=== ecc_store_unit ===
**config.mk**
```make
export PLATFORM = sky130hd
export DESIGN_NAME = ecc_store_unit
export DESIGN_NICKNAME = d
export VERILOG_FILES = /design/src/rtl/ecc_pkg.sv /design/src/rtl/secded_codec.sv /design/src/rtl/ecc_store_unit.sv
export SDC_FILE = /design/constraint.sdc
export NUM_CORES = 1
export LEC_CHECK = 0
export CAP_MARGIN = 20
export CORE_MARGIN = 3
export CORE_UTILIZATION = 34
export CTS_BUF_LIST = sky130_fd_sc_hd__clkbuf_4 sky130_fd_sc_hd__clkbuf_8
export DETAILED_ROUTE_END_ITERATION = 6
export GPL_ROUTABILITY_DRIVEN = 0
export MAX_ROUTING_LAYER = met4
export PLACE_DENSITY = 0.6
export RECOVER_POWER = 100
export SLEW_MARGIN = 20
export SYNTH_ARGS = -nofsm -noshare
export SYNTH_HDL_FRONTEND = slang
export SYNTH_SLANG_ARGS = --single-unit
export TNS_END_PERCENT = 30
```
**constraint.sdc**
```tcl
create_clock -name clk -period 5.5 [get_ports clk]
set_input_delay 0.55 -clock clk [delete_from_list [all_inputs] [get_ports clk]]
set_output_delay 0.55 -clock clk [all_outputs]
set_load 0.005 [all_outputs]
```
**src/rtl/ecc_pkg.sv**
```systemverilog
// Shared SECDED (39,32) definitions for the ECC load and store paths.
// Hamming positions 1..38 carry check bits at powers of two and data elsewhere.
package ecc_pkg;

  localparam int DATA_W = 32;
  localparam int CHK_W  = 6;
  localparam int CODE_W = 39;

  typedef enum logic [1:0] {
    SZ_BYTE = 2'b00,
    SZ_HALF = 2'b01,
    SZ_WORD = 2'b10,
    SZ_BAD  = 2'b11
  } size_e;

  typedef enum logic [1:0] {
    IDLE,
    READ,
    MERGE,
    WRITE
  } state_e;

  // Hamming position of data bit idx: the idx-th non-power-of-two position from 3 up.
  function automatic logic [CHK_W-1:0] data_pos(input int unsigned idx);
    int unsigned n;
    logic [CHK_W-1:0] pos;
    n   = 0;
    pos = '0;
    for (int unsigned p = 3; p < 39; p++) begin
      if ((p & (p - 1)) != 0) begin
        if (n == idx) pos = CHK_W'(p);
        n++;
      end
    end
    return pos;
  endfunction

  function automatic logic [CHK_W-1:0] secded_check(input logic [DATA_W-1:0] d);
    logic [CHK_W-1:0] c;
    logic [CHK_W-1:0] pos;
    c = '0;
    for (int i = 0; i < DATA_W; i++) begin
      pos = data_pos(i);
      for (int k = 0; k < CHK_W; k++) begin
        if (pos[k]) c[k] = c[k] ^ d[i];
      end
    end
    return c;
  endfunction

  function automatic logic [CODE_W-1:0] secded_encode(input logic [DATA_W-1:0] d);
    logic [CHK_W-1:0] c;
    c = secded_check(d);
    return {^{c, d}, c, d};
  endfunction

  function automatic logic [CHK_W-1:0] secded_syndrome(input logic [CODE_W-1:0] cw);
    return secded_check(cw[DATA_W-1:0]) ^ cw[DATA_W+CHK_W-1:DATA_W];
  endfunction

endpackage

```
**src/rtl/secded_codec.sv**
```systemverilog
// Combinational SECDED (39,32) encoder plus single-error-correcting decoder.
module secded_codec
  import ecc_pkg::*;
(
  input  logic [DATA_W-1:0] i_data,
  output logic [CODE_W-1:0] o_code,
  input  logic [CODE_W-1:0] i_code,
  output logic [DATA_W-1:0] o_data,
  output logic              o_corr,
  output logic              o_uncorr
);

  logic [CHK_W-1:0] w_syn;
  logic             w_par;

  assign o_code = secded_encode(i_data);

  // NOTE: every output of a combinational block gets a default first, so no path leaves it unassigned and no latch is inferred.
  always_comb begin
    w_syn    = secded_syndrome(i_code);
    w_par    = ^i_code;
    o_data   = i_code[DATA_W-1:0];
    o_corr   = 1'b0;
    o_uncorr = 1'b0;
    if (w_syn != '0) begin
      // A syndrome beyond position 38 points at no real bit, so it cannot be a single error.
      if (!w_par || w_syn > CHK_W'(38)) begin
        o_uncorr = 1'b1;
      end else begin
        o_corr = 1'b1;
        for (int i = 0; i < DATA_W; i++) begin
          if (data_pos(i) == w_syn) o_data[i] = ~o_data[i];
        end
      end
    end else if (w_par) begin
      o_corr = 1'b1;
    end
  end

endmodule

```
**src/rtl/ecc_store_unit.sv**
```systemverilog
// Store path into ECC-protected data memory: word stores write directly,
// byte/half stores do read-correct-merge-encode-write.
module ecc_store_unit
  import ecc_pkg::*;
#(
  parameter int ADDR_WIDTH = 10,
  parameter int DATA_WIDTH = 32,
  parameter int CODE_WIDTH = 39
) (
  input  logic                  clk,
  input  logic                  rst,
  input  logic                  st_valid,
  output logic                  st_ready,
  input  logic [31:0]           st_addr,
  input  logic [DATA_WIDTH-1:0] st_data,
  input  logic [1:0]            st_size,
  output logic                  mem_en,
  output logic                  mem_we,
  output logic [ADDR_WIDTH-1:0] mem_addr,
  output logic [CODE_WIDTH-1:0] mem_wdata,
  input  logic [CODE_WIDTH-1:0] mem_rdata,
  output logic                  ecc_corr,
  output logic                  ecc_uncorr,
  output logic                  st_misaligned
);

  state_e                r_state;
  state_e                w_next;
  logic [ADDR_WIDTH-1:0] r_addr;
  logic [1:0]            r_lane;
  size_e                 r_size;
  logic [DATA_W-1:0]     r_data;
  logic [CODE_W-1:0]     r_code;
  logic                  r_misaligned;

  size_e                 w_size;
  logic                  w_accept;
  logic                  w_bad;
  logic [DATA_W-1:0]     w_enc_in;
  logic [CODE_W-1:0]     w_enc;
  logic [DATA_W-1:0]     w_dec_data;
  logic                  w_corr;
  logic                  w_uncorr;
  logic [DATA_W-1:0]     w_merged;
  logic                  w_unused_addr;

  assign w_unused_addr = ^st_addr[31:ADDR_WIDTH+2];

  assign w_size   = size_e'(st_size);
  assign w_accept = st_valid && st_ready;
  assign w_bad    = (w_size == SZ_BAD)
                 || (w_size == SZ_HALF && st_addr[0])
                 || (w_size == SZ_WORD && st_addr[1:0] != 2'b00);

  // One encoder serves both the direct word path and the RMW re-encode.
  assign w_enc_in = (r_state == MERGE) ? w_merged : st_data;

  secded_codec u_codec (
    .i_data   (w_enc_in),
    .o_code   (w_enc),
    .i_code   (mem_rdata),
    .o_data   (w_dec_data),
    .o_corr   (w_corr),
    .o_uncorr (w_uncorr)
  );

  always_comb begin
    w_merged = w_dec_data;
    case (r_size)
      SZ_BYTE: w_merged[{r_lane, 3'b000} +: 8]     = r_data[7:0];
      SZ_HALF: w_merged[{r_lane[1], 4'b0000} +: 16] = r_data[15:0];
      default: ;
    endcase
  end

  // NOTE: state registers use non-blocking assignments so every flop samples pre-edge values.
  always_ff @(posedge clk) begin
    if (!rst) begin
      r_state      <= IDLE;
      r_addr       <= '0;
      r_lane       <= '0;
      r_size       <= SZ_BYTE;
      r_data       <= '0;
      r_code       <= '0;
      r_misaligned <= 1'b0;
    end else begin
      r_state      <= w_next;
      r_misaligned <= w_accept && w_bad;
      if (w_accept) begin
        r_addr <= st_addr[ADDR_WIDTH+1:2];
        r_lane <= st_addr[1:0];
        r_size <= w_size;
        r_data <= st_data;
      end
      if ((w_accept && !w_bad) || r_state == MERGE) r_code <= w_enc;
    end
  end

  always_comb begin
    w_next     = r_state;
    st_ready   = 1'b0;
    mem_en     = 1'b0;
    mem_we     = 1'b0;
    ecc_corr   = 1'b0;
    ecc_uncorr = 1'b0;
    case (r_state)
      IDLE: begin
        st_ready = 1'b1;
        if (w_accept && !w_bad) w_next = (w_size == SZ_WORD) ? WRITE : READ;
      end
      READ: begin
        mem_en = 1'b1;
        w_next = MERGE;
      end
      MERGE: begin
        ecc_corr   = w_corr;
        ecc_uncorr = w_uncorr;
        w_next     = w_uncorr ? IDLE : WRITE;
      end
      WRITE: begin
        mem_en = 1'b1;
        mem_we = 1'b1;
        w_next = IDLE;
      end
      default: w_next = IDLE;
    endcase
  end

  assign mem_addr      = r_addr;
  assign mem_wdata     = r_code;
  assign st_misaligned = r_misaligned;

endmodule

```
=== multicycle_control ===
## src/rtl/multicycle_control.sv

```systemverilog
// Multi-cycle LEGv8 main control: sequences fetch, decode, execute,
// memory and writeback over a shared ALU and a single memory port.
module multicycle_control #(
    parameter logic [3:0] RESET_STATE = 4'd0
) (
    input  logic        clk,
    input  logic        reset,
    input  logic [10:0] opcode,
    input  logic        zero,
    input  logic        mem_ready,
    output logic        pc_write,
    output logic        ir_write,
    output logic        mem_read,
    output logic        mem_write,
    output logic        reg_write,
    output logic        mem_to_reg,
    output logic        reg2loc,
    output logic        alu_src_a,
    output logic [1:0]  alu_src_b,
    output logic [1:0]  ALUOp,
    output logic [1:0]  pc_source,
    output logic        illegal,
    output logic        instr_done,
    output logic [3:0]  state
);

    typedef enum logic [3:0] {
        FETCH     = 4'd0,
        DECODE    = 4'd1,
        EXEC_R    = 4'd2,
        WB_R      = 4'd3,
        MEM_ADDR  = 4'd4,
        MEM_READ  = 4'd5,
        WB_LOAD   = 4'd6,
        MEM_WRITE = 4'd7,
        BRANCH    = 4'd8,
        JUMP      = 4'd9
    } state_t;

    localparam logic [10:0] OP_ADD  = 11'b10001011000;
    localparam logic [10:0] OP_SUB  = 11'b11001011000;
    localparam logic [10:0] OP_AND  = 11'b10001010000;
    localparam logic [10:0] OP_ORR  = 11'b10101010000;
    localparam logic [10:0] OP_LDUR = 11'b11111000010;
    localparam logic [10:0] OP_STUR = 11'b11111000000;

    state_t cur;

    logic is_r;
    logic is_ldur;
    logic is_stur;
    logic is_cbz;
    logic is_b;

    assign is_r    = (opcode == OP_ADD) || (opcode == OP_SUB) ||
                     (opcode == OP_AND) || (opcode == OP_ORR);
    assign is_ldur = (opcode == OP_LDUR);
    assign is_stur = (opcode == OP_STUR);
    assign is_cbz  = (opcode[10:3] == 8'b10110100);
    assign is_b    = (opcode[10:5] == 6'b000101);

    always_ff @(posedge clk) begin
        if (reset) begin
            cur <= state_t'(RESET_STATE);
        end else begin
            case (cur)
                FETCH: begin
                    if (mem_ready) cur <= DECODE;
                end
                DECODE: begin
                    unique case (1'b1)
                        is_r:              cur <= EXEC_R;
                        is_ldur || is_stur: cur <= MEM_ADDR;
                        is_cbz:            cur <= BRANCH;
                        is_b:              cur <= JUMP;
                        default:           cur <= FETCH;
                    endcase
                end
                EXEC_R:   cur <= WB_R;
                WB_R:     cur <= FETCH;
                MEM_ADDR: begin
                    unique case (1'b1)
                        is_ldur: cur <= MEM_READ;
                        is_stur: cur <= MEM_WRITE;
                        default: cur <= FETCH;
                    endcase
                end
                MEM_READ: begin
                    if (mem_ready) cur <= WB_LOAD;
                end
                WB_LOAD:  cur <= FETCH;
                MEM_WRITE: begin
                    if (mem_ready) cur <= FETCH;
                end
                BRANCH:   cur <= FETCH;
                JUMP:     cur <= FETCH;
                default:  cur <= FETCH;
            endcase
        end
    end

    // Reset blanks every output so an abandoned instruction has no side effects.
    always_comb begin
        pc_write   = 1'b0;
        ir_write   = 1'b0;
        mem_read   = 1'b0;
        mem_write  = 1'b0;
        reg_write  = 1'b0;
        mem_to_reg = 1'b0;
        reg2loc    = 1'b0;
        alu_src_a  = 1'b0;
        alu_src_b  = 2'b00;
        ALUOp      = 2'b00;
        pc_source  = 2'b00;
        illegal    = 1'b0;
        instr_done = 1'b0;
        state      = 4'd0;
        if (!reset) begin
            state = cur;
            case (cur)
                FETCH: begin
                    mem_read  = 1'b1;
                    alu_src_b = 2'b01;
                    pc_write  = mem_ready;
                    ir_write  = mem_ready;
                end
                DECODE: begin
                    alu_src_b = 2'b11;
                    reg2loc   = is_stur || is_cbz;
                    if (!(is_r || is_ldur || is_stur || is_cbz || is_b)) begin
                        illegal    = 1'b1;
                        instr_done = 1'b1;
                    end
                end
                EXEC_R: begin
                    alu_src_a = 1'b1;
                    ALUOp     = 2'b10;
                end
                WB_R: begin
                    reg_write  = 1'b1;
                    instr_done = 1'b1;
                end
                MEM_ADDR: begin
                    alu_src_a = 1'b1;
                    alu_src_b = 2'b10;
                    reg2loc   = is_stur;
                end
                MEM_READ: begin
                    mem_read = 1'b1;
                end
                WB_LOAD: begin
                    reg_write  = 1'b1;
                    mem_to_reg = 1'b1;
                    instr_done = 1'b1;
                end
                MEM_WRITE: begin
                    mem_write  = 1'b1;
                    reg2loc    = 1'b1;
                    instr_done = mem_ready;
                end
                BRANCH: begin
                    alu_src_a  = 1'b1;
                    ALUOp      = 2'b01;
                    reg2loc    = 1'b1;
                    pc_source  = 2'b01;
                    pc_write   = zero;
                    instr_done = 1'b1;
                end
                JUMP: begin
                    pc_write   = 1'b1;
                    pc_source  = 2'b10;
                    instr_done = 1'b1;
                end
                default: begin
                end
            endcase
        end
    end

endmodule

```

## config.mk

```make
export PLATFORM = sky130hd
export DESIGN_NAME = multicycle_control
export DESIGN_NICKNAME = d
export VERILOG_FILES = /design/src/rtl/multicycle_control.sv
export SDC_FILE = /design/constraint.sdc
export NUM_CORES = 1
export LEC_CHECK = 0
export CORE_MARGIN = 2
export CORE_UTILIZATION = 41
export CTS_CLUSTER_DIAMETER = 80
export DETAILED_ROUTE_END_ITERATION = 10
export PLACE_DENSITY = 0.84
export SKIP_CTS_REPAIR_TIMING = 1
export SYNTH_ARGS = -nofsm -noshare
export SYNTH_HDL_FRONTEND = slang
export SYNTH_SLANG_ARGS = --single-unit
export TNS_END_PERCENT = 10
```

## constraint.sdc

```tcl
create_clock -name clk -period 2.1 [get_ports clk]
set_input_delay 0.21 -clock clk [delete_from_list [all_inputs] [get_ports clk]]
set_output_delay 0.21 -clock clk [all_outputs]
set_load 0.005 [all_outputs]
```

=== count_mod ===
## src/rtl/count_mod_pkg.sv

```systemverilog
// count_mod shared constants and parameter legality helpers.
// Imported by the counter top and its prescaler.
package count_mod_pkg;

  localparam int MODE_WRAP = 0;
  localparam int MODE_SAT  = 1;

  function automatic bit modulo_ok(int w, int m);
    longint lim;
    lim = longint'(1) << w;
    return (w >= 1) && (longint'(m) >= 2) && (longint'(m) <= lim);
  endfunction

  function automatic bit div_ok(int d);
    return d >= 1;
  endfunction

  function automatic bit mode_ok(int m);
    return (m == MODE_WRAP) || (m == MODE_SAT);
  endfunction

endpackage

```

## src/rtl/count_mod_prescale.sv

```systemverilog
// Prescaler: divides enabled cycles by DIV, one tick per DIV.
// sync_clr restarts the phase and suppresses the tick.
module count_prescale
  import count_mod_pkg::*;
#(
  parameter int DIV = 1
) (
  input  logic clk,
  input  logic res,
  input  logic en,
  input  logic sync_clr,
  output logic tick
);

  localparam int PW = (DIV > 1) ? $clog2(DIV) : 1;
  localparam logic [PW-1:0] LAST = PW'(DIV - 1);

  if (!div_ok(DIV)) begin : g_bad_div
    $error("count_prescale: DIV must be >= 1");
  end

  logic [PW-1:0] cnt;

  assign tick = en & ~sync_clr & (cnt == LAST);

  // phase counter, advances only on enabled cycles
  always_ff @(posedge clk or posedge res) begin
    if (res) begin
      cnt <= '0;
    end else if (sync_clr) begin
      cnt <= '0;
    end else if (en) begin
      cnt <= (cnt == LAST) ? '0 : cnt + PW'(1);
    end
  end

endmodule

```

## src/rtl/count_mod.sv

```systemverilog
// Modulo up/down counter with prescale, wrap or saturate.
// tc pulses with the new y after each boundary step.
module count_mod
  import count_mod_pkg::*;
#(
  parameter int WIDTH  = 8,
  parameter int MODULO = 256,
  parameter int DIV    = 1,
  parameter int MODE   = MODE_WRAP
) (
  input  logic             clk,
  input  logic             res,
  input  logic             en,
  input  logic             up,
  input  logic             clr,
  input  logic             load,
  input  logic [WIDTH-1:0] load_val,
  input  logic             ovf_clr,
  output logic [WIDTH-1:0] y,
  output logic             tc,
  output logic             ovf
);

  if (!modulo_ok(WIDTH, MODULO)) begin : g_bad_mod
    $error("count_mod: MODULO outside 2..2**WIDTH");
  end
  if (!mode_ok(MODE)) begin : g_bad_mode
    $error("count_mod: MODE must be MODE_WRAP or MODE_SAT");
  end

  localparam logic [WIDTH-1:0] MAX = WIDTH'(MODULO - 1);
  localparam bit SAT = (MODE == MODE_SAT);

  logic             tick;
  logic             at_top;
  logic             at_bot;
  logic             bnd;
  logic [WIDTH-1:0] y_step;
  logic [WIDTH-1:0] ld_val;

  count_prescale #(
    .DIV(DIV)
  ) u_pre (
    .clk     (clk),
    .res     (res),
    .en      (en),
    .sync_clr(clr | load),
    .tick    (tick)
  );

  // next value of a step and whether it hits a boundary
  always_comb begin
    at_top = (y == MAX);
    at_bot = (y == '0);
    bnd    = tick & (up ? at_top : at_bot);
    ld_val = (load_val > MAX) ? MAX : load_val;
    y_step = y;
    if (up) begin
      if (at_top) y_step = SAT ? MAX : '0;
      else        y_step = y + WIDTH'(1);
    end else begin
      if (at_bot) y_step = SAT ? '0 : MAX;
      else        y_step = y - WIDTH'(1);
    end
  end

  // count register, tc pulse and sticky ovf
  always_ff @(posedge clk or posedge res) begin
    if (res) begin
      y   <= '0;
      tc  <= 1'b0;
      ovf <= 1'b0;
    end else begin
      tc <= bnd;
      if (clr)       y <= '0;
      else if (load) y <= ld_val;
      else if (tick) y <= y_step;
      if (bnd)          ovf <= 1'b1;
      else if (ovf_clr) ovf <= 1'b0;
    end
  end

endmodule
```

## config.mk

```make
export PLATFORM = sky130hd
export DESIGN_NAME = count_mod
export DESIGN_NICKNAME = d
export VERILOG_FILES = /design/src/rtl/count_mod_pkg.sv /design/src/rtl/count_mod_prescale.sv /design/src/rtl/count_mod.sv
export SDC_FILE = /design/constraint.sdc
export NUM_CORES = 1
export LEC_CHECK = 0
export CAP_MARGIN = 5
export CORE_ASPECT_RATIO = 1.1
export CORE_UTILIZATION = 35
export CTS_BUF_LIST = sky130_fd_sc_hd__clkbuf_4
export CTS_CLUSTER_DIAMETER = 120
export DETAILED_ROUTE_END_ITERATION = 12
export HOLD_SLACK_MARGIN = 0.03
export RECOVER_POWER = 50
export REMOVE_ABC_BUFFERS = 1
export SETUP_SLACK_MARGIN = 0.3
export SLEW_MARGIN = 40
export SYNTH_ARGS = -nofsm -noshare
export SYNTH_HDL_FRONTEND = slang
export SYNTH_HIERARCHICAL = 1
export SYNTH_SLANG_ARGS = --single-unit
```

## constraint.sdc

```tcl
create_clock -name clk -period 2.8 [get_ports clk]
set_input_delay 0.56 -clock clk [delete_from_list [all_inputs] [get_ports clk]]
set_output_delay 0.56 -clock clk [all_outputs]
set_load 0.02 [all_outputs]
```

=== spi_xfer_queue ===
### src/rtl/spi_pkg.sv
// Shared types for the SPI transfer queue: FSM state encoding and default byte width.
package spi_pkg;

  localparam int DEFAULT_DATA_W = 8;

  typedef enum logic [1:0] {
    IDLE  = 2'b00,
    START = 2'b01,
    GAP   = 2'b11
  } xferState_e;

endpackage

### src/rtl/sync_fifo.sv
// Single-clock show-ahead FIFO; a push on a full FIFO is accepted when a pop happens in the same cycle.
module sync_fifo #(
  parameter int DATA_W = 8,
  parameter int DEPTH  = 4
) (
  input  logic              clk,
  input  logic              rst,
  input  logic              push,
  input  logic [DATA_W-1:0] pushData,
  input  logic              pop,
  output logic              full,
  output logic              empty,
  output logic [DATA_W-1:0] head
);

  localparam int AW = $clog2(DEPTH);

  logic [AW:0]       wrPtr;
  logic [AW:0]       rdPtr;
  logic [DATA_W-1:0] mem [DEPTH];
  logic              doPush;
  logic              doPop;

  // Extra pointer MSB separates "full" from "empty" when the index bits match.
  assign empty  = (wrPtr == rdPtr);
  assign full   = (wrPtr[AW] != rdPtr[AW]) && (wrPtr[AW-1:0] == rdPtr[AW-1:0]);
  assign doPop  = pop && !empty;
  assign doPush = push && (!full || doPop);
  assign head   = empty ? '0 : mem[rdPtr[AW-1:0]];

  always_ff @(posedge clk) begin
    if (rst) begin
      wrPtr <= '0;
      rdPtr <= '0;
    end else begin
      if (doPush) wrPtr <= wrPtr + (AW+1)'(1);
      if (doPop)  rdPtr <= rdPtr + (AW+1)'(1);
    end
  end

  // NOTE: storage is deliberately not reset; head is masked to zero while empty,
  // so stale contents are never visible and the array can map onto plain RAM.
  always_ff @(posedge clk) begin
    if (doPush) mem[wrPtr[AW-1:0]] <= pushData;
  end

endmodule

### src/rtl/spi_xfer_queue.sv
// Queues bytes for an SPI slave stage, hands them out one transfer at a time with an
// enforced idle gap, and collects the bytes received back into an RX FIFO.
module spi_xfer_queue
  import spi_pkg::*;
#(
  parameter int DATA_W     = DEFAULT_DATA_W,
  parameter int DEPTH      = 4,
  parameter int GAP_CYCLES = 2
) (
  input  logic              clk,
  input  logic              rst,
  input  logic              wr_en,
  input  logic [DATA_W-1:0] wr_data,
  output logic              tx_full,
  output logic              send_start,
  output logic [DATA_W-1:0] send_data,
  input  logic              xfer_done,
  input  logic [DATA_W-1:0] recv_data,
  input  logic              rd_en,
  output logic [DATA_W-1:0] rd_data,
  output logic              rx_empty,
  output logic              busy,
  output logic              rx_overflow
);

  localparam logic [3:0] GAP_LOAD = 4'(GAP_CYCLES - 1);

  xferState_e        state;
  logic [3:0]        gapCnt;
  logic              txEmpty;
  logic [DATA_W-1:0] txHead;
  logic              rxFull;
  logic              rxPush;

  assign rxPush = (state == START) && xfer_done;
  assign busy   = (state != IDLE) || !txEmpty;

  sync_fifo #(.DATA_W(DATA_W), .DEPTH(DEPTH)) txFifo (
    .clk      (clk),
    .rst      (rst),
    .push     (wr_en),
    .pushData (wr_data),
    .pop      (state == IDLE),
    .full     (tx_full),
    .empty    (txEmpty),
    .head     (txHead)
  );

  sync_fifo #(.DATA_W(DATA_W), .DEPTH(DEPTH)) rxFifo (
    .clk      (clk),
    .rst      (rst),
    .push     (rxPush),
    .pushData (recv_data),
    .pop      (rd_en),
    .full     (rxFull),
    .empty    (rx_empty),
    .head     (rd_data)
  );

  // A full RX FIFO still takes the byte when a read frees a slot in the same cycle.
  always_ff @(posedge clk) begin
    if (rst)                                rx_overflow <= 1'b0;
    else if (rxPush && rxFull && !rd_en)    rx_overflow <= 1'b1;
  end

  always_ff @(posedge clk) begin
    if (rst) begin
      state      <= IDLE;
      send_start <= 1'b0;
      send_data  <= '0;
      gapCnt     <= '0;
    end else begin
      case (state)
        IDLE: begin
          if (!txEmpty) begin
            send_data  <= txHead;
            send_start <= 1'b1;
            state      <= START;
          end
        end
        START: begin
          if (xfer_done) begin
            send_start <= 1'b0;
            gapCnt     <= GAP_LOAD;
            state      <= GAP;
          end
        end
        GAP: begin
          if (gapCnt == 4'd0) state  <= IDLE;
          else                gapCnt <= gapCnt - 4'd1;
        end
        default: begin
          send_start <= 1'b0;
          state      <= IDLE;
        end
      endcase
    end
  end

endmodule

### config.mk
export PLATFORM = sky130hd
export DESIGN_NAME = spi_xfer_queue
export DESIGN_NICKNAME = d
export VERILOG_FILES = /design/src/rtl/spi_pkg.sv /design/src/rtl/sync_fifo.sv /design/src/rtl/spi_xfer_queue.sv
export SDC_FILE = /design/constraint.sdc
export NUM_CORES = 1
export LEC_CHECK = 0
export ABC_AREA = 1
export CAP_MARGIN = 15
export CORE_AREA = 5 5 131 133
export CTS_CLUSTER_SIZE = 10
export DETAILED_ROUTE_END_ITERATION = 12
export DIE_AREA = 0 0 136 138
export PLACE_DENSITY = 0.52
export SLEW_MARGIN = 20
export SYNTH_ARGS = -nofsm -noshare
export SYNTH_HDL_FRONTEND = slang
export SYNTH_SLANG_ARGS = --single-unit
### constraint.sdc
create_clock -name clk -period 2.8 [get_ports clk]
set_input_delay 0.42 -clock clk [delete_from_list [all_inputs] [get_ports clk]]
set_output_delay 0.42 -clock clk [all_outputs]
set_load 0.01 [all_outputs]

==> layout pictures side by side <==
Cell area per tile.
Plate I
10 x 11 tiles, from white (low) to dark blue (high), 0 to 100% covered.
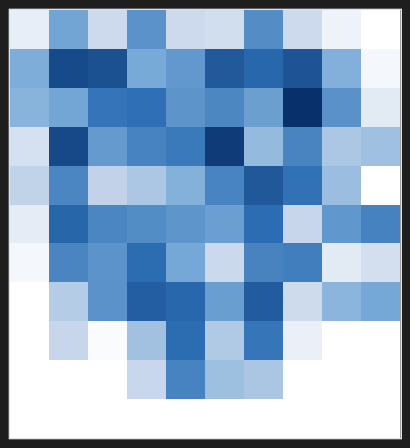
Plate II
9 x 9 tiles, from white (low) to dark blue (high), 0 to 100% covered.
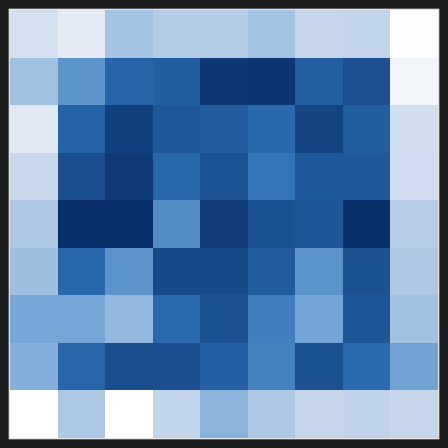
Plate III
14 x 14 tiles, from white (low) to dark blue (high), 0 to 100% covered.
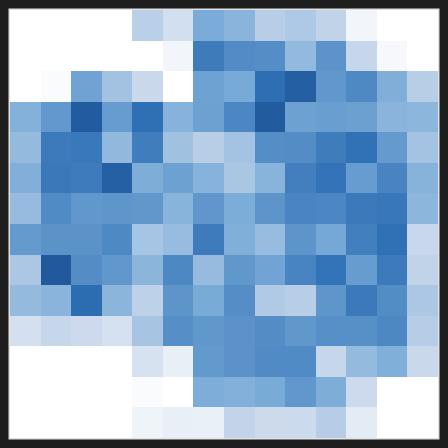
Plate IV
14 x 14 tiles, from white (low) to dark blue (high), 0 to 100% covered.
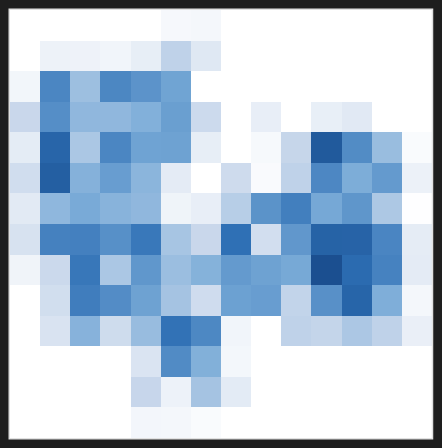
The one with the highest utilization is Plate II.
The one with the lowest utilization is Plate IV.
ecc_store_unit: Plate III
spi_xfer_queue: Plate IV
count_mod: Plate I
multicycle_control: Plate II

Key to Plate III:
16% of the tiles are nearly empty. The mean over all tiles is 41%. The emptiest ninth of the die: south-west. The fullest tile reaches 83%. 3.1% of the tiles are over 75% full.

==> count_mod/placement_by_type.png <==
The bar under the picture is 20 um long. Fill, decap, tap and diode cells in gray.
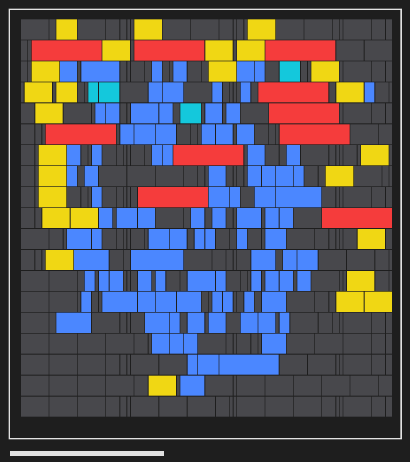
Key: cyan = clock drivers and dummy loads [cells 4]; blue = combinational and other logic [cells 98]; red = flops [cells 10]; yellow = other buffers and delay cells [cells 26]

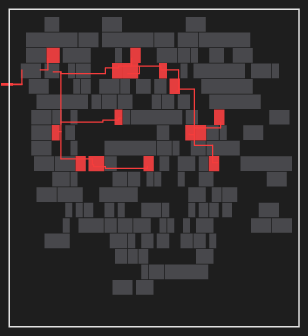
(count_mod/io_fan.png)
Key: red = load [bits 1, direction input, edge west, end cells 15, wire 112 um]

==> results_dict.tcl, count_mod <==
# metrics dict for downstream scripts
set metrics [dict create \
    seqAreaFraction_pct 21.1 \
    critical_path.top_delay_family "simple AND/OR/NAND/NOR gates" \
    grt_most_used_layer "met2" \
    ctsResizeCount 0 \
    layout.core_utilization_pct 47.5 \
    synth.area.mux_share_pct 0 \
    area_of_combinational_cells_with_multiple_inputs_sq_um 577 \
    async_flop_share_pct 100 \
    numPlacedInstances 165 \
    route.detailed.drc 0 \
    layout.filler_cells 271 \
    nClkBuffers 3 \
    regArea_sq_um 250 \
    hold_viol 0 \
    max-clock-path-buffers 2 \
    synthesis.area_per_instance_sq_um 7.87 \
    area_growth_syn_to_layout_pct 29.7 \
    clk_transition_reported_paths_ns 0.07 \
    run_status "completed" \
    crit-reg2reg-launch "y[0]" \
    yosys_warnings 6 \
    drt_first_iter_violations 31 \
    top_regs "y: 8 flops, ovf: 1 flops, tc: 1 flops" \
    drt_wl_total_mm 2.33 \
    ys_seq_share_pct 27.4 \
    area_share_clock_buf_inv_pct 2.22 \
    ys_top_logic_family "AND-OR/OR-AND gates" \
    layout_top_cell_excl_fill_tap "clkdlybuf4s50_1" \
    clock_skew_ns 0.00377 \
    setup_tns_ns 0 \
    grt_max_degree 15 \
    cpMaxStageDelayCell "clkdlybuf4s50_1" \
    routed_antenna_nets 0 \
    top_cell_area_share_pct 27.4 \
    layout.non_clock_buffers 26 \
    insertion_delay_ns 0.27 \
    comb_area_share_pct 48.7 \
    cp_cell_sequence "clkdlybuf4s50_1 -> or2_2 -> nor2b_4 -> inv_1 -> nor3_1 -> inv_1 -> o32ai_2" \
    power.share.switching_pct 35.0 \
    area_leaders "dfrtp_1, a21oi_1, xnor2_1, nand2_1, ha_1" \
    via_count 922 \
    cts_root_buffer "clkbuf_4" \
]
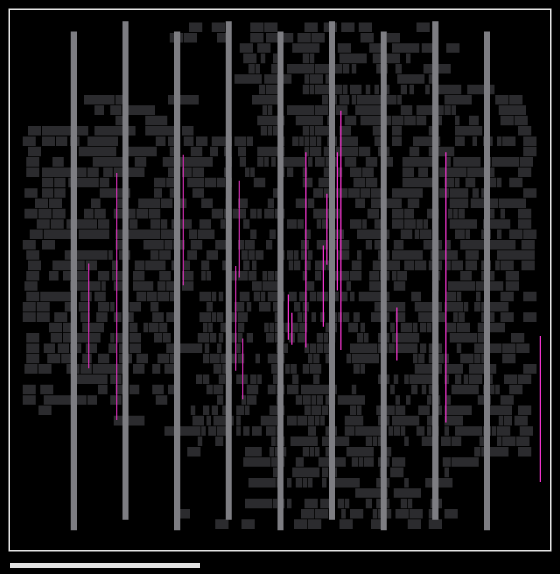
(ecc_store_unit/layer_met4.png)
The bar under the picture is 50 um long. Supply wires on this layer in gray.
The layer holds 2.4% of the routed length. The layer carries 525 um of wire.

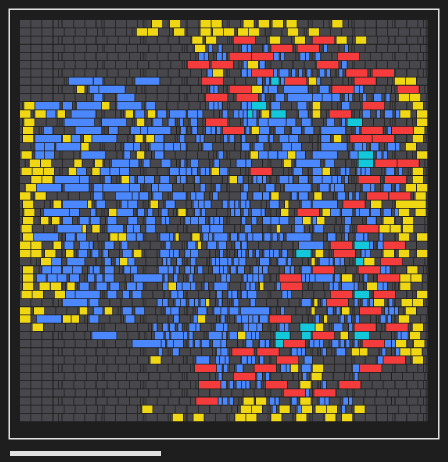
(ecc_store_unit/placement_by_type.png)
The bar under the picture is 50 um long. Fill, decap, tap and diode cells in gray.
Key: yellow = other buffers and delay cells [cells 219]; cyan = clock drivers and dummy loads [cells 16]; red = flops [cells 72]; blue = combinational and other logic [cells 651]

==> results_dict.tcl, ecc_store_unit <==
# metrics dict for downstream scripts
set metrics [dict create \
    run_status "completed" \
    port_buffers 142 \
    synth-edff-count 0 \
    well_tap_count 229 \
    critical_path.top_delay_family "XOR/XNOR gates" \
    yosys.area.top_type "dfxtp_1" \
    postPlaceCellArea_sq_um 8350 \
    worst_slew_margin_relative_to_its_limit_pct 42.8 \
    mostFrequentLayoutCells "nand2_1, a21oi_1, clkdlybuf4s50_1" \
    comb-power_w 0.00266 \
    finalWorstSetupSlack_ns 0.293 \
    ios 163 \
    timing.hold.worst_path_depth 2 \
    synthAdderAreaFrac_pct 0.996 \
    cp_cell_sequence "clkdlybuf4s50_1 -> xnor2_1 -> xnor3_1 -> xor3_1 -> xor3_1 -> buf_4 -> nand4_2 -> xnor2_1 -> buf_4 -> a221oi_4 -> xnor2_1 -> xnor2_2 -> xor2_1 -> xnor3_1 -> xnor3_1 -> nand2_1 -> a21oi_2" \
    grt_util_met3_pct 3.27 \
    layout.cells.largest_class "logic gates" \
    post_synth_most_frequent_cells "nand2_1, a21oi_1, xnor2_1, nor2_1, dfxtp_1" \
    insertion_delay_ns 0.35 \
    cell_internal_pwr_w 0.00216 \
    synth.yosys.num_cells 778 \
    switching_power_w 0.00159 \
    timing.critical_path.fanout_max 12 \
    top_signal_layer_used "met4" \
]
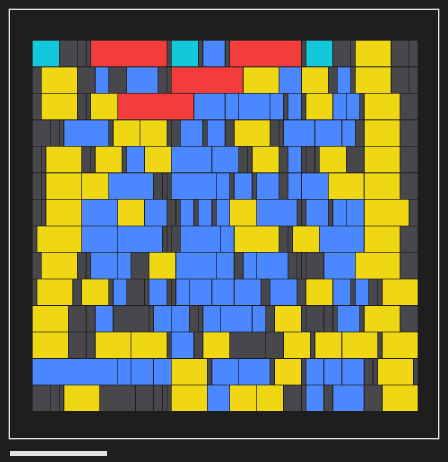
(multicycle_control/placement_by_type.png)
The bar under the picture is 10 um long. Fill, decap, tap and diode cells in gray.
Key: cyan = clock drivers [cells 3]; red = flops [cells 4]; blue = combinational and other logic [cells 79]; yellow = other buffers and delay cells [cells 57]

==> results_dict.tcl, multicycle_control <==
# metrics dict for downstream scripts
set metrics [dict create \
    run_status "complete, but fails checks" \
    failed_checks "negative setup slack" \
    period_needed_ns 2.19 \
    finalWorstSetupSlack_ns -0.0860 \
    cell_internal_pwr_w 0.000219 \
    drt-pass1-iter-count 4 \
    level_count_of_the_clock_h_tree 1 \
    post_synth_num_cell_types 40 \
    hold_viol 0 \
    timing.hold.worst_path_depth 3 \
    route.detailed.drc 0 \
    worst_ir_drop_vdd_uv 463 \
    routed_antenna_nets 0 \
    drt_first_iter_violations 22 \
    initial_core_util_pct 43.4 \
    final_non_clock_buffer_share_pct 44.6 \
    grt_most_used_layer "met2" \
    area_of_the_synthesized_netlist_per_yosys_stat_sq_um 653 \
    clock_power_w 0.0000947 \
    area_leaders "dfxtp_1, nor2_1, nor3b_1, nand2_1, nor2b_1" \
    insertion_delay_ns 0.23 \
    comb-power_w 0.000129 \
    pwr_density_cell_nw_per_um2 259 \
    max-clock-path-buffers 2 \
    mostFrequentLayoutCells "clkdlybuf4s50_1, buf_4, nor2_1" \
    power_frac_comb_pct 42.4 \
    netlist_instances 92 \
    critPathMostFrequentCell "clkdlybuf4s50_1" \
    route.met2.wl_mm 1.20 \
    avgRoutedWirePerCell_um 13.7 \
    cts_root_buffer "clkbuf_4" \
    timing_max_transition_violations_final 0 \
    layout.non_clock_buffers 57 \
    power.total_w 0.000304 \
    area_growth_syn_to_layout_pct 79.7 \
    final_setup_violation_count 2 \
]
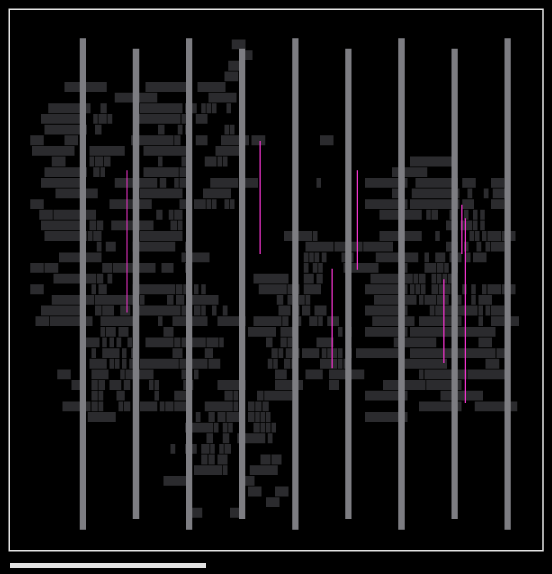
(spi_xfer_queue/layer_met4.png)
The bar under the picture is 50 um long. Supply wires on this layer in gray.
The wires run mostly vertical. The layer carries 195 um of wire. The layer holds 2.4% of the routed length. 5 nets have wire on it. The longest straight run is 46.9 um.
via count: 2,641
total wirelength of the detailed-routed design: 8.29 mm

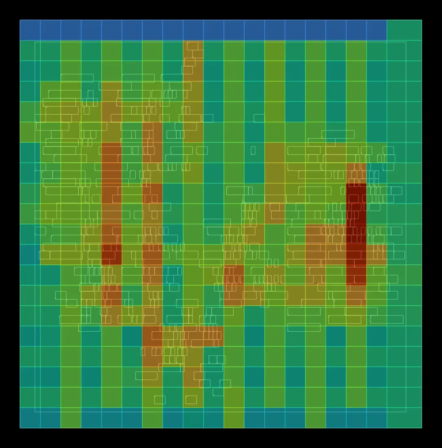
(spi_xfer_queue/congestion.png)
global routing met3 resource utilization: 3.45%
share of the core filled with cells: 31.3%
GR met2 Demand/Resource: 15.7%
total routing usage reported by global routing: 9.05%
WL per Instance: 13.0 um

==> results_dict.tcl, spi_xfer_queue <==
# metrics dict for downstream scripts
set metrics [dict create \
    top_cell "nor2_1" \
    cts_root_buffer "clkbuf_16" \
    numPlacedInstances 622 \
    ys_seq_share_pct 63.0 \
    drt-pass1-iter-count 4 \
    nClkBuffers 10 \
    timing.critical_path.to "busy" \
    worst_pin_slew_ns 0.676 \
    layout.cells.largest_class "sequential cells" \
    slowest_delay_ns 0.57 \
    drt_first_iter_violations 109 \
    cp.required_ns 2.38 \
    post_synth_instance_area_sq_um 4000 \
    synth.cellmix.compoundShare_pct 10.4 \
    run_status "completed" \
    pwr_density_cell_nw_per_um2 855 \
    regArea_sq_um 2520 \
    area_of_the_synthesized_netlist_per_yosys_stat_sq_um 4000 \
    timing.critical_path.fanout_max 19 \
    cts_made_buffers 9 \
    vert_die_dim_um 138 \
    final_setup_violation_count 0 \
    r2r_cell_count 7 \
    power.leakage_nw 1.81 \
    setup_tns_ns 0 \
]

=== fetch_unit_flat ===
==> fetch_unit_flat/cell_density.png <==
11 x 11 tiles, from white (low) to dark blue (high), 0 to 100% covered.
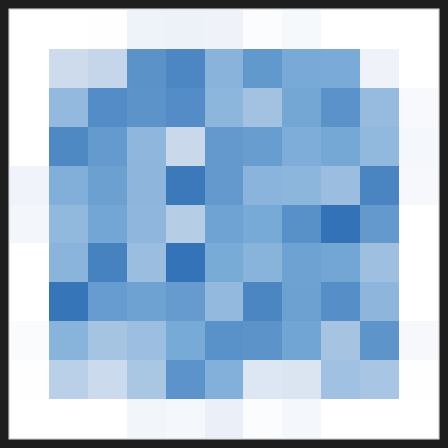

===== src/rtl/fetch_pkg.sv =====
// rtl/fetch_pkg.sv - shared types and defaults for the instruction fetch front end
//
// Purpose: FSM state encoding, default bus widths and the prefetch queue
//          entry layout used by fetch_unit, fetch_if and the testbench.
// Ports:   none (package).
package fetch_pkg;

   localparam int FETCH_ADDR_W = 8;
   localparam int FETCH_DATA_W = 16;

   typedef enum logic [1:0] {
      FETCH_IDLE  = 2'd0,
      FETCH_REQ   = 2'd1,
      FETCH_DRAIN = 2'd2
   } fetch_state_e;

   typedef struct packed {
      logic [FETCH_ADDR_W-1:0] pc;
      logic [FETCH_DATA_W-1:0] data;
   } fetch_entry_t;

endpackage


===== src/rtl/fetch_if.sv =====
// rtl/fetch_if.sv - bundle of program counter, memory and decoder signals of the fetch unit
//
// Purpose: groups every non-clock/reset signal of fetch_unit.
// Ports:   master = fetch unit view (drives mem_req/mem_addr, enable_increment,
//          instr_valid/instr_data/instr_pc); slave = environment view.
interface fetch_if
   import fetch_pkg::*;
#(
   parameter int ADDR_W = FETCH_ADDR_W,
   parameter int DATA_W = FETCH_DATA_W
) ();

   logic [ADDR_W-1:0] pc;
   logic              enable_increment;
   logic              flush;
   logic              mem_req;
   logic [ADDR_W-1:0] mem_addr;
   logic              mem_ack;
   logic [DATA_W-1:0] mem_rdata;
   logic              instr_valid;
   logic              instr_ready;
   logic [DATA_W-1:0] instr_data;
   logic [ADDR_W-1:0] instr_pc;

   modport master (
      input  pc, flush, mem_ack, mem_rdata, instr_ready,
      output enable_increment, mem_req, mem_addr, instr_valid, instr_data, instr_pc
   );

   modport slave (
      output pc, flush, mem_ack, mem_rdata, instr_ready,
      input  enable_increment, mem_req, mem_addr, instr_valid, instr_data, instr_pc
   );

endinterface


===== src/rtl/fetch_fifo.sv =====
// rtl/fetch_fifo.sv - small synchronous FIFO holding prefetched {pc, data} words
//
// Purpose: DEPTH-entry queue, power-of-two depth, wrapping pointers.
// Ports:   clk, reset (async active-low); push/push_data write the tail;
//          pop retires the head; clear empties the queue on the next edge
//          and takes priority over push/pop; full, empty, head (current head word).
module fetch_fifo #(
   parameter int DEPTH = 2,
   parameter int WIDTH = 24
) (
   input  logic             clk,
   input  logic             reset,
   input  logic             push,
   input  logic [WIDTH-1:0] push_data,
   input  logic             pop,
   input  logic             clear,
   output logic             full,
   output logic             empty,
   output logic [WIDTH-1:0] head
);

   localparam int PTR_W = $clog2(DEPTH);
   localparam int CNT_W = PTR_W + 1;

   logic [WIDTH-1:0] mem_q [DEPTH];
   logic [PTR_W-1:0] wr_ptr_q, wr_ptr_d;
   logic [PTR_W-1:0] rd_ptr_q, rd_ptr_d;
   logic [CNT_W-1:0] count_q, count_d;
   logic             push_en;
   logic             pop_en;

   assign full    = (count_q == CNT_W'(DEPTH));
   assign empty   = (count_q == '0);
   assign head    = mem_q[rd_ptr_q];
   assign push_en = push && !full;
   assign pop_en  = pop && !empty;

   always_comb begin
      wr_ptr_d = wr_ptr_q;
      rd_ptr_d = rd_ptr_q;
      count_d  = count_q;
      if (clear) begin
         wr_ptr_d = '0;
         rd_ptr_d = '0;
         count_d  = '0;
      end else begin
         if (push_en) wr_ptr_d = wr_ptr_q + PTR_W'(1);
         if (pop_en)  rd_ptr_d = rd_ptr_q + PTR_W'(1);
         if (push_en && !pop_en)      count_d = count_q + CNT_W'(1);
         else if (pop_en && !push_en) count_d = count_q - CNT_W'(1);
      end
   end

   always_ff @(posedge clk or negedge reset) begin
      if (!reset) begin
         wr_ptr_q <= '0;
         rd_ptr_q <= '0;
         count_q  <= '0;
         for (int i = 0; i < DEPTH; i++) mem_q[i] <= '0;
      end else begin
         wr_ptr_q <= wr_ptr_d;
         rd_ptr_q <= rd_ptr_d;
         count_q  <= count_d;
         if (push_en && !clear) mem_q[wr_ptr_q] <= push_data;
      end
   end

endmodule


===== src/rtl/fetch_unit.sv =====
// rtl/fetch_unit.sv - instruction fetch front end between program counter, memory and decoder
//
// Purpose: issues one memory read at a time at the current pc, queues returned
//          words with their pc for the decoder and pulses enable_increment
//          once per accepted fetch; flush discards queue and in-flight data.
// Ports:   clk, reset (async active-low); bus (fetch_if.master): pc, flush,
//          mem_req/mem_addr/mem_ack/mem_rdata, enable_increment,
//          instr_valid/instr_ready/instr_data/instr_pc.
module fetch_unit
   import fetch_pkg::*;
#(
   parameter int ADDR_W = FETCH_ADDR_W,
   parameter int DATA_W = FETCH_DATA_W,
   parameter int DEPTH  = 2
) (
   input logic      clk,
   input logic      reset,
   fetch_if.master  bus
);

   fetch_state_e             state_q, state_d;
   logic [ADDR_W-1:0]        addr_q, addr_d;
   logic                     take;
   logic                     full;
   logic                     empty;
   logic [ADDR_W+DATA_W-1:0] head;

   always_ff @(posedge clk or negedge reset) begin
      if (!reset) begin
         state_q <= FETCH_IDLE;
         addr_q  <= '0;
      end else begin
         state_q <= state_d;
         addr_q  <= addr_d;
      end
   end

   always_comb begin
      state_d = state_q;
      addr_d  = addr_q;
      take    = 1'b0;
      unique case (state_q)
         FETCH_IDLE: begin
            // Space is checked here, so the single in-flight word always fits.
            if (!bus.flush && !full) begin
               addr_d  = bus.pc;
               state_d = FETCH_REQ;
            end
         end
         FETCH_REQ: begin
            if (bus.mem_ack) begin
               take    = !bus.flush;
               state_d = FETCH_IDLE;
            end else if (bus.flush) begin
               state_d = FETCH_DRAIN;
            end
         end
         FETCH_DRAIN: begin
            // Memory still owes one beat; swallow it without incrementing.
            if (bus.mem_ack) state_d = FETCH_IDLE;
         end
         default: state_d = FETCH_IDLE;
      endcase
   end

   assign bus.mem_req          = (state_q != FETCH_IDLE);
   assign bus.mem_addr         = addr_q;
   assign bus.enable_increment = take;
   assign bus.instr_valid      = !empty;
   assign bus.instr_pc         = head[ADDR_W+DATA_W-1 -: ADDR_W];
   assign bus.instr_data       = head[DATA_W-1:0];

   fetch_fifo #(
      .DEPTH (DEPTH),
      .WIDTH (ADDR_W + DATA_W)
   ) u_fifo (
      .clk       (clk),
      .reset     (reset),
      .push      (take),
      .push_data ({addr_q, bus.mem_rdata}),
      .pop       (!empty && bus.instr_ready),
      .clear     (bus.flush),
      .full      (full),
      .empty     (empty),
      .head      (head)
   );

endmodule


===== src/flat_wrapper.sv =====
// flat-port wrapper written by rule: the top's interface ports become plain ports
module fetch_unit_flat import fetch_pkg::*;
#(
   parameter int ADDR_W = FETCH_ADDR_W,
   parameter int DATA_W = FETCH_DATA_W,
   parameter int DEPTH  = 2
)
  (clk, reset, bus_pc, bus_flush, bus_mem_ack, bus_mem_rdata, bus_instr_ready, bus_enable_increment, bus_mem_req, bus_mem_addr, bus_instr_valid, bus_instr_data, bus_instr_pc);
  fetch_if #(.ADDR_W(ADDR_W), .DATA_W(DATA_W)) bus_i ();
  input logic clk;
  input logic reset;
  input wire logic [$bits(bus_i.pc)-1:0] bus_pc;
  input wire logic [$bits(bus_i.flush)-1:0] bus_flush;
  input wire logic [$bits(bus_i.mem_ack)-1:0] bus_mem_ack;
  input wire logic [$bits(bus_i.mem_rdata)-1:0] bus_mem_rdata;
  input wire logic [$bits(bus_i.instr_ready)-1:0] bus_instr_ready;
  output wire logic [$bits(bus_i.enable_increment)-1:0] bus_enable_increment;
  output wire logic [$bits(bus_i.mem_req)-1:0] bus_mem_req;
  output wire logic [$bits(bus_i.mem_addr)-1:0] bus_mem_addr;
  output wire logic [$bits(bus_i.instr_valid)-1:0] bus_instr_valid;
  output wire logic [$bits(bus_i.instr_data)-1:0] bus_instr_data;
  output wire logic [$bits(bus_i.instr_pc)-1:0] bus_instr_pc;
  assign bus_i.pc = bus_pc;
  assign bus_i.flush = bus_flush;
  assign bus_i.mem_ack = bus_mem_ack;
  assign bus_i.mem_rdata = bus_mem_rdata;
  assign bus_i.instr_ready = bus_instr_ready;
  assign bus_enable_increment = bus_i.enable_increment;
  assign bus_mem_req = bus_i.mem_req;
  assign bus_mem_addr = bus_i.mem_addr;
  assign bus_instr_valid = bus_i.instr_valid;
  assign bus_instr_data = bus_i.instr_data;
  assign bus_instr_pc = bus_i.instr_pc;
  fetch_unit #(.ADDR_W(ADDR_W), .DATA_W(DATA_W), .DEPTH(DEPTH)) u_core (.clk(clk), .reset(reset), .bus(bus_i));
endmodule

===== config.mk =====
export PLATFORM = sky130hd
export DESIGN_NAME = fetch_unit_flat
export DESIGN_NICKNAME = d
export VERILOG_FILES = /design/src/rtl/fetch_pkg.sv /design/src/rtl/fetch_if.sv /design/src/rtl/fetch_fifo.sv /design/src/rtl/fetch_unit.sv /design/src/flat_wrapper.sv
export SDC_FILE = /design/constraint.sdc
export NUM_CORES = 1
export LEC_CHECK = 0
export ABC_AREA = 1
export CORE_MARGIN = 8
export CORE_UTILIZATION = 35
export CTS_CLUSTER_DIAMETER = 200
export DETAILED_ROUTE_END_ITERATION = 8
export GPL_TIMING_DRIVEN = 0
export PLACE_DENSITY_LB_ADDON = 0.05
export SLEW_MARGIN = 40
export SYNTH_ARGS = -nofsm -noshare
export SYNTH_HDL_FRONTEND = slang
export SYNTH_SLANG_ARGS = --single-unit

===== constraint.sdc =====
create_clock -name clk -period 2.2 [get_ports clk]
set_input_delay 0.66 -clock clk [delete_from_list [all_inputs] [get_ports clk]]
set_output_delay 0.66 -clock clk [all_outputs]
set_load 0.01 [all_outputs]

=== tp_input_capture ===
**src/rtl/tp_input_capture.sv**
```systemverilog
// Test-point input capture: synchronizes raw test-point legs, counts rising edges per
// channel and records a triggered snapshot of DEPTH words for software readback.
module tp_input_capture #(
    parameter int NCH   = 8,
    parameter int CNT_W = 16,
    parameter int DEPTH = 16,
    localparam int AW   = $clog2(DEPTH)
) (
    input  logic             CLK,
    input  logic             RST_B,
    input  logic [NCH-1:0]   TP_IN,
    input  logic [NCH-1:0]   TRIG_MASK,
    input  logic             ARM,
    input  logic             DISARM,
    input  logic             FORCE_TRIG,
    input  logic             CNT_CLR,
    input  logic [3:0]       CNT_SEL,
    output logic [CNT_W-1:0] CNT_DATA,
    input  logic [AW-1:0]    RD_ADDR,
    output logic [NCH-1:0]   RD_DATA,
    output logic [NCH-1:0]   LIVE,
    output logic [1:0]       STATE,
    output logic             DONE,
    output logic [AW:0]      WR_CNT
);

    // state   | meaning
    // IDLE    | waiting for ARM
    // ARMED   | waiting for a masked rising edge or FORCE_TRIG
    // CAPTURE | writing one synchronized sample per cycle
    // DONE    | buffer full, held until re-armed
    typedef enum logic [1:0] {
        ST_IDLE    = 2'd0,
        ST_ARMED   = 2'd1,
        ST_CAPTURE = 2'd2,
        ST_DONE    = 2'd3
    } state_t;

    localparam logic [AW:0] FULL = (AW + 1)'(DEPTH);

    state_t           state, state_nxt;
    logic [NCH-1:0]   s1, s2, s3;
    logic [NCH-1:0]   rise;
    logic             trig;
    logic [AW:0]      wr_cnt, wr_cnt_nxt;
    logic             mem_we;
    logic [AW-1:0]    mem_waddr;
    logic [NCH-1:0]   mem [DEPTH];
    logic [CNT_W-1:0] cnt [NCH];
    logic [CNT_W-1:0] cnt_view [16];

    always_ff @(posedge CLK or negedge RST_B) begin
        if (!RST_B) begin
            s1 <= '0;
            s2 <= '0;
            s3 <= '0;
        end else begin
            s1 <= TP_IN;
            s2 <= s1;
            s3 <= s2;
        end
    end

    assign rise = s2 & ~s3;
    assign LIVE = s2;
    assign trig = (|(rise & TRIG_MASK)) | FORCE_TRIG;

    always_ff @(posedge CLK or negedge RST_B) begin
        if (!RST_B) begin
            for (int i = 0; i < NCH; i++) cnt[i] <= '0;
        end else begin
            for (int i = 0; i < NCH; i++) begin
                if (CNT_CLR)
                    cnt[i] <= '0;
                else if (rise[i] && (cnt[i] != {CNT_W{1'b1}}))
                    cnt[i] <= cnt[i] + 1'b1;
            end
        end
    end

    // Pad the readout view to all 16 selector codes so unused codes read zero.
    for (genvar g = 0; g < 16; g++) begin : g_view
        if (g < NCH) begin : g_real
            assign cnt_view[g] = cnt[g];
        end else begin : g_zero
            assign cnt_view[g] = '0;
        end
    end

    always_comb begin
        state_nxt  = state;
        wr_cnt_nxt = wr_cnt;
        mem_we     = 1'b0;
        mem_waddr  = wr_cnt[AW-1:0];
        if (DISARM) begin
            state_nxt = ST_IDLE;
        end else begin
            case (state)
                ST_IDLE: begin
                    if (ARM) begin
                        state_nxt  = ST_ARMED;
                        wr_cnt_nxt = '0;
                    end
                end
                ST_ARMED: begin
                    if (trig) begin
                        state_nxt  = ST_CAPTURE;
                        mem_we     = 1'b1;
                        mem_waddr  = '0;
                        wr_cnt_nxt = (AW + 1)'(1);
                    end
                end
                ST_CAPTURE: begin
                    mem_we     = 1'b1;
                    wr_cnt_nxt = wr_cnt + 1'b1;
                    if (wr_cnt_nxt == FULL) state_nxt = ST_DONE;
                end
                ST_DONE: begin
                    if (ARM) begin
                        state_nxt  = ST_ARMED;
                        wr_cnt_nxt = '0;
                    end
                end
                default: state_nxt = ST_IDLE;
            endcase
        end
    end

    always_ff @(posedge CLK or negedge RST_B) begin
        if (!RST_B) begin
            state    <= ST_IDLE;
            wr_cnt   <= '0;
            CNT_DATA <= '0;
            RD_DATA  <= '0;
        end else begin
            state    <= state_nxt;
            wr_cnt   <= wr_cnt_nxt;
            CNT_DATA <= cnt_view[CNT_SEL];
            RD_DATA  <= mem[RD_ADDR];
        end
    end

    // Snapshot RAM carries no reset so it can map onto block/distributed memory.
    always_ff @(posedge CLK) begin
        if (mem_we) mem[mem_waddr] <= s2;
    end

    assign STATE  = state;
    assign DONE   = (state == ST_DONE);
    assign WR_CNT = wr_cnt;

endmodule

```
**config.mk**
```make
export PLATFORM = sky130hd
export DESIGN_NAME = tp_input_capture
export DESIGN_NICKNAME = d
export VERILOG_FILES = /design/src/rtl/tp_input_capture.sv
export SDC_FILE = /design/constraint.sdc
export NUM_CORES = 1
export LEC_CHECK = 0
export CAP_MARGIN = 20
export CORE_ASPECT_RATIO = 0.9
export CORE_MARGIN = 8
export CORE_UTILIZATION = 31
export DETAILED_ROUTE_END_ITERATION = 16
export GPL_ROUTABILITY_DRIVEN = 0
export PLACE_DENSITY = 0.53
export REMOVE_ABC_BUFFERS = 1
export SLEW_MARGIN = 25
export SYNTH_ARGS = -nofsm -noshare
export SYNTH_HDL_FRONTEND = slang
export SYNTH_SLANG_ARGS = --single-unit
```
**constraint.sdc**
```tcl
create_clock -name CLK -period 5.7 [get_ports CLK]
set_input_delay 1.14 -clock CLK [delete_from_list [all_inputs] [get_ports CLK]]
set_output_delay 1.14 -clock CLK [all_outputs]
set_load 0.01 [all_outputs]
```

==> screenshots <==
Track usage over the die.
(a)
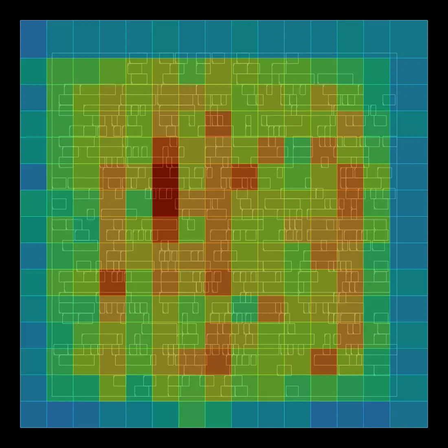
(b)
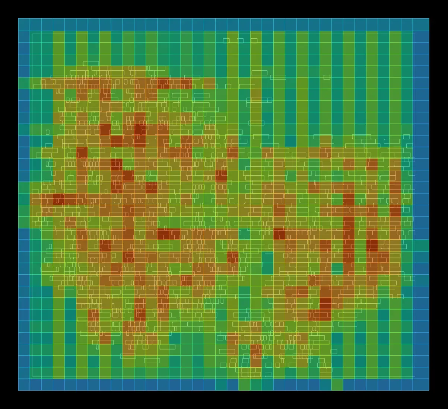
(b) comes from tp_input_capture.
(a) comes from fetch_unit_flat.

==> fetch_unit_flat/layer_met1.png <==
Supply wires on this layer in gray.
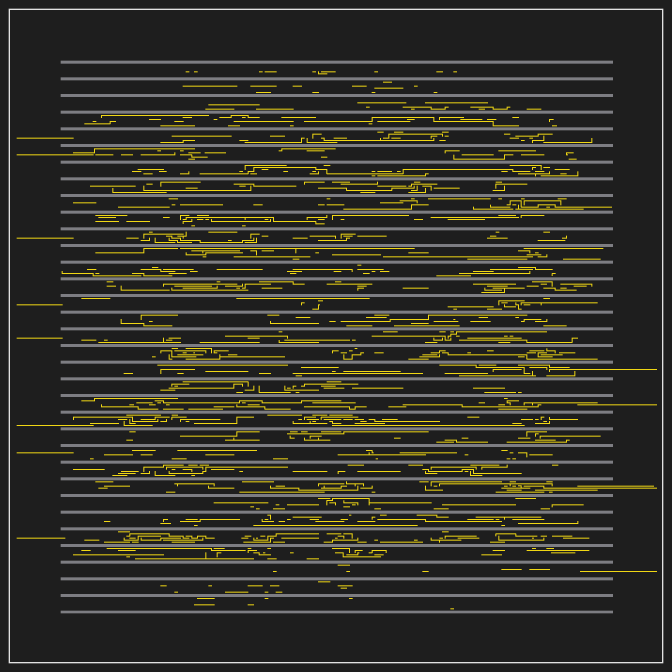
The wires run mostly horizontal. The layer holds 45% of the routed length.

Notes on fetch_unit_flat/cell_density.png above:
The densest ninth of the die: center. The fullest tile reaches 73%. 19% of the tiles are nearly empty. The mean over all tiles is 33%.

==> results_dict.tcl, fetch_unit_flat <==
# metrics dict for downstream scripts
set metrics [dict create \
    clockPowerShare_pct 22.6 \
    numPlacedInstances 492 \
    drt_first_iter_violations 58 \
    power.total_w 0.00484 \
    level_count_of_the_clock_h_tree 3 \
    yosys_warnings 0 \
    detail_route.wirelength.met1_mm 3.32 \
    grt_most_used_layer "met2" \
    rsz0062_at_grt "false" \
    layout.filler_cells 851 \
    seqAreaFraction_pct 40.1 \
    worst_slew_margin_relative_to_its_limit_pct 70.5 \
    routed_antenna_nets 0 \
    clock.fmax_ghz 0.477 \
    run_status "completed" \
    critical_path_buf_inv_count 2 \
    area_share_clock_buf_inv_pct 5.56 \
    synth.cellmix.compoundShare_pct 16.3 \
    clock_skew_ns 0.00964 \
    top_signal_layer_used "met4" \
    r2r_setup_slack_ns 0.64 \
    post_synth_num_cell_types 20 \
    fin_nets 428 \
    vias_in_the_first_global_route 2500 \
    worst_pin_slew_ns 0.442 \
    grt_util_met1_pct 16.3 \
    initial_core_util_pct 35.4 \
    timing_max_transition_violations_final 0 \
    hold_ws_ns 0.127 \
    avgRoutedWirePerCell_um 14.5 \
    crit_cells 3 \
    wl_met3_um 509 \
    postCtsSetupRepairBufs 1 \
    well_tap_count 105 \
    power_frac_comb_pct 39.7 \
    largest_reg_flops 48 \
    area_leaders "dfrtp_1, nand2_1, o21ai_0, o21ai_2, inv_1" \
    synth.area.mux_share_pct 3.15 \
    regArea_sq_um 1550 \
]
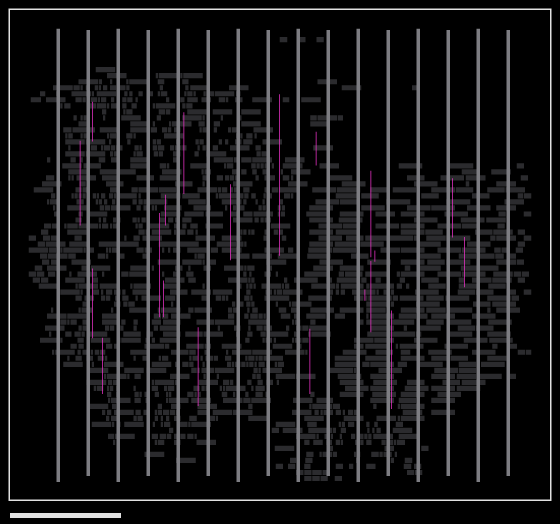
(tp_input_capture/layer_met4.png)
The bar under the picture is 50 um long. Supply wires on this layer in gray.
The longest straight run is 72.8 um. 7 nets have wire on it. The wires run mostly vertical. The layer holds 1.5% of the routed length. The layer carries 586 um of wire.

==> results_dict.tcl, tp_input_capture <==
# metrics dict for downstream scripts
set metrics [dict create \
    pwr_density_cell_nw_per_um2 306 \
    period_needed_ns 3.80 \
    grt_util_met1_pct 21.3 \
    grt_overflow_total 0 \
    synth.cellmix.compoundShare_pct 4.24 \
    comb_area_share_pct 34.0 \
    area_leaders "dfrtp_1, edfxtp_1, mux4_2, nor2_1, xnor2_1" \
    r2r_setup_slack_ns 2.14 \
    fin_nets 1245 \
    synthesis.area_per_instance_sq_um 12.9 \
    rsz0062_at_grt "false" \
    power.share.switching_pct 23.1 \
    yosys_warnings 0 \
    fin_area_sq_um 17200 \
    run_status "completed" \
    final_min_period_over_clock_period_pct 66.6 \
    port_buffers 69 \
]

=== vga_timing_gen_flat ===
==> vga_timing_gen_flat/congestion.png <==
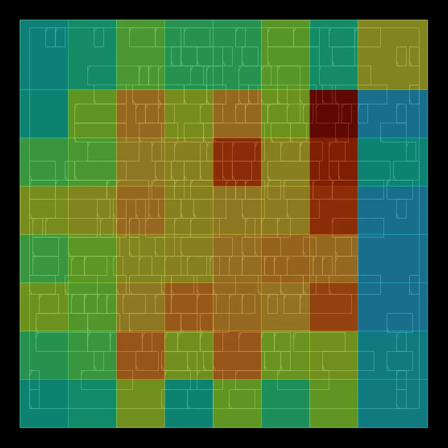

<file path="src/rtl/vga_if.sv">
// rtl/vga_if.sv - VGA raster bus from the timing source to the renderers
interface vga_if #(
    parameter int HCOUNT_WIDTH = 10,
    parameter int VCOUNT_WIDTH = 10
);
    logic [HCOUNT_WIDTH-1:0] hcount;
    logic [VCOUNT_WIDTH-1:0] vcount;
    logic                    hsync;
    logic                    vsync;
    logic                    blank;

    modport src (output hcount, vcount, hsync, vsync, blank);
    modport dst (input  hcount, vcount, hsync, vsync, blank);
endinterface

</file>
<file path="src/rtl/vga_timing_gen.sv">
// rtl/vga_timing_gen.sv - 640x480@60 raster timing source with pixel clock-enable divider
// VGA_FRAME_CNT_EN: when defined, frame_cnt_out counts completed frames; otherwise it is tied to 0.
module vga_timing_gen #(
    parameter int H_ACTIVE     = 640,
    parameter int H_FP         = 16,
    parameter int H_SYNC       = 96,
    parameter int H_BP         = 48,
    parameter int V_ACTIVE     = 480,
    parameter int V_FP         = 10,
    parameter int V_SYNC       = 2,
    parameter int V_BP         = 33,
    parameter int CLK_DIV      = 1,
    parameter int HCOUNT_WIDTH = 10,
    parameter int VCOUNT_WIDTH = 10
) (
    input  logic        clk_in,
    input  logic        rst_in,
    vga_if.src          vga,
    output logic        pix_en_out,
    output logic        line_start_out,
    output logic        frame_start_out,
    output logic [15:0] frame_cnt_out
);
    localparam int H_TOTAL = H_ACTIVE + H_FP + H_SYNC + H_BP;
    localparam int V_TOTAL = V_ACTIVE + V_FP + V_SYNC + V_BP;

    localparam logic [HCOUNT_WIDTH-1:0] H_LAST = HCOUNT_WIDTH'(H_TOTAL - 1);
    localparam logic [VCOUNT_WIDTH-1:0] V_LAST = VCOUNT_WIDTH'(V_TOTAL - 1);
    localparam logic [HCOUNT_WIDTH-1:0] H_ONE  = HCOUNT_WIDTH'(1);
    localparam logic [VCOUNT_WIDTH-1:0] V_ONE  = VCOUNT_WIDTH'(1);
    localparam logic [3:0]              DIV_LAST = 4'(CLK_DIV - 1);

    localparam logic [31:0] HS_START  = 32'(H_ACTIVE + H_FP);
    localparam logic [31:0] HS_END    = 32'(H_ACTIVE + H_FP + H_SYNC);
    localparam logic [31:0] VS_START  = 32'(V_ACTIVE + V_FP);
    localparam logic [31:0] VS_END    = 32'(V_ACTIVE + V_FP + V_SYNC);
    localparam logic [31:0] H_VISIBLE = 32'(H_ACTIVE);
    localparam logic [31:0] V_VISIBLE = 32'(V_ACTIVE);

    if (H_TOTAL > 2**HCOUNT_WIDTH) begin : g_hwidth_err
        $error("H_TOTAL does not fit in HCOUNT_WIDTH bits");
    end
    if (V_TOTAL > 2**VCOUNT_WIDTH) begin : g_vwidth_err
        $error("V_TOTAL does not fit in VCOUNT_WIDTH bits");
    end
    if (CLK_DIV < 1 || CLK_DIV > 16) begin : g_div_err
        $error("CLK_DIV must be in 1..16");
    end

    logic [3:0]              div_cnt_q, div_cnt_d;
    logic [HCOUNT_WIDTH-1:0] hcount_q, hcount_d;
    logic [VCOUNT_WIDTH-1:0] vcount_q, vcount_d;
    logic                    hsync_q, hsync_d;
    logic                    vsync_q, vsync_d;
    logic                    blank_q, blank_d;
    logic                    pix_en;
    logic [31:0]             h_ext, v_ext;

    always_comb begin
        pix_en    = (div_cnt_q == DIV_LAST);
        div_cnt_d = pix_en ? 4'd0 : div_cnt_q + 4'd1;
        hcount_d  = hcount_q;
        vcount_d  = vcount_q;
        if (pix_en) begin
            if (hcount_q == H_LAST) begin
                hcount_d = '0;
                vcount_d = (vcount_q == V_LAST) ? '0 : vcount_q + V_ONE;
            end else begin
                hcount_d = hcount_q + H_ONE;
            end
        end
        // Sync/blank decode from the next counts so they land on the same edge as the counters.
        h_ext   = 32'(hcount_d);
        v_ext   = 32'(vcount_d);
        hsync_d = !(h_ext >= HS_START && h_ext < HS_END);
        vsync_d = !(v_ext >= VS_START && v_ext < VS_END);
        blank_d = (h_ext >= H_VISIBLE) || (v_ext >= V_VISIBLE);
    end

    always_ff @(posedge clk_in) begin
        if (rst_in) begin
            div_cnt_q <= 4'd0;
            hcount_q  <= '0;
            vcount_q  <= '0;
            hsync_q   <= 1'b1;
            vsync_q   <= 1'b1;
            blank_q   <= 1'b0;
        end else begin
            div_cnt_q <= div_cnt_d;
            hcount_q  <= hcount_d;
            vcount_q  <= vcount_d;
            hsync_q   <= hsync_d;
            vsync_q   <= vsync_d;
            blank_q   <= blank_d;
        end
    end

    assign vga.hcount      = hcount_q;
    assign vga.vcount      = vcount_q;
    assign vga.hsync       = hsync_q;
    assign vga.vsync       = vsync_q;
    assign vga.blank       = blank_q;
    assign pix_en_out      = pix_en;
    assign line_start_out  = pix_en && (hcount_q == '0);
    assign frame_start_out = pix_en && (hcount_q == '0) && (vcount_q == '0);

`ifdef VGA_FRAME_CNT_EN
    logic [15:0] frame_cnt_q, frame_cnt_d;
    logic        frame_wrap;

    always_comb begin
        frame_wrap  = pix_en && (hcount_q == H_LAST) && (vcount_q == V_LAST);
        frame_cnt_d = frame_wrap ? frame_cnt_q + 16'd1 : frame_cnt_q;
    end

    always_ff @(posedge clk_in) begin
        if (rst_in) begin
            frame_cnt_q <= 16'd0;
        end else begin
            frame_cnt_q <= frame_cnt_d;
        end
    end

    assign frame_cnt_out = frame_cnt_q;
`else
    assign frame_cnt_out = 16'd0;
`endif
endmodule

</file>
<file path="src/flat_wrapper.sv">
// flat-port wrapper written by rule: the top's interface ports become plain ports
module vga_timing_gen_flat 
#(
    parameter int H_ACTIVE     = 640,
    parameter int H_FP         = 16,
    parameter int H_SYNC       = 96,
    parameter int H_BP         = 48,
    parameter int V_ACTIVE     = 480,
    parameter int V_FP         = 10,
    parameter int V_SYNC       = 2,
    parameter int V_BP         = 33,
    parameter int CLK_DIV      = 1,
    parameter int HCOUNT_WIDTH = 10,
    parameter int VCOUNT_WIDTH = 10
)
  (clk_in, rst_in, pix_en_out, line_start_out, frame_start_out, frame_cnt_out, vga_hcount, vga_vcount, vga_hsync, vga_vsync, vga_blank);
  vga_if #(.HCOUNT_WIDTH(HCOUNT_WIDTH), .VCOUNT_WIDTH(VCOUNT_WIDTH)) vga_i ();
  input  logic clk_in;
  input  logic rst_in;
  output logic pix_en_out;
  output logic line_start_out;
  output logic frame_start_out;
  output logic [15:0] frame_cnt_out;
  output wire logic [$bits(vga_i.hcount)-1:0] vga_hcount;
  output wire logic [$bits(vga_i.vcount)-1:0] vga_vcount;
  output wire logic [$bits(vga_i.hsync)-1:0] vga_hsync;
  output wire logic [$bits(vga_i.vsync)-1:0] vga_vsync;
  output wire logic [$bits(vga_i.blank)-1:0] vga_blank;
  assign vga_hcount = vga_i.hcount;
  assign vga_vcount = vga_i.vcount;
  assign vga_hsync = vga_i.hsync;
  assign vga_vsync = vga_i.vsync;
  assign vga_blank = vga_i.blank;
  vga_timing_gen #(.H_ACTIVE(H_ACTIVE), .H_FP(H_FP), .H_SYNC(H_SYNC), .H_BP(H_BP), .V_ACTIVE(V_ACTIVE), .V_FP(V_FP), .V_SYNC(V_SYNC), .V_BP(V_BP), .CLK_DIV(CLK_DIV), .HCOUNT_WIDTH(HCOUNT_WIDTH), .VCOUNT_WIDTH(VCOUNT_WIDTH)) u_core (.clk_in(clk_in), .rst_in(rst_in), .vga(vga_i), .pix_en_out(pix_en_out), .line_start_out(line_start_out), .frame_start_out(frame_start_out), .frame_cnt_out(frame_cnt_out));
endmodule
</file>
<file path="config.mk">
export PLATFORM = sky130hd
export DESIGN_NAME = vga_timing_gen_flat
export DESIGN_NICKNAME = d
export VERILOG_FILES = /design/src/rtl/vga_if.sv /design/src/rtl/vga_timing_gen.sv /design/src/flat_wrapper.sv
export SDC_FILE = /design/constraint.sdc
export NUM_CORES = 1
export LEC_CHECK = 0
export CORE_UTILIZATION = 52
export DETAILED_ROUTE_END_ITERATION = 10
export HOLD_SLACK_MARGIN = 0.12
export PLACE_DENSITY = 0.85
export SLEW_MARGIN = 15
export SYNTH_ARGS = -nofsm -noshare
export SYNTH_HDL_FRONTEND = slang
export SYNTH_SLANG_ARGS = --single-unit
export TNS_END_PERCENT = 30
</file>
<file path="constraint.sdc">
create_clock -name clk_in -period 4.81 [get_ports clk_in]
set_clock_uncertainty 0.05 [all_clocks]
set_input_delay 0.481 -clock clk_in [delete_from_list [all_inputs] [get_ports clk_in]]
set_output_delay 0.481 -clock clk_in [all_outputs]
set_load 0.02 [all_outputs]
</file>
=== adsr_envelope ===
[src/rtl/adsr_envelope.sv]
`default_nettype none
// +--------------------------------------------------------------------------+
// | adsr_envelope                                                            |
// | Tick-paced ADSR amplitude generator with synchronized gate input.        |
// | Revision: 1.0                                                            |
// +--------------------------------------------------------------------------+
module adsr_envelope #(
   parameter int CLKSPEED = 48_000_000,
   parameter int TICK_HZ  = 48_000
) (
   input  logic       clk,
   input  logic       rst_n,
   input  logic       gate,
   input  logic [9:0] attack_rate,
   input  logic [9:0] decay_rate,
   input  logic [9:0] sustain_level,
   input  logic [9:0] release_rate,
   output logic [9:0] amp,
   output logic [2:0] stage,
   output logic       tick
);

   localparam int c_DIV = CLKSPEED / TICK_HZ;
   localparam int c_CW  = (c_DIV > 2) ? $clog2(c_DIV) : 1;
   localparam logic [c_CW-1:0] c_CNT_LAST = c_CW'(c_DIV - 1);
   localparam logic [c_CW-1:0] c_CNT_PRE  = c_CW'(c_DIV - 2);
   localparam logic [c_CW-1:0] c_CNT_ONE  = c_CW'(1);

   typedef enum logic [2:0] {
      ST_IDLE    = 3'd0,
      ST_ATTACK  = 3'd1,
      ST_DECAY   = 3'd2,
      ST_SUSTAIN = 3'd3,
      ST_RELEASE = 3'd4
   } state_t;

   state_t            r_state;
   logic [9:0]        r_amp;
   logic [c_CW-1:0]   r_cnt;
   logic              r_tick;
   logic              r_gate_m;
   logic              r_gate_s;
   logic              r_gate_d;
   logic [2:0]        r_settle;

   logic              w_rise;
   logic              w_fall;
   logic [10:0]       w_att_sum;
   logic signed [10:0] w_dec_diff;
   logic signed [10:0] w_sus_ext;
   logic              w_dec_hit;
   logic              w_rel_hit;
   logic [9:0]        w_rel_diff;

   // Edges are only trusted once the synchronizer holds real samples, so a
   // gate already high when reset is released does not fire a note.
   assign w_rise = r_settle[2] &  r_gate_s & ~r_gate_d;
   assign w_fall = r_settle[2] & ~r_gate_s &  r_gate_d;

   assign w_att_sum  = {1'b0, r_amp} + {1'b0, attack_rate};
   assign w_dec_diff = $signed({1'b0, r_amp}) - $signed({1'b0, decay_rate});
   assign w_sus_ext  = $signed({1'b0, sustain_level});
   assign w_dec_hit  = (w_dec_diff <= w_sus_ext);
   assign w_rel_hit  = (r_amp <= release_rate);
   assign w_rel_diff = r_amp - release_rate;

   assign amp   = r_amp;
   assign stage = r_state;
   assign tick  = r_tick;

   always_ff @(posedge clk or negedge rst_n) begin
      if (!rst_n) begin
         r_gate_m <= 1'b0;
         r_gate_s <= 1'b0;
         r_gate_d <= 1'b0;
         r_settle <= 3'b000;
      end else begin
         r_gate_m <= gate;
         r_gate_s <= r_gate_m;
         r_gate_d <= r_gate_s;
         r_settle <= {r_settle[1:0], 1'b1};
      end
   end

   // Tick is registered one count early so it is high while the counter is at DIV-1.
   always_ff @(posedge clk or negedge rst_n) begin
      if (!rst_n) begin
         r_cnt  <= '0;
         r_tick <= 1'b0;
      end else begin
         r_cnt  <= (r_cnt == c_CNT_LAST) ? '0 : r_cnt + c_CNT_ONE;
         r_tick <= (r_cnt == c_CNT_PRE);
      end
   end

   always_ff @(posedge clk or negedge rst_n) begin
      if (!rst_n) begin
         r_state <= ST_IDLE;
         r_amp   <= '0;
      end else begin
         case (r_state)
            ST_IDLE: begin
               r_amp <= '0;
               if (w_rise) r_state <= ST_ATTACK;
            end
            ST_ATTACK: begin
               if (w_fall) begin
                  r_state <= ST_RELEASE;
               end else if (r_tick) begin
                  if (w_att_sum >= 11'd1023) begin
                     r_amp   <= 10'd1023;
                     r_state <= ST_DECAY;
                  end else begin
                     r_amp <= w_att_sum[9:0];
                  end
               end
            end
            ST_DECAY: begin
               if (w_fall) begin
                  r_state <= ST_RELEASE;
               end else if (r_tick) begin
                  if (w_dec_hit) begin
                     r_amp   <= sustain_level;
                     r_state <= ST_SUSTAIN;
                  end else begin
                     r_amp <= w_dec_diff[9:0];
                  end
               end
            end
            ST_SUSTAIN: begin
               if (w_fall) r_state <= ST_RELEASE;
               else        r_amp   <= sustain_level;
            end
            ST_RELEASE: begin
               // Retrigger keeps the current amplitude to avoid a click.
               if (w_rise) begin
                  r_state <= ST_ATTACK;
               end else if (r_tick) begin
                  if (w_rel_hit) begin
                     r_amp   <= '0;
                     r_state <= ST_IDLE;
                  end else begin
                     r_amp <= w_rel_diff;
                  end
               end
            end
            default: begin
               r_state <= ST_IDLE;
               r_amp   <= '0;
            end
         endcase
      end
   end

endmodule
`default_nettype wire

[config.mk]
export PLATFORM = sky130hd
export DESIGN_NAME = adsr_envelope
export DESIGN_NICKNAME = d
export VERILOG_FILES = /design/src/rtl/adsr_envelope.sv
export SDC_FILE = /design/constraint.sdc
export NUM_CORES = 1
export LEC_CHECK = 0
export CORE_MARGIN = 5
export CORE_UTILIZATION = 55
export DETAILED_ROUTE_END_ITERATION = 10
export PLACE_DENSITY = 0.85
export SYNTH_ARGS = -nofsm -noshare
export SYNTH_HDL_FRONTEND = slang
export SYNTH_SLANG_ARGS = --single-unit
[constraint.sdc]
create_clock -name clk -period 4.3 [get_ports clk]
set_clock_uncertainty 0.05 [all_clocks]
set_input_delay 0.86 -clock clk [delete_from_list [all_inputs] [get_ports clk]]
set_output_delay 0.86 -clock clk [all_outputs]
set_load 0.02 [all_outputs]
=== load_store_unit ===
==> src/rtl/load_store_unit.sv <==
// Load/store unit: accepts one CPU request at a time, runs a fixed-latency
// memory access (or rejects a misaligned word access) and returns a response.
//
// state  | meaning
// IDLE   | ready for a request
// ACCESS | memory strobe held for MEM_LATENCY cycles
// RESP   | response presented until the CPU accepts it
module load_store_unit #(
  parameter int unsigned MEM_LATENCY = 2
) (
  input  logic        clk,
  input  logic        reset,
  input  logic        req_valid,
  output logic        req_ready,
  input  logic        req_write,
  input  logic        req_byte,
  input  logic        req_signed,
  input  logic [17:0] req_addr,
  input  logic [31:0] req_wdata,
  output logic        resp_valid,
  input  logic        resp_ready,
  output logic [31:0] resp_rdata,
  output logic        resp_error,
  output logic [17:0] address,
  output logic [31:0] write_data,
  output logic        byteOperation,
  output logic        memRead,
  output logic        memWrite,
  input  logic [31:0] read_data
);

  typedef enum logic [1:0] {IDLE, ACCESS, RESP} state_e;

  localparam logic [3:0] LAST = 4'(MEM_LATENCY - 1);

  state_e      state_q, state_d;
  logic [3:0]  cnt_q, cnt_d;
  logic        write_q, write_d;
  logic        byte_q, byte_d;
  logic        signed_q, signed_d;
  logic [17:0] addr_q, addr_d;
  logic [31:0] wdata_q, wdata_d;
  logic        byte_op_q, byte_op_d;
  logic [31:0] rdata_q, rdata_d;
  logic        err_q, err_d;

  // State and datapath registers with synchronous reset.
  always_ff @(posedge clk) begin
    if (reset) begin
      state_q   <= IDLE;
      cnt_q     <= '0;
      write_q   <= 1'b0;
      byte_q    <= 1'b0;
      signed_q  <= 1'b0;
      addr_q    <= '0;
      wdata_q   <= '0;
      byte_op_q <= 1'b0;
      rdata_q   <= '0;
      err_q     <= 1'b0;
    end else begin
      state_q   <= state_d;
      cnt_q     <= cnt_d;
      write_q   <= write_d;
      byte_q    <= byte_d;
      signed_q  <= signed_d;
      addr_q    <= addr_d;
      wdata_q   <= wdata_d;
      byte_op_q <= byte_op_d;
      rdata_q   <= rdata_d;
      err_q     <= err_d;
    end
  end

  // Next-state logic; memory-facing registers only load for a real access so
  // they keep the previous access values across a rejected request.
  always_comb begin
    state_d   = state_q;
    cnt_d     = cnt_q;
    write_d   = write_q;
    byte_d    = byte_q;
    signed_d  = signed_q;
    addr_d    = addr_q;
    wdata_d   = wdata_q;
    byte_op_d = byte_op_q;
    rdata_d   = rdata_q;
    err_d     = err_q;
    unique case (state_q)
      IDLE: begin
        if (req_valid) begin
          write_d  = req_write;
          byte_d   = req_byte;
          signed_d = req_signed;
          if (!req_byte && (req_addr[1:0] != 2'b00)) begin
            state_d = RESP;
            err_d   = 1'b1;
            rdata_d = '0;
          end else begin
            state_d   = ACCESS;
            cnt_d     = '0;
            addr_d    = req_addr;
            byte_op_d = req_byte;
            wdata_d   = req_byte ? {24'b0, req_wdata[7:0]} : req_wdata;
          end
        end
      end
      ACCESS: begin
        cnt_d = cnt_q + 4'd1;
        if (cnt_q == LAST) begin
          state_d = RESP;
          err_d   = 1'b0;
          if (write_q)     rdata_d = '0;
          else if (byte_q) rdata_d = {{24{signed_q & read_data[7]}}, read_data[7:0]};
          else             rdata_d = read_data;
        end
      end
      RESP: begin
        if (resp_ready) state_d = IDLE;
      end
      default: state_d = IDLE;
    endcase
  end

  // Output decode.
  always_comb begin
    req_ready     = (state_q == IDLE) && !reset;
    resp_valid    = (state_q == RESP);
    resp_rdata    = rdata_q;
    resp_error    = err_q;
    address       = addr_q;
    write_data    = wdata_q;
    byteOperation = byte_op_q;
    memRead       = (state_q == ACCESS) && !write_q;
    memWrite      = (state_q == ACCESS) && write_q;
  end

endmodule

==> config.mk <==
export PLATFORM = sky130hd
export DESIGN_NAME = load_store_unit
export DESIGN_NICKNAME = d
export VERILOG_FILES = /design/src/rtl/load_store_unit.sv
export SDC_FILE = /design/constraint.sdc
export NUM_CORES = 1
export LEC_CHECK = 0
export ABC_CLOCK_PERIOD_IN_PS = 1800
export CAP_MARGIN = 20
export CORE_MARGIN = 4
export CORE_UTILIZATION = 35
export DETAILED_ROUTE_END_ITERATION = 7
export PLACE_DENSITY = 0.68
export SLEW_MARGIN = 20
export SYNTH_ARGS = -nofsm -noshare
export SYNTH_HDL_FRONTEND = slang
export SYNTH_SLANG_ARGS = --single-unit
==> constraint.sdc <==
create_clock -name clk -period 1.8 [get_ports clk]
set_clock_uncertainty 0.05 [all_clocks]
set_input_delay 0.36 -clock clk [delete_from_list [all_inputs] [get_ports clk]]
set_output_delay 0.36 -clock clk [all_outputs]
set_load 0.01 [all_outputs]
=== add6_result_accum ===
File: src/rtl/add6_result_accum.sv
// rtl/add6_result_accum.sv - frame accumulator for 7-bit adder sums with saturating total and held result
//
// Sums arrive over in_valid/in_ready and are added into a saturating ACC_W-bit
// accumulator. After N accepted sums the block moves to HOLD. It then presents the total,
// the count and the sticky saturation flag until the consumer takes them.
// The frame length is latched on the first sample of each frame, so later
// n_samples changes do not affect that frame.

module add6_result_accum #(
  parameter int SUM_W   = 7,
  parameter int ACC_W   = 12,
  parameter int COUNT_W = 6
) (
  input  logic               clk,
  input  logic               rst,
  input  logic               clear,
  input  logic [COUNT_W-1:0] n_samples,
  input  logic               in_valid,
  output logic               in_ready,
  input  logic [SUM_W-1:0]   in_sum,
  output logic               out_valid,
  input  logic               out_ready,
  output logic [ACC_W-1:0]   out_acc,
  output logic [COUNT_W-1:0] out_count,
  output logic               out_sat
);

  typedef enum logic {
    ST_ACCUM = 1'b0,
    ST_HOLD  = 1'b1
  } state_t;

  localparam logic [ACC_W-1:0] ACC_MAX = {ACC_W{1'b1}};

  state_t             r_state;
  logic [ACC_W-1:0]   r_acc;
  logic [COUNT_W-1:0] r_count;
  logic [COUNT_W-1:0] r_n_lat;
  logic               r_sat;
  logic               r_valid;

  logic               w_accept;
  logic [ACC_W:0]     w_sum_ext;
  logic               w_ovf;
  logic [COUNT_W-1:0] w_n_new;
  logic [COUNT_W-1:0] w_n_eff;
  logic [COUNT_W-1:0] w_count_inc;

  // in_ready is the only output that also looks at clear: a sample offered
  // during a clear cycle must be refused.
  assign in_ready  = (r_state == ST_ACCUM) && !clear;
  assign w_accept  = in_valid && in_ready;

  // One extra bit catches overflow before clamping.
  assign w_sum_ext = {1'b0, r_acc} + (ACC_W + 1)'(in_sum);
  assign w_ovf     = w_sum_ext[ACC_W];

  // A frame length of zero behaves as a single-sample frame.
  assign w_n_new     = (n_samples == '0) ? COUNT_W'(1) : n_samples;
  assign w_n_eff     = (r_count == '0) ? w_n_new : r_n_lat;
  assign w_count_inc = r_count + COUNT_W'(1);

  assign out_valid = r_valid;
  assign out_acc   = r_acc;
  assign out_count = r_count;
  assign out_sat   = r_sat;

  // Frame FSM: accumulate in ACCUM, hold the result in HOLD until it is consumed.
  always_ff @(posedge clk) begin
    if (rst) begin
      r_state <= ST_ACCUM;
      r_acc   <= '0;
      r_count <= '0;
      r_n_lat <= '0;
      r_sat   <= 1'b0;
      r_valid <= 1'b0;
    end else if (clear) begin
      r_state <= ST_ACCUM;
      r_acc   <= '0;
      r_count <= '0;
      r_sat   <= 1'b0;
      r_valid <= 1'b0;
    end else begin
      case (r_state)
        ST_ACCUM: begin
          if (w_accept) begin
            r_acc   <= w_ovf ? ACC_MAX : w_sum_ext[ACC_W-1:0];
            r_count <= w_count_inc;
            if (w_ovf) begin
              r_sat <= 1'b1;
            end
            if (r_count == '0) begin
              r_n_lat <= w_n_new;
            end
            if (w_count_inc == w_n_eff) begin
              r_state <= ST_HOLD;
              r_valid <= 1'b1;
            end
          end
        end
        ST_HOLD: begin
          // The bubble cycle between frames comes from in_ready being low here.
          if (out_ready) begin
            r_state <= ST_ACCUM;
            r_acc   <= '0;
            r_count <= '0;
            r_sat   <= 1'b0;
            r_valid <= 1'b0;
          end
        end
        default: begin
          r_state <= ST_ACCUM;
        end
      endcase
    end
  end

endmodule

File: config.mk
export PLATFORM = sky130hd
export DESIGN_NAME = add6_result_accum
export DESIGN_NICKNAME = d
export VERILOG_FILES = /design/src/rtl/add6_result_accum.sv
export SDC_FILE = /design/constraint.sdc
export NUM_CORES = 1
export LEC_CHECK = 0
export ABC_CLOCK_PERIOD_IN_PS = 3500
export CORE_UTILIZATION = 46
export CTS_CLUSTER_SIZE = 14
export DETAILED_ROUTE_END_ITERATION = 8
export PLACE_DENSITY = 0.75
export SLEW_MARGIN = 40
export SYNTH_ARGS = -nofsm -noshare
export SYNTH_HDL_FRONTEND = slang
export SYNTH_SLANG_ARGS = --single-unit
File: constraint.sdc
create_clock -name clk -period 3.5 [get_ports clk]
set_clock_uncertainty 0.1 [all_clocks]
set_input_delay 0.7 -clock clk [delete_from_list [all_inputs] [get_ports clk]]
set_output_delay 0.7 -clock clk [all_outputs]
set_load 0.01 [all_outputs]
=== alu_issue_ctrl ===
**src/rtl/alu_issue_ctrl.sv**
```systemverilog
// Multi-cycle issue sequencer: accepts one instruction, drives an external ALU, writes back to an 8x16 register file.
// Optional feature macro ALU_ISSUE_TRAP_EN: op 111 raises a sticky err flag instead of being a silent NOP.
module alu_issue_ctrl #(
    parameter int DATA_W   = 16,
    parameter int ALU_OP_W = 3
) (
    input  logic                clk,
    input  logic                reset,
    input  logic                instr_valid,
    output logic                instr_ready,
    input  logic [15:0]         instr,
    output logic [ALU_OP_W-1:0] alu_op,
    output logic [DATA_W-1:0]   alu_x,
    output logic [DATA_W-1:0]   alu_y,
    input  logic [DATA_W-1:0]   alu_out,
    input  logic                alu_zero,
    output logic                done,
    output logic [DATA_W-1:0]   result,
    output logic                taken,
    output logic                err,
    input  logic [2:0]          dbg_addr,
    output logic [DATA_W-1:0]   dbg_data
);

    localparam logic [2:0] OP_AND = 3'b000;
    localparam logic [2:0] OP_OR  = 3'b001;
    localparam logic [2:0] OP_ADD = 3'b010;
    localparam logic [2:0] OP_SUB = 3'b011;
    localparam logic [2:0] OP_SLT = 3'b100;
    localparam logic [2:0] OP_BEQ = 3'b101;
    localparam logic [2:0] OP_LI  = 3'b110;
    localparam logic [2:0] OP_ILL = 3'b111;

    typedef enum logic [1:0] {
        IDLE   = 2'd0,
        DECODE = 2'd1,
        EXEC   = 2'd2,
        WB     = 2'd3
    } state_t;

    state_t state, state_nxt;

    logic [15:0]       instr_p0;
    logic              zero_p2;
    logic [DATA_W-1:0] regs [8];

    logic [2:0]        f_op, f_rd, f_rs, f_rt;
    logic [DATA_W-1:0] imm_ext;
    logic [DATA_W-1:0] rs_val, rt_val;
    logic              is_legal, is_beq, writes_back;

    // Translate instruction op to the ALU's own opcode encoding.
    function automatic logic [ALU_OP_W-1:0] map_alu_op(input logic [2:0] op);
        logic [ALU_OP_W-1:0] code;
        case (op)
            OP_AND:  code = ALU_OP_W'(3'b000);
            OP_OR:   code = ALU_OP_W'(3'b001);
            OP_ADD:  code = ALU_OP_W'(3'b010);
            OP_SUB:  code = ALU_OP_W'(3'b110);
            OP_SLT:  code = ALU_OP_W'(3'b111);
            OP_BEQ:  code = ALU_OP_W'(3'b110);
            OP_LI:   code = ALU_OP_W'(3'b010);
            default: code = ALU_OP_W'(3'b000);
        endcase
        return code;
    endfunction

    function automatic logic [DATA_W-1:0] read_reg(input logic [2:0] addr,
                                                   input logic [DATA_W-1:0] value);
        return (addr == 3'd0) ? '0 : value;
    endfunction

    assign f_op    = instr_p0[15:13];
    assign f_rd    = instr_p0[12:10];
    assign f_rs    = instr_p0[9:7];
    assign f_rt    = instr_p0[6:4];
    assign imm_ext = {{(DATA_W-10){1'b0}}, instr_p0[9:0]};

    assign is_legal    = (f_op != OP_ILL);
    assign is_beq      = (f_op == OP_BEQ);
    assign writes_back = is_legal && !is_beq;

    assign rs_val   = read_reg(f_rs, regs[f_rs]);
    assign rt_val   = read_reg(f_rt, regs[f_rt]);
    assign dbg_data = read_reg(dbg_addr, regs[dbg_addr]);

    assign instr_ready = (state == IDLE);
    assign done        = (state == WB);
    assign taken       = (state == WB) && is_beq && zero_p2;

    always_comb begin
        state_nxt = state;
        case (state)
            IDLE:    if (instr_valid) state_nxt = DECODE;
            DECODE:  state_nxt = EXEC;
            EXEC:    state_nxt = WB;
            WB:      state_nxt = IDLE;
            default: state_nxt = IDLE;
        endcase
    end

    always_ff @(posedge clk or posedge reset) begin
        if (reset) begin
            state <= IDLE;
        end else begin
            state <= state_nxt;
        end
    end

    // Stage 0: latch the accepted instruction word.
    always_ff @(posedge clk or posedge reset) begin
        if (reset) begin
            instr_p0 <= '0;
        end else if (state == IDLE && instr_valid) begin
            instr_p0 <= instr;
        end
    end

    // Stage 1: issue operands to the ALU; they hold until the next legal decode.
    always_ff @(posedge clk or posedge reset) begin
        if (reset) begin
            alu_op <= '0;
            alu_x  <= '0;
            alu_y  <= '0;
        end else if (state == DECODE && is_legal) begin
            alu_op <= map_alu_op(f_op);
            alu_x  <= (f_op == OP_LI) ? '0 : rs_val;
            alu_y  <= (f_op == OP_LI) ? imm_ext : rt_val;
        end
    end

    // Stage 2: capture the settled ALU response.
    always_ff @(posedge clk or posedge reset) begin
        if (reset) begin
            result  <= '0;
            zero_p2 <= 1'b0;
        end else if (state == EXEC && is_legal) begin
            result  <= alu_out;
            zero_p2 <= alu_zero;
        end
    end

    // Stage 3: write back on the edge leaving WB; r0 is never written so it stays zero.
    always_ff @(posedge clk or posedge reset) begin
        if (reset) begin
            for (int i = 0; i < 8; i++) begin
                regs[i] <= '0;
            end
        end else if (state == WB && writes_back && f_rd != 3'd0) begin
            regs[f_rd] <= result;
        end
    end

`ifdef ALU_ISSUE_TRAP_EN
    logic err_q;

    always_ff @(posedge clk or posedge reset) begin
        if (reset) begin
            err_q <= 1'b0;
        end else if (state == WB && !is_legal) begin
            err_q <= 1'b1;
        end
    end

    assign err = err_q;
`else
    assign err = 1'b0;
`endif

endmodule
```
**config.mk**
```make
export PLATFORM = sky130hd
export DESIGN_NAME = alu_issue_ctrl
export DESIGN_NICKNAME = d
export VERILOG_FILES = /design/src/rtl/alu_issue_ctrl.sv
export SDC_FILE = /design/constraint.sdc
export NUM_CORES = 1
export LEC_CHECK = 0
export CAP_MARGIN = 25
export CORE_UTILIZATION = 55
export CTS_CLUSTER_SIZE = 28
export DETAILED_ROUTE_END_ITERATION = 10
export PLACE_DENSITY = 0.78
export RECOVER_POWER = 25
export SYNTH_ARGS = -nofsm -noshare
export SYNTH_HDL_FRONTEND = slang
export SYNTH_SLANG_ARGS = --single-unit
```
**constraint.sdc**
```tcl
create_clock -name clk -period 9 [get_ports clk]
set_clock_uncertainty 0.1 [all_clocks]
set_input_delay 2.7 -clock clk [delete_from_list [all_inputs] [get_ports clk]]
set_output_delay 2.7 -clock clk [all_outputs]
set_load 0.01 [all_outputs]
```

## Gallery

Cell classes on the final placement.
panel A
The bar under the picture is 20 um long. Fill, decap, tap and diode cells in gray.
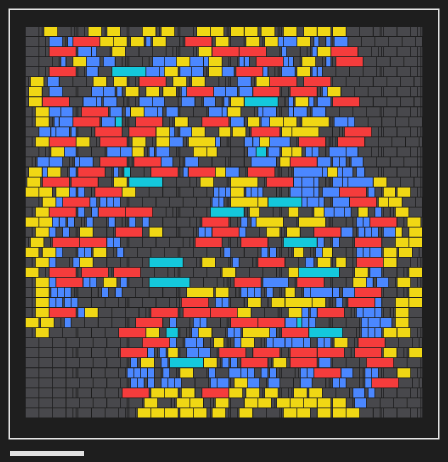
panel B
The bar under the picture is 20 um long. Fill, decap, tap and diode cells in gray.
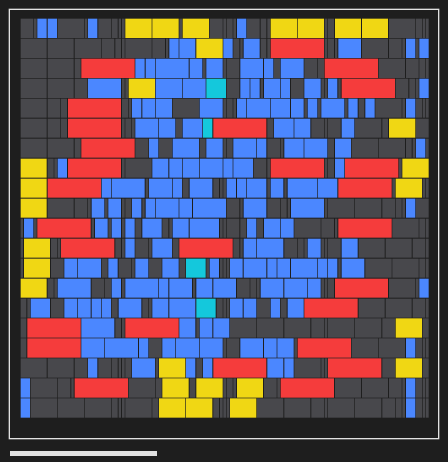
panel C
The bar under the picture is 50 um long. Fill, decap, tap and diode cells in gray.
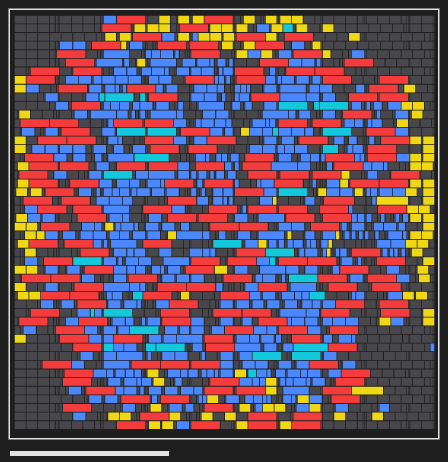
panel D
The bar under the picture is 20 um long. Fill, decap, tap and diode cells in gray.
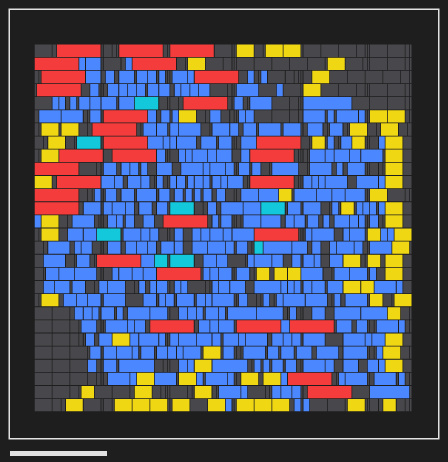
panel E
The bar under the picture is 20 um long. Fill, decap, tap and diode cells in gray.
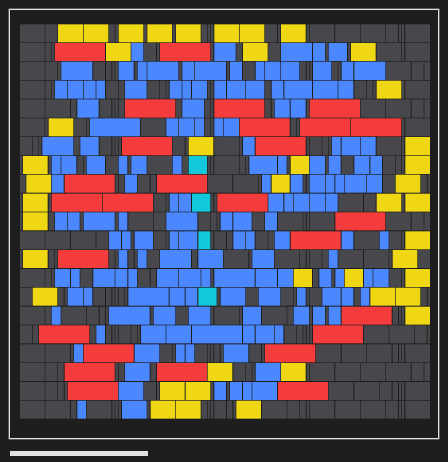
- largest die: panel C
- most cells: panel C
alu_issue_ctrl -> panel C
load_store_unit -> panel A
add6_result_accum -> panel E
adsr_envelope -> panel D
vga_timing_gen_flat -> panel B

Key to panel C:
Key: red = flops [cells 182]; cyan = clock drivers and dummy loads [cells 32]; blue = combinational and other logic [cells 516]; yellow = other buffers and delay cells [cells 129]

==> vga_timing_gen_flat/io_fan.png <==
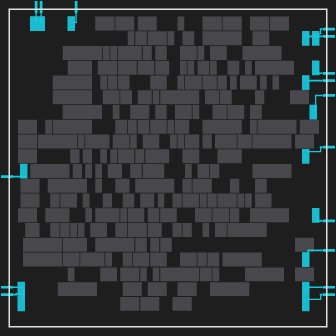
Key: cyan = frame_cnt_out [bits 16, direction output, edge 10 east, 3 west, 3 north, end cells 16, wire 44.3 um]

About vga_timing_gen_flat/congestion.png:
total routing usage reported by global routing: 21.3%
WL per Instance: 12.5 um
most utilized layer in the global route result: met1
GR met2 Demand/Resource: 31.2%

==> results_dict.tcl, vga_timing_gen_flat <==
# metrics dict for downstream scripts
set metrics [dict create \
    run_status "completed" \
    final_min_period_over_clock_period_pct 66.5 \
    area_of_the_synthesized_netlist_per_yosys_stat_sq_um 1650 \
    detail_route.wirelength.met1_mm 1.64 \
    initial_antenna_violation_count 0 \
    period_needed_ns 3.20 \
    crit-reg2reg-launch "u_core.div_cnt_q[0]" \
    postPlaceCellArea_sq_um 1870 \
    r2r_setup_slack_ns 1.73 \
    grt_pass1_wl_mm 5.60 \
    clock.fmax_ghz 0.312 \
    vias_in_the_first_global_route 1164 \
    worst_ep_arrival_time_ns 2.67 \
    synth.area.mux_share_pct 1.22 \
    route.detailed.drc 0 \
    ios 44 \
    simple_gate_area_share_pct 29.4 \
    design.die.area_sq_um 3390 \
    end_kind "primary output" \
    final_non_clock_buffer_share_pct 14.3 \
    timing.hold.worst_path_depth 1 \
    hold_path_end "u_core.div_cnt_q[0]" \
    synth.yosys.num_cells 200 \
    proportion_of_layout_cells_with_a_drive_suffix_above_1_pct 4.52 \
    timing.critical_path.fanout_max 17 \
    mostFrequentLayoutCells "clkdlybuf4s50_1, dfxtp_1, nor2_1" \
    setup_tns_ns 0 \
    pwr-share-seq_pct 61.3 \
    async_flop_share_pct 0 \
    rsz0062_at_grt "false" \
    switching_power_w 0.000101 \
    pwr_density_cell_nw_per_um2 199 \
    worstHoldStart "u_core.div_cnt_q[0]" \
    netlist_instances 200 \
    synthesis.area_per_instance_sq_um 8.23 \
    worstSetupStartpoint "u_core.div_cnt_q[0]" \
    clock_power_w 0.0000969 \
    max-clock-path-buffers 2 \
    grt_max_degree 19 \
    drt_first_iter_violations 54 \
    post_synth_num_cell_types 49 \
    clk_transition_reported_paths_ns 0.14 \
]
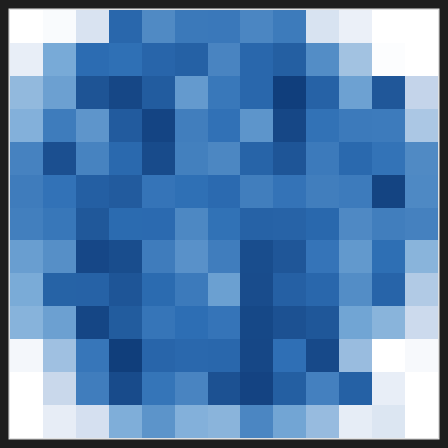
(alu_issue_ctrl/cell_density.png)
13 x 13 tiles, from white (low) to dark blue (high), 0 to 100% covered.
The mean over all tiles is 62%. The fullest tile reaches 95%. 36% of the tiles are over 75% full. 5.9% of the tiles are nearly empty.

==> results_dict.tcl, alu_issue_ctrl <==
# metrics dict for downstream scripts
set metrics [dict create \
    hold_ws_ns 0.390 \
    port_buffers 108 \
    critical_path.top_delay_family "buffers and inverters" \
    power_frac_comb_pct 47.2 \
    pwr-share-seq_pct 36.3 \
    regArea_sq_um 4560 \
    yosys.area.top_type "dfrtp_1" \
    post_synth_instance_area_sq_um 9720 \
    grt_util_met3_pct 6.01 \
    synth.yosys.num_cells 761 \
    top_cell "mux2_2" \
    power.share.switching_pct 39.0 \
    grt_max_degree 121 \
    worstSetupStartpoint "dbg_addr[1]" \
    failed_checks "max-capacitance violations, max-slew violations" \
    well_tap_count 225 \
    ys_seq_share_pct 46.9 \
    hold_path_end "alu_x[13]" \
    die.size.x_um 135 \
    synth-xor-area-share_pct 0.0901 \
    layout.filler_cells 1268 \
    yosys_warnings 0 \
    power_leader "combinational cells" \
    r2r_cell_count 4 \
    timing_max_transition_violations_final 34 \
    antenna-diode-count 1 \
    final_setup_violation_count 0 \
    cap_viol_max_count 2 \
    vias_in_the_first_global_route 7536 \
    drt-pass1-iter-count 6 \
    hold_viol 0 \
    initial_antenna_violation_count 0 \
    run_status "complete, but fails checks" \
    clock.fmax_ghz 0.125 \
    fin_nets 889 \
    worst_ir_drop_vdd_uv 209 \
    layout.core_utilization_pct 66.5 \
    avgRoutedWirePerCell_um 25.6 \
    grt_most_used_layer "met2" \
    slowest_delay_ns 0.86 \
    end_kind "primary output" \
    layout.cells.largest_class "logic gates" \
    insertion_delay_ns 0.43 \
]
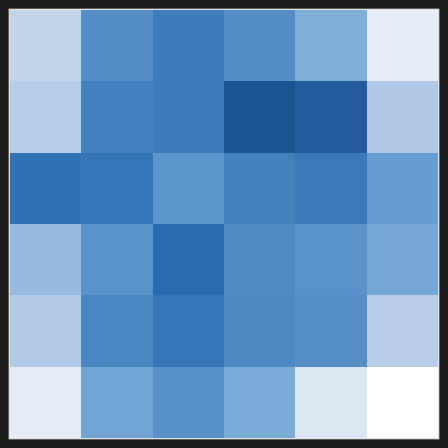
(add6_result_accum/cell_density.png)
6 x 6 tiles, from white (low) to dark blue (high), 0 to 100% covered.
The emptiest ninth of the die: south-east. The mean over all tiles is 53%. The fullest tile reaches 87%.
initial standard-cell utilization of the core: 48.6%
total core area: 3390 sq um
share of the core filled with cells: 61.6%

==> results_dict.tcl, add6_result_accum <==
# metrics dict for downstream scripts
set metrics [dict create \
    grt_util_met3_pct 1.86 \
    drt_wl_total_mm 3.60 \
    run_status "completed" \
    pg_seq_w 0.000319 \
    worst_pin_slew_ns 0.595 \
    yosys.area.top_type "dfxtp_1" \
    seqAreaFraction_pct 25.9 \
    wl_met3_um 182 \
    placement_rows 21 \
    post_synth_most_frequent_cells "dfxtp_1, nor2_1, a21oi_1, a31oi_1, nand2_1" \
    hold_ws_ns 0.355 \
    ios 39 \
    routed_antenna_nets 0 \
    grt_util_met2_pct 31.3 \
    gpl.final_weighted_congestion 0.801 \
    simple_gate_area_share_pct 20.4 \
    timing.critical_path.fanout_max 8 \
    clock_power_w 0.000140 \
    cell_internal_pwr_w 0.000410 \
    top_signal_layer_used "met4" \
]
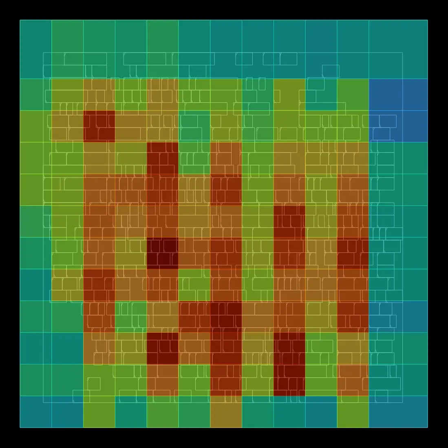
(adsr_envelope/congestion.png)
WL per Instance: 17.0 um
total routing usage reported by global routing: 24.3%
met1 Usage GRT: 33.4%
global routing met3 resource utilization: 3.82%
most utilized layer in the global route result: met2

==> results_dict.tcl, adsr_envelope <==
# metrics dict for downstream scripts
set metrics [dict create \
    worst_ep_arrival_time_ns 4.24 \
    synth-xor-area-share_pct 5.40 \
    run_status "completed" \
    nClkBuffers 6 \
    postSynthRegisterBits 30 \
    post_cts_hold_buffer_count 0 \
    ys_seq_share_pct 22.0 \
    preCtsSetupSlack_ns -0.182 \
    timing.hold.worst_path_depth 0 \
    drt_first_iter_violations 356 \
    area_growth_syn_to_layout_pct 24.4 \
    initial_core_util_pct 57.2 \
    synth.cellmix.compoundShare_pct 26.7 \
    cp_cell_sequence "clkdlybuf4s50_1 -> inv_1 -> ha_1 -> and2_1 -> a31oi_2 -> nand3_2 -> a2111o_1 -> o211ai_1 -> ha_1 -> nand3_1 -> o21ba_2 -> o21ai_2 -> nor3_4 -> mux2_2 -> a221o_1" \
    top_cell_area_share_pct 22.0 \
]
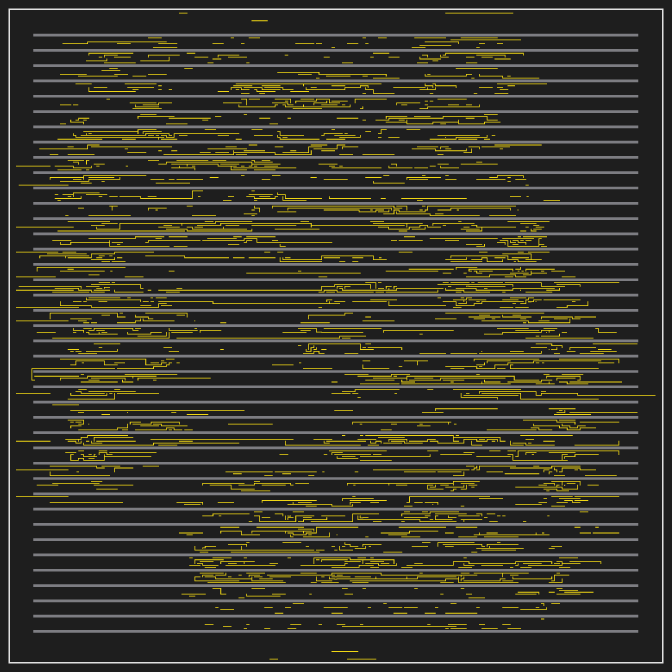
(load_store_unit/layer_met1.png)
Supply wires on this layer in gray.
The layer carries 5,420 um of wire. 620 nets have wire on it. The wires run mostly horizontal. The layer holds 42% of the routed length. The longest straight run is 30.8 um.

==> results_dict.tcl, load_store_unit <==
# metrics dict for downstream scripts
set metrics [dict create \
    numPlacedInstances 743 \
    port_buffers 176 \
    design.die.area_sq_um 13500 \
    drt-pass1-iter-count 4 \
    period_needed_ns 1.74 \
    top_signal_layer_used "met4" \
    run_status "completed" \
    timing.hold.worst_path_depth 3 \
    netlist_instances 445 \
    slowest_delay_ns 0.53 \
    die.size.x_um 116 \
    antenna-diode-count 0 \
    cell_internal_pwr_w 0.00388 \
    grt_util_met1_pct 22.5 \
    finalWorstSetupSlack_ns 0.0554 \
    final_min_period_over_clock_period_pct 96.9 \
    area_of_the_synthesized_netlist_per_yosys_stat_sq_um 4080 \
    post_synth_num_cell_types 38 \
    postCtsSetupRepairBufs 0 \
    synth.area.mux_share_pct 8.09 \
    grt_max_degree 51 \
    well_tap_count 143 \
    hold_viol 0 \
    area_growth_syn_to_layout_pct 56.8 \
    final_cells 760 \
    power.leakage_nw 2.40 \
    regArea_sq_um 1860 \
    final_setup_violation_count 0 \
    worst_pin_slew_ns 0.531 \
    end_kind "flip-flop" \
    switching_power_w 0.00131 \
    start_kind "input port" \
    route.detailed.vias_per_inst 5.29 \
    layout.cells.largest_class "non-clock buffers" \
    ctsResizeCount 5 \
    grt_use_total_pct 18.7 \
    seq_cell_count 93 \
    nonClockInverterCount 5 \
    final_non_clock_buffer_share_pct 33.0 \
    setup_tns_ns 0 \
    crit-reg2reg-launch "state_q[1]" \
    power.total_w 0.00519 \
    clock_sinks 93 \
    proportion_of_layout_cells_with_a_drive_suffix_above_1_pct 9.56 \
]

=== mem_access_ctrl ===
==> mem_access_ctrl/placement_by_type.png <==
The bar under the picture is 20 um long. Fill, decap, tap and diode cells in gray.
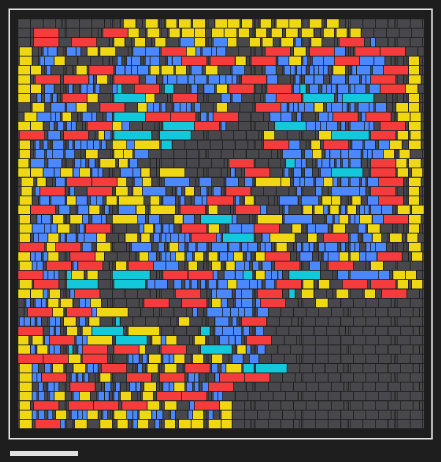

--- config.mk ---
export PLATFORM = sky130hd
export DESIGN_NAME = mem_access_ctrl
export DESIGN_NICKNAME = d
export VERILOG_FILES = /design/src/rtl/mem_pkg.sv /design/src/rtl/load_extract.sv /design/src/rtl/mem_access_ctrl.sv
export SDC_FILE = /design/constraint.sdc
export NUM_CORES = 1
export LEC_CHECK = 0
export CAP_MARGIN = 20
export CORE_AREA = 2 2 121 123
export CTS_BUF_LIST = sky130_fd_sc_hd__clkbuf_16
export DETAILED_ROUTE_END_ITERATION = 10
export DIE_AREA = 0 0 123 125
export HOLD_SLACK_MARGIN = 0.02
export PLACE_DENSITY = 0.81
export REMOVE_ABC_BUFFERS = 1
export SYNTH_ARGS = -nofsm -noshare
export SYNTH_HDL_FRONTEND = slang
export SYNTH_HIERARCHICAL = 1
export SYNTH_SLANG_ARGS = --single-unit
--- constraint.sdc ---
create_clock -name clk -period 1.8 [get_ports clk]
set_clock_uncertainty 0.05 [all_clocks]
set_input_delay 0.36 -clock clk [delete_from_list [all_inputs] [get_ports clk]]
set_output_delay 0.36 -clock clk [all_outputs]
set_load 0.03 [all_outputs]
--- src/rtl/mem_pkg.sv ---
// Shared encodings and helpers for the data-memory access path.
// Used by the access controller and the writeback load extractor.
package mem_pkg;

   localparam logic [2:0] OP_LB  = 3'b000;
   localparam logic [2:0] OP_LBU = 3'b001;
   localparam logic [2:0] OP_LH  = 3'b010;
   localparam logic [2:0] OP_LHU = 3'b011;
   localparam logic [2:0] OP_LW  = 3'b100;
   localparam logic [2:0] OP_SB  = 3'b101;
   localparam logic [2:0] OP_SH  = 3'b110;
   localparam logic [2:0] OP_SW  = 3'b111;

   localparam logic [1:0] EXC_NONE = 2'b00;
   localparam logic [1:0] EXC_ADDR = 2'b01;
   localparam logic [1:0] EXC_BUS  = 2'b10;

   typedef enum logic [1:0] {
      ST_IDLE,
      ST_ACCESS,
      ST_DONE
   } state_t;

   function automatic logic is_store(input logic [2:0] op);
      return (op == OP_SB) || (op == OP_SH) || (op == OP_SW);
   endfunction

   function automatic logic is_misaligned(input logic [2:0] op,
                                          input logic [1:0] a1_0);
      logic half;
      logic word;
      half = (op == OP_LH) || (op == OP_LHU) || (op == OP_SH);
      word = (op == OP_LW) || (op == OP_SW);
      return (half && a1_0[0]) || (word && (a1_0 != 2'b00));
   endfunction

endpackage

--- src/rtl/load_extract.sv ---
// Little-endian lane select plus sign/zero extension of load data.
// Purely combinational so the writeback stage can reuse it.
module load_extract
   import mem_pkg::*;
(
   input  logic [31:0] rdata,
   input  logic [1:0]  offset,
   input  logic [2:0]  op,
   output logic [31:0] value
);

   logic [7:0]  byte_v;
   logic [15:0] half_v;

   always_comb begin
      byte_v = rdata[7:0];
      case (offset)
         2'd0: byte_v = rdata[7:0];
         2'd1: byte_v = rdata[15:8];
         2'd2: byte_v = rdata[23:16];
         2'd3: byte_v = rdata[31:24];
         default: byte_v = rdata[7:0];
      endcase
      half_v = offset[1] ? rdata[31:16] : rdata[15:0];
   end

   always_comb begin
      value = rdata;
      case (op)
         OP_LB:   value = {{24{byte_v[7]}}, byte_v};
         OP_LBU:  value = {24'd0, byte_v};
         OP_LH:   value = {{16{half_v[15]}}, half_v};
         OP_LHU:  value = {16'd0, half_v};
         default: value = rdata;
      endcase
   end

endmodule

--- src/rtl/mem_access_ctrl.sv ---
// Sequences one load/store at a time against a variable-latency
// data memory, with alignment and bus-timeout exceptions.
module mem_access_ctrl
   import mem_pkg::*;
#(
   parameter int unsigned TIMEOUT_CYCLES = 255
) (
   input  logic        clk,
   input  logic        rst,
   input  logic        req_valid,
   output logic        req_ready,
   input  logic [2:0]  req_op,
   input  logic [31:0] req_addr,
   input  logic [31:0] req_wdata,
   output logic        mem_en,
   output logic [3:0]  mem_we,
   output logic [31:0] mem_addr,
   output logic [31:0] mem_wdata,
   input  logic [31:0] mem_rdata,
   input  logic        mem_ack,
   output logic        resp_valid,
   output logic [31:0] resp_rdata,
   output logic [1:0]  resp_exc
);

   localparam logic [7:0] CNT_LAST = 8'(TIMEOUT_CYCLES - 1);

   state_t      state;
   logic [7:0]  cnt;
   logic [2:0]  op_q;
   logic [1:0]  off_q;
   logic [3:0]  fmt_we;
   logic [31:0] fmt_wdata;
   logic [31:0] ld_value;

   always_comb begin
      fmt_we    = 4'b0000;
      fmt_wdata = 32'd0;
      case (req_op)
         OP_SB: begin
            fmt_we    = 4'b0001 << req_addr[1:0];
            fmt_wdata = {4{req_wdata[7:0]}};
         end
         OP_SH: begin
            fmt_we    = 4'b0011 << req_addr[1:0];
            fmt_wdata = {2{req_wdata[15:0]}};
         end
         OP_SW: begin
            fmt_we    = 4'b1111;
            fmt_wdata = req_wdata;
         end
         default: begin
            fmt_we    = 4'b0000;
            fmt_wdata = 32'd0;
         end
      endcase
   end

   load_extract u_load_extract (
      .rdata  (mem_rdata),
      .offset (off_q),
      .op     (op_q),
      .value  (ld_value)
   );

   always_ff @(posedge clk) begin
      if (rst) begin
         state      <= ST_IDLE;
         cnt        <= 8'd0;
         op_q       <= OP_LB;
         off_q      <= 2'b00;
         req_ready  <= 1'b1;
         mem_en     <= 1'b0;
         mem_we     <= 4'b0000;
         mem_addr   <= 32'd0;
         mem_wdata  <= 32'd0;
         resp_valid <= 1'b0;
         resp_rdata <= 32'd0;
         resp_exc   <= EXC_NONE;
      end else begin
         resp_valid <= 1'b0;
         case (state)
            ST_IDLE: begin
               if (req_valid) begin
                  op_q      <= req_op;
                  off_q     <= req_addr[1:0];
                  cnt       <= 8'd0;
                  req_ready <= 1'b0;
                  if (is_misaligned(req_op, req_addr[1:0])) begin
                     state      <= ST_DONE;
                     resp_valid <= 1'b1;
                     resp_rdata <= 32'd0;
                     resp_exc   <= EXC_ADDR;
                  end else begin
                     state     <= ST_ACCESS;
                     mem_en    <= 1'b1;
                     mem_we    <= fmt_we;
                     mem_addr  <= {req_addr[31:2], 2'b00};
                     mem_wdata <= fmt_wdata;
                  end
               end
            end
            ST_ACCESS: begin
               // An ack on the expiring cycle still wins over the timeout.
               if (mem_ack) begin
                  state      <= ST_DONE;
                  mem_en     <= 1'b0;
                  mem_we     <= 4'b0000;
                  resp_valid <= 1'b1;
                  resp_exc   <= EXC_NONE;
                  resp_rdata <= is_store(op_q) ? 32'd0 : ld_value;
               end else if (cnt == CNT_LAST) begin
                  state      <= ST_DONE;
                  mem_en     <= 1'b0;
                  mem_we     <= 4'b0000;
                  resp_valid <= 1'b1;
                  resp_exc   <= EXC_BUS;
                  resp_rdata <= 32'd0;
               end else begin
                  cnt <= cnt + 8'd1;
               end
            end
            ST_DONE: begin
               state     <= ST_IDLE;
               req_ready <= 1'b1;
               cnt       <= 8'd0;
            end
            default: begin
               state     <= ST_IDLE;
               req_ready <= 1'b1;
               mem_en    <= 1'b0;
               mem_we    <= 4'b0000;
            end
         endcase
      end
   end

endmodule

=== alu_op_sequencer ===
--- src/rtl/alu_op_sequencer.sv ---
// ALU operand/control sequencer: accepts instruction words, reads operands
// from an internal register file, drives an external combinational ALU,
// writes the result back and presents it on a valid/ready result channel.
module alu_op_sequencer #(
  parameter int unsigned N    = 32,
  parameter int unsigned REGS = 8,
  parameter int unsigned AW   = 3
) (
  input  logic          clk,
  input  logic          rst_n,
  input  logic          instr_valid,
  output logic          instr_ready,
  input  logic [15:0]   instr,
  output logic [3:0]    alu_ctrl,
  output logic [N-1:0]  src_A,
  output logic [N-1:0]  src_B,
  input  logic [N-1:0]  alu_result,
  output logic          res_valid,
  input  logic          res_ready,
  output logic [N-1:0]  res_data,
  output logic [AW-1:0] res_rd,
  output logic          res_err,
  input  logic [AW-1:0] dbg_addr,
  output logic [N-1:0]  dbg_data
);

  localparam int unsigned IMM_W = 9;

  typedef enum logic [1:0] {IDLE, EXEC, RESP} state_t;

  localparam logic [3:0] OP_LAST_ALU = 4'd5;
  localparam logic [3:0] OP_LDI      = 4'd15;

  state_t         state;
  logic [N-1:0]   regs [REGS];
  logic [AW-1:0]  rd_q;

  // Instruction field decode
  logic [3:0]     op;
  logic [AW-1:0]  rd, ra, rb;
  logic [N-1:0]   imm;
  logic           accept;
  logic           unused_bits;

  assign op          = instr[15:12];
  assign rd          = instr[11:9];
  assign ra          = instr[8:6];
  assign rb          = instr[5:3];
  assign imm         = {{(N-IMM_W){1'b0}}, instr[8:0]};
  assign accept      = instr_valid && instr_ready;
  assign unused_bits = ^instr[2:0];

  // Debug read port sees the register file directly
  assign dbg_data = regs[dbg_addr];

  // Sequencer FSM, register file and all registered outputs
  always_ff @(posedge clk or negedge rst_n) begin
    if (!rst_n) begin
      state       <= IDLE;
      instr_ready <= 1'b1;
      rd_q        <= '0;
      alu_ctrl    <= '0;
      src_A       <= '0;
      src_B       <= '0;
      res_valid   <= 1'b0;
      res_data    <= '0;
      res_rd      <= '0;
      res_err     <= 1'b0;
      for (int i = 0; i < int'(REGS); i++) regs[i] <= '0;
    end else begin
      unique case (state)
        IDLE: begin
          if (accept) begin
            rd_q        <= rd;
            instr_ready <= 1'b0;
            if (op <= OP_LAST_ALU) begin
              // Operands read here already include every earlier writeback
              alu_ctrl <= op;
              src_A    <= regs[ra];
              src_B    <= regs[rb];
              state    <= EXEC;
            end else if (op == OP_LDI) begin
              regs[rd]  <= imm;
              res_data  <= imm;
              res_rd    <= rd;
              res_err   <= 1'b0;
              res_valid <= 1'b1;
              state     <= RESP;
            end else begin
              res_data  <= '0;
              res_rd    <= rd;
              res_err   <= 1'b1;
              res_valid <= 1'b1;
              state     <= RESP;
            end
          end
        end
        EXEC: begin
          regs[rd_q] <= alu_result;
          res_data   <= alu_result;
          res_rd     <= rd_q;
          res_err    <= 1'b0;
          res_valid  <= 1'b1;
          state      <= RESP;
        end
        RESP: begin
          if (res_ready) begin
            res_valid   <= 1'b0;
            instr_ready <= 1'b1;
            state       <= IDLE;
          end
        end
        default: begin
          state       <= IDLE;
          instr_ready <= 1'b1;
          res_valid   <= 1'b0;
        end
      endcase
    end
  end

endmodule
--- config.mk ---
export PLATFORM = sky130hd
export DESIGN_NAME = alu_op_sequencer
export DESIGN_NICKNAME = d
export VERILOG_FILES = /design/src/rtl/alu_op_sequencer.sv
export SDC_FILE = /design/constraint.sdc
export NUM_CORES = 1
export LEC_CHECK = 0
export ABC_AREA = 1
export CORE_MARGIN = 2
export CORE_UTILIZATION = 30
export CTS_CLUSTER_DIAMETER = 150
export DETAILED_ROUTE_END_ITERATION = 8
export MAX_ROUTING_LAYER = met4
export PLACE_DENSITY = 0.46
export SETUP_SLACK_MARGIN = 0.02
export SLEW_MARGIN = 20
export SYNTH_ARGS = -nofsm -noshare
export SYNTH_HDL_FRONTEND = slang
export SYNTH_SLANG_ARGS = --single-unit
--- constraint.sdc ---
create_clock -name clk -period 2 [get_ports clk]
set_clock_uncertainty 0.15 [all_clocks]
set_input_delay 0.4 -clock clk [delete_from_list [all_inputs] [get_ports clk]]
set_output_delay 0.4 -clock clk [all_outputs]
set_load 0.05 [all_outputs]
==> alu_op_sequencer/placement_by_type.png <==
The bar under the picture is 100 um long. Fill, decap, tap and diode cells in gray.
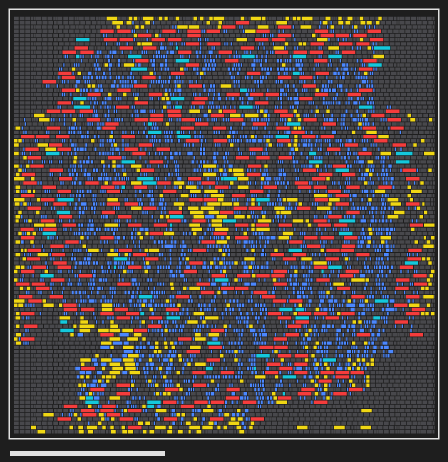
Key: cyan = clock drivers and dummy loads [cells 78]; yellow = other buffers and delay cells [cells 557]; red = flops [cells 367]; blue = combinational and other logic [cells 2,830]
register share of the cell area: 29.5%
total core area: 73,200 sq um
final instance area: 31,200 sq um

==> results_dict.tcl, alu_op_sequencer <==
# metrics dict for downstream scripts
set metrics [dict create \
    proportion_of_layout_cells_with_a_drive_suffix_above_1_pct 23.6 \
    r2r_setup_slack_ns 0 \
    grt_pass1_wl_mm 150 \
    area_of_combinational_cells_with_multiple_inputs_sq_um 11900 \
    grt_util_met2_pct 40.7 \
    n_multi_input_combinational_cell 2549 \
    post_cts_hold_buffer_count 1 \
    mostFrequentLayoutCells "nand2_1, nand3_1, dfrtp_1" \
    start_kind "flip-flop" \
    yosys.area.top_type "dfrtp_1" \
    finalWorstSetupSlack_ns -0.282 \
    grt_most_used_layer "met2" \
    layout_top_cell_excl_fill_tap "nand2_1" \
    rsz0062_at_grt "true" \
    clock_sinks 367 \
    timing.rr.end "src_A[3]" \
    design.die.area_sq_um 76300 \
    top_cell_area_share_pct 41.2 \
    area_growth_syn_to_layout_pct 40.2 \
    run_status "complete, but fails checks" \
    critPathMostFrequentCell "o21ai_1" \
    final_setup_violation_count 32 \
    synth.area.mux_share_pct 0 \
    layout.filler_cells 7601 \
    final_non_clock_buffer_share_pct 20.1 \
    worst_ep_arrival_time_ns 1.73 \
    openroad.warnings 29 \
    well_tap_count 959 \
    fin_nets 3857 \
    synth.yosys.num_cells 3416 \
    grt_util_met3_pct 2.72 \
    failed_checks "negative setup slack" \
    power_leader "clock" \
    ys_seq_share_pct 41.3 \
    insertion_delay_ns 0.62 \
]
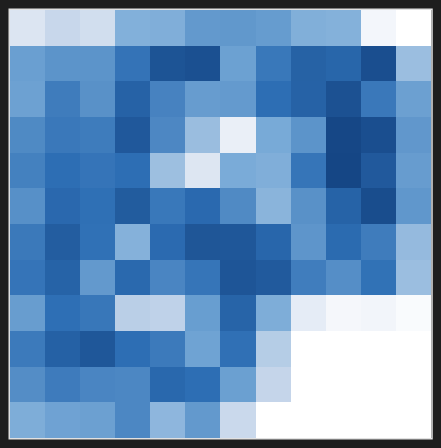
(mem_access_ctrl/cell_density.png)
12 x 12 tiles, from white (low) to dark blue (high), 0 to 100% covered.
The fullest tile reaches 91%. The emptiest ninth of the die: south-east. 23% of the tiles are over 75% full.

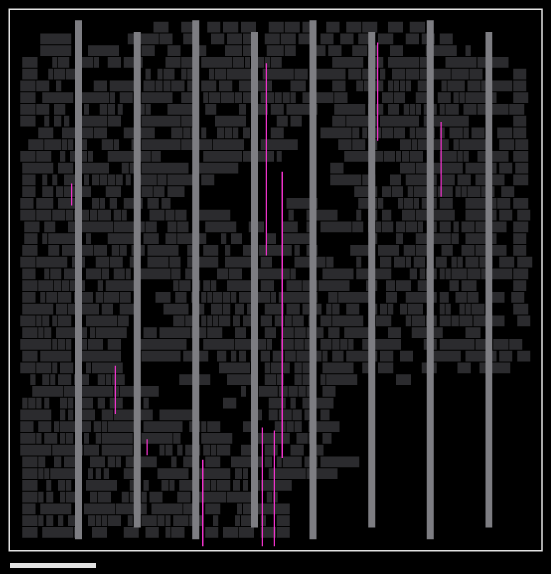
(mem_access_ctrl/layer_met4.png)
The bar under the picture is 20 um long. Supply wires on this layer in gray.
The longest straight run is 66.0 um. The wires run mostly vertical. The layer holds 1.5% of the routed length. 8 nets have wire on it.
via count: 5,594
total wirelength of the detailed-routed design: 16.4 mm

Notes on mem_access_ctrl/placement_by_type.png above:
Key: blue = combinational and other logic [cells 477]; cyan = clock drivers and dummy loads [cells 32]; red = flops [cells 118]; yellow = other buffers and delay cells [cells 279]
final instance area: 8670 sq um
total core area: 14,200 sq um

==> results_dict.tcl, mem_access_ctrl <==
# metrics dict for downstream scripts
set metrics [dict create \
    area_leaders "dfxtp_1, nand2_1, a22o_1, a21oi_1, a22oi_1" \
    clock_power_w 0.00338 \
    cpMaxStageDelayCell "clkdlybuf4s50_1" \
    mostFrequentLayoutCells "nand2_1, dfxtp_1, dlygate4sd2_1" \
    simple_gate_area_share_pct 18.4 \
    netlist_instances 649 \
    clock_sinks 118 \
    max-clock-path-buffers 2 \
    n_multi_input_combinational_cell 469 \
    vert_die_dim_um 125 \
    period_needed_ns 1.67 \
    run_status "completed" \
    ios 208 \
    rsz0062_at_grt "false" \
    drt_first_iter_violations 410 \
    final_non_clock_buffer_share_pct 30.4 \
    finalWorstSetupSlack_ns 0.134 \
    detailed_place_hpwl_mm 11.4 \
]

==> notes/layouts.md <==
Pictures saved along the way, in no particular order.

Signal wires on met1.
Supply wires on this layer in gray.
image #1
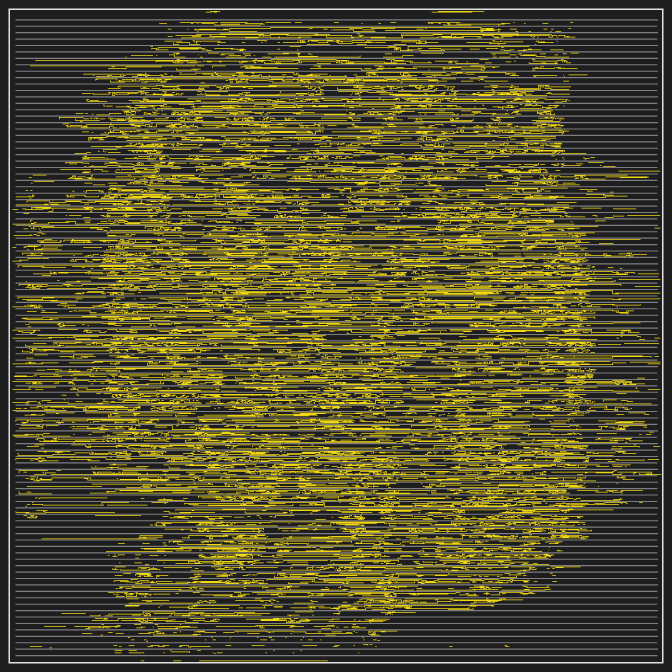
image #2
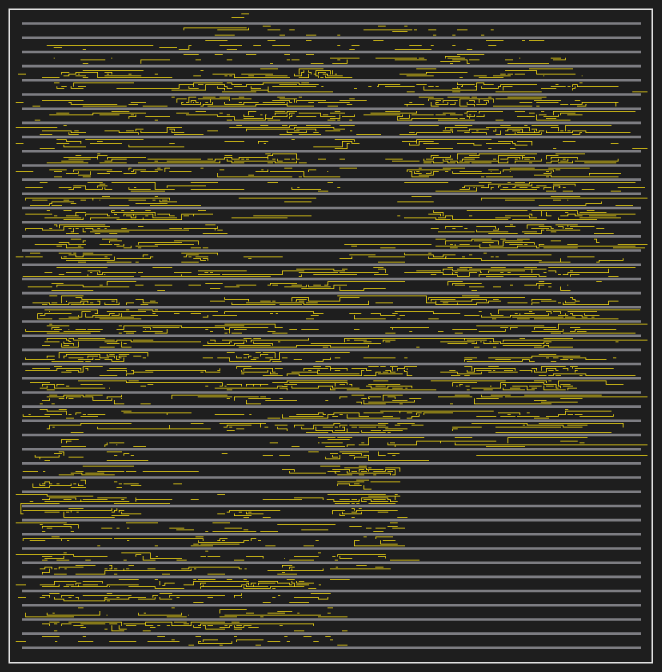
- image #1 = alu_op_sequencer
- image #2 = mem_access_ctrl



==> layout pictures side by side <==
Cell classes on the final placement.
shot_01.png
The bar under the picture is 20 um long. Fill, decap, tap and diode cells in gray.
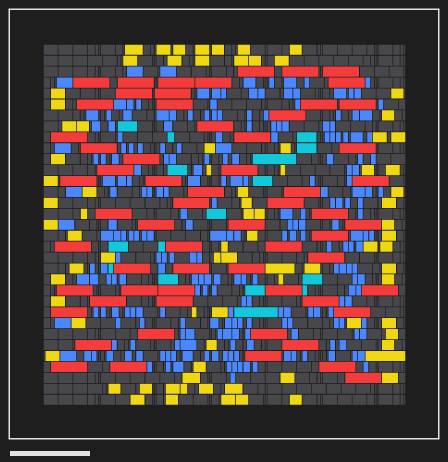
shot_02.png
The bar under the picture is 50 um long. Fill, decap, tap and diode cells in gray.
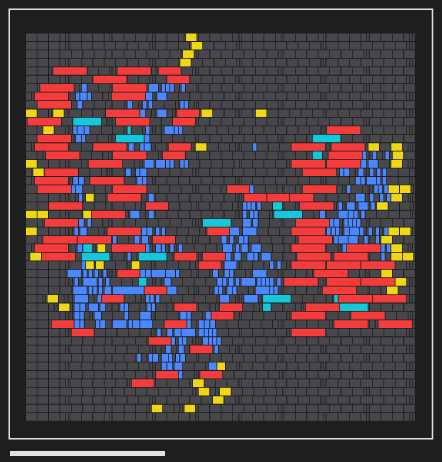
shot_03.png
The bar under the picture is 50 um long. Fill, decap, tap and diode cells in gray.
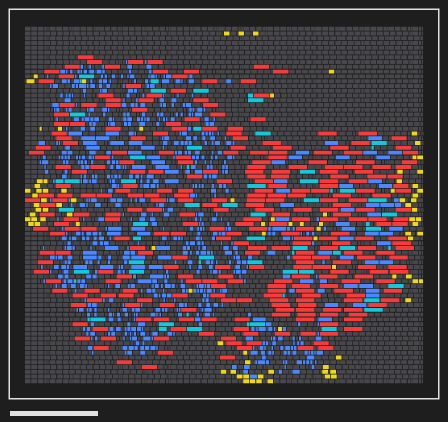
shot_01.png: fetch_unit_flat
shot_03.png: tp_input_capture
shot_02.png: spi_xfer_queue
- smallest die: shot_01.png

Key to shot_01.png:
Key: yellow = other buffers and delay cells [cells 82]; red = flops [cells 62]; blue = combinational and other logic [cells 244]; cyan = clock drivers and dummy loads [cells 16]


==> layout pictures side by side <==
Wires at chosen ports, followed through buffers.
picture 1
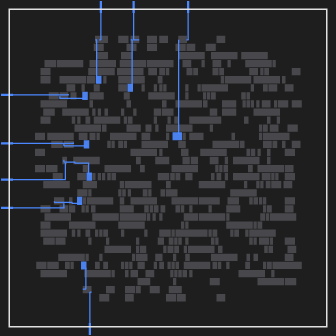
picture 2
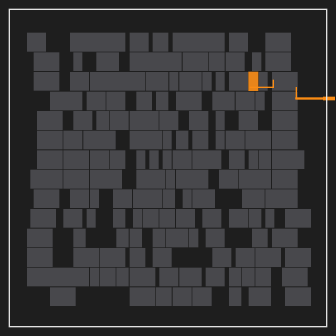
picture 3
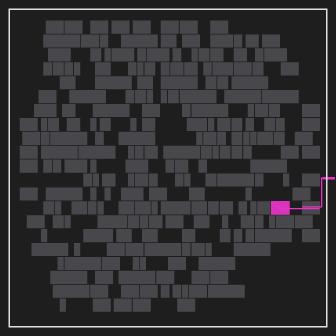
The one with the fewest cells is picture 2.
multicycle_control is picture 2.
add6_result_accum is picture 3.
fetch_unit_flat is picture 1.

Power and IR drop assume default switching activity.
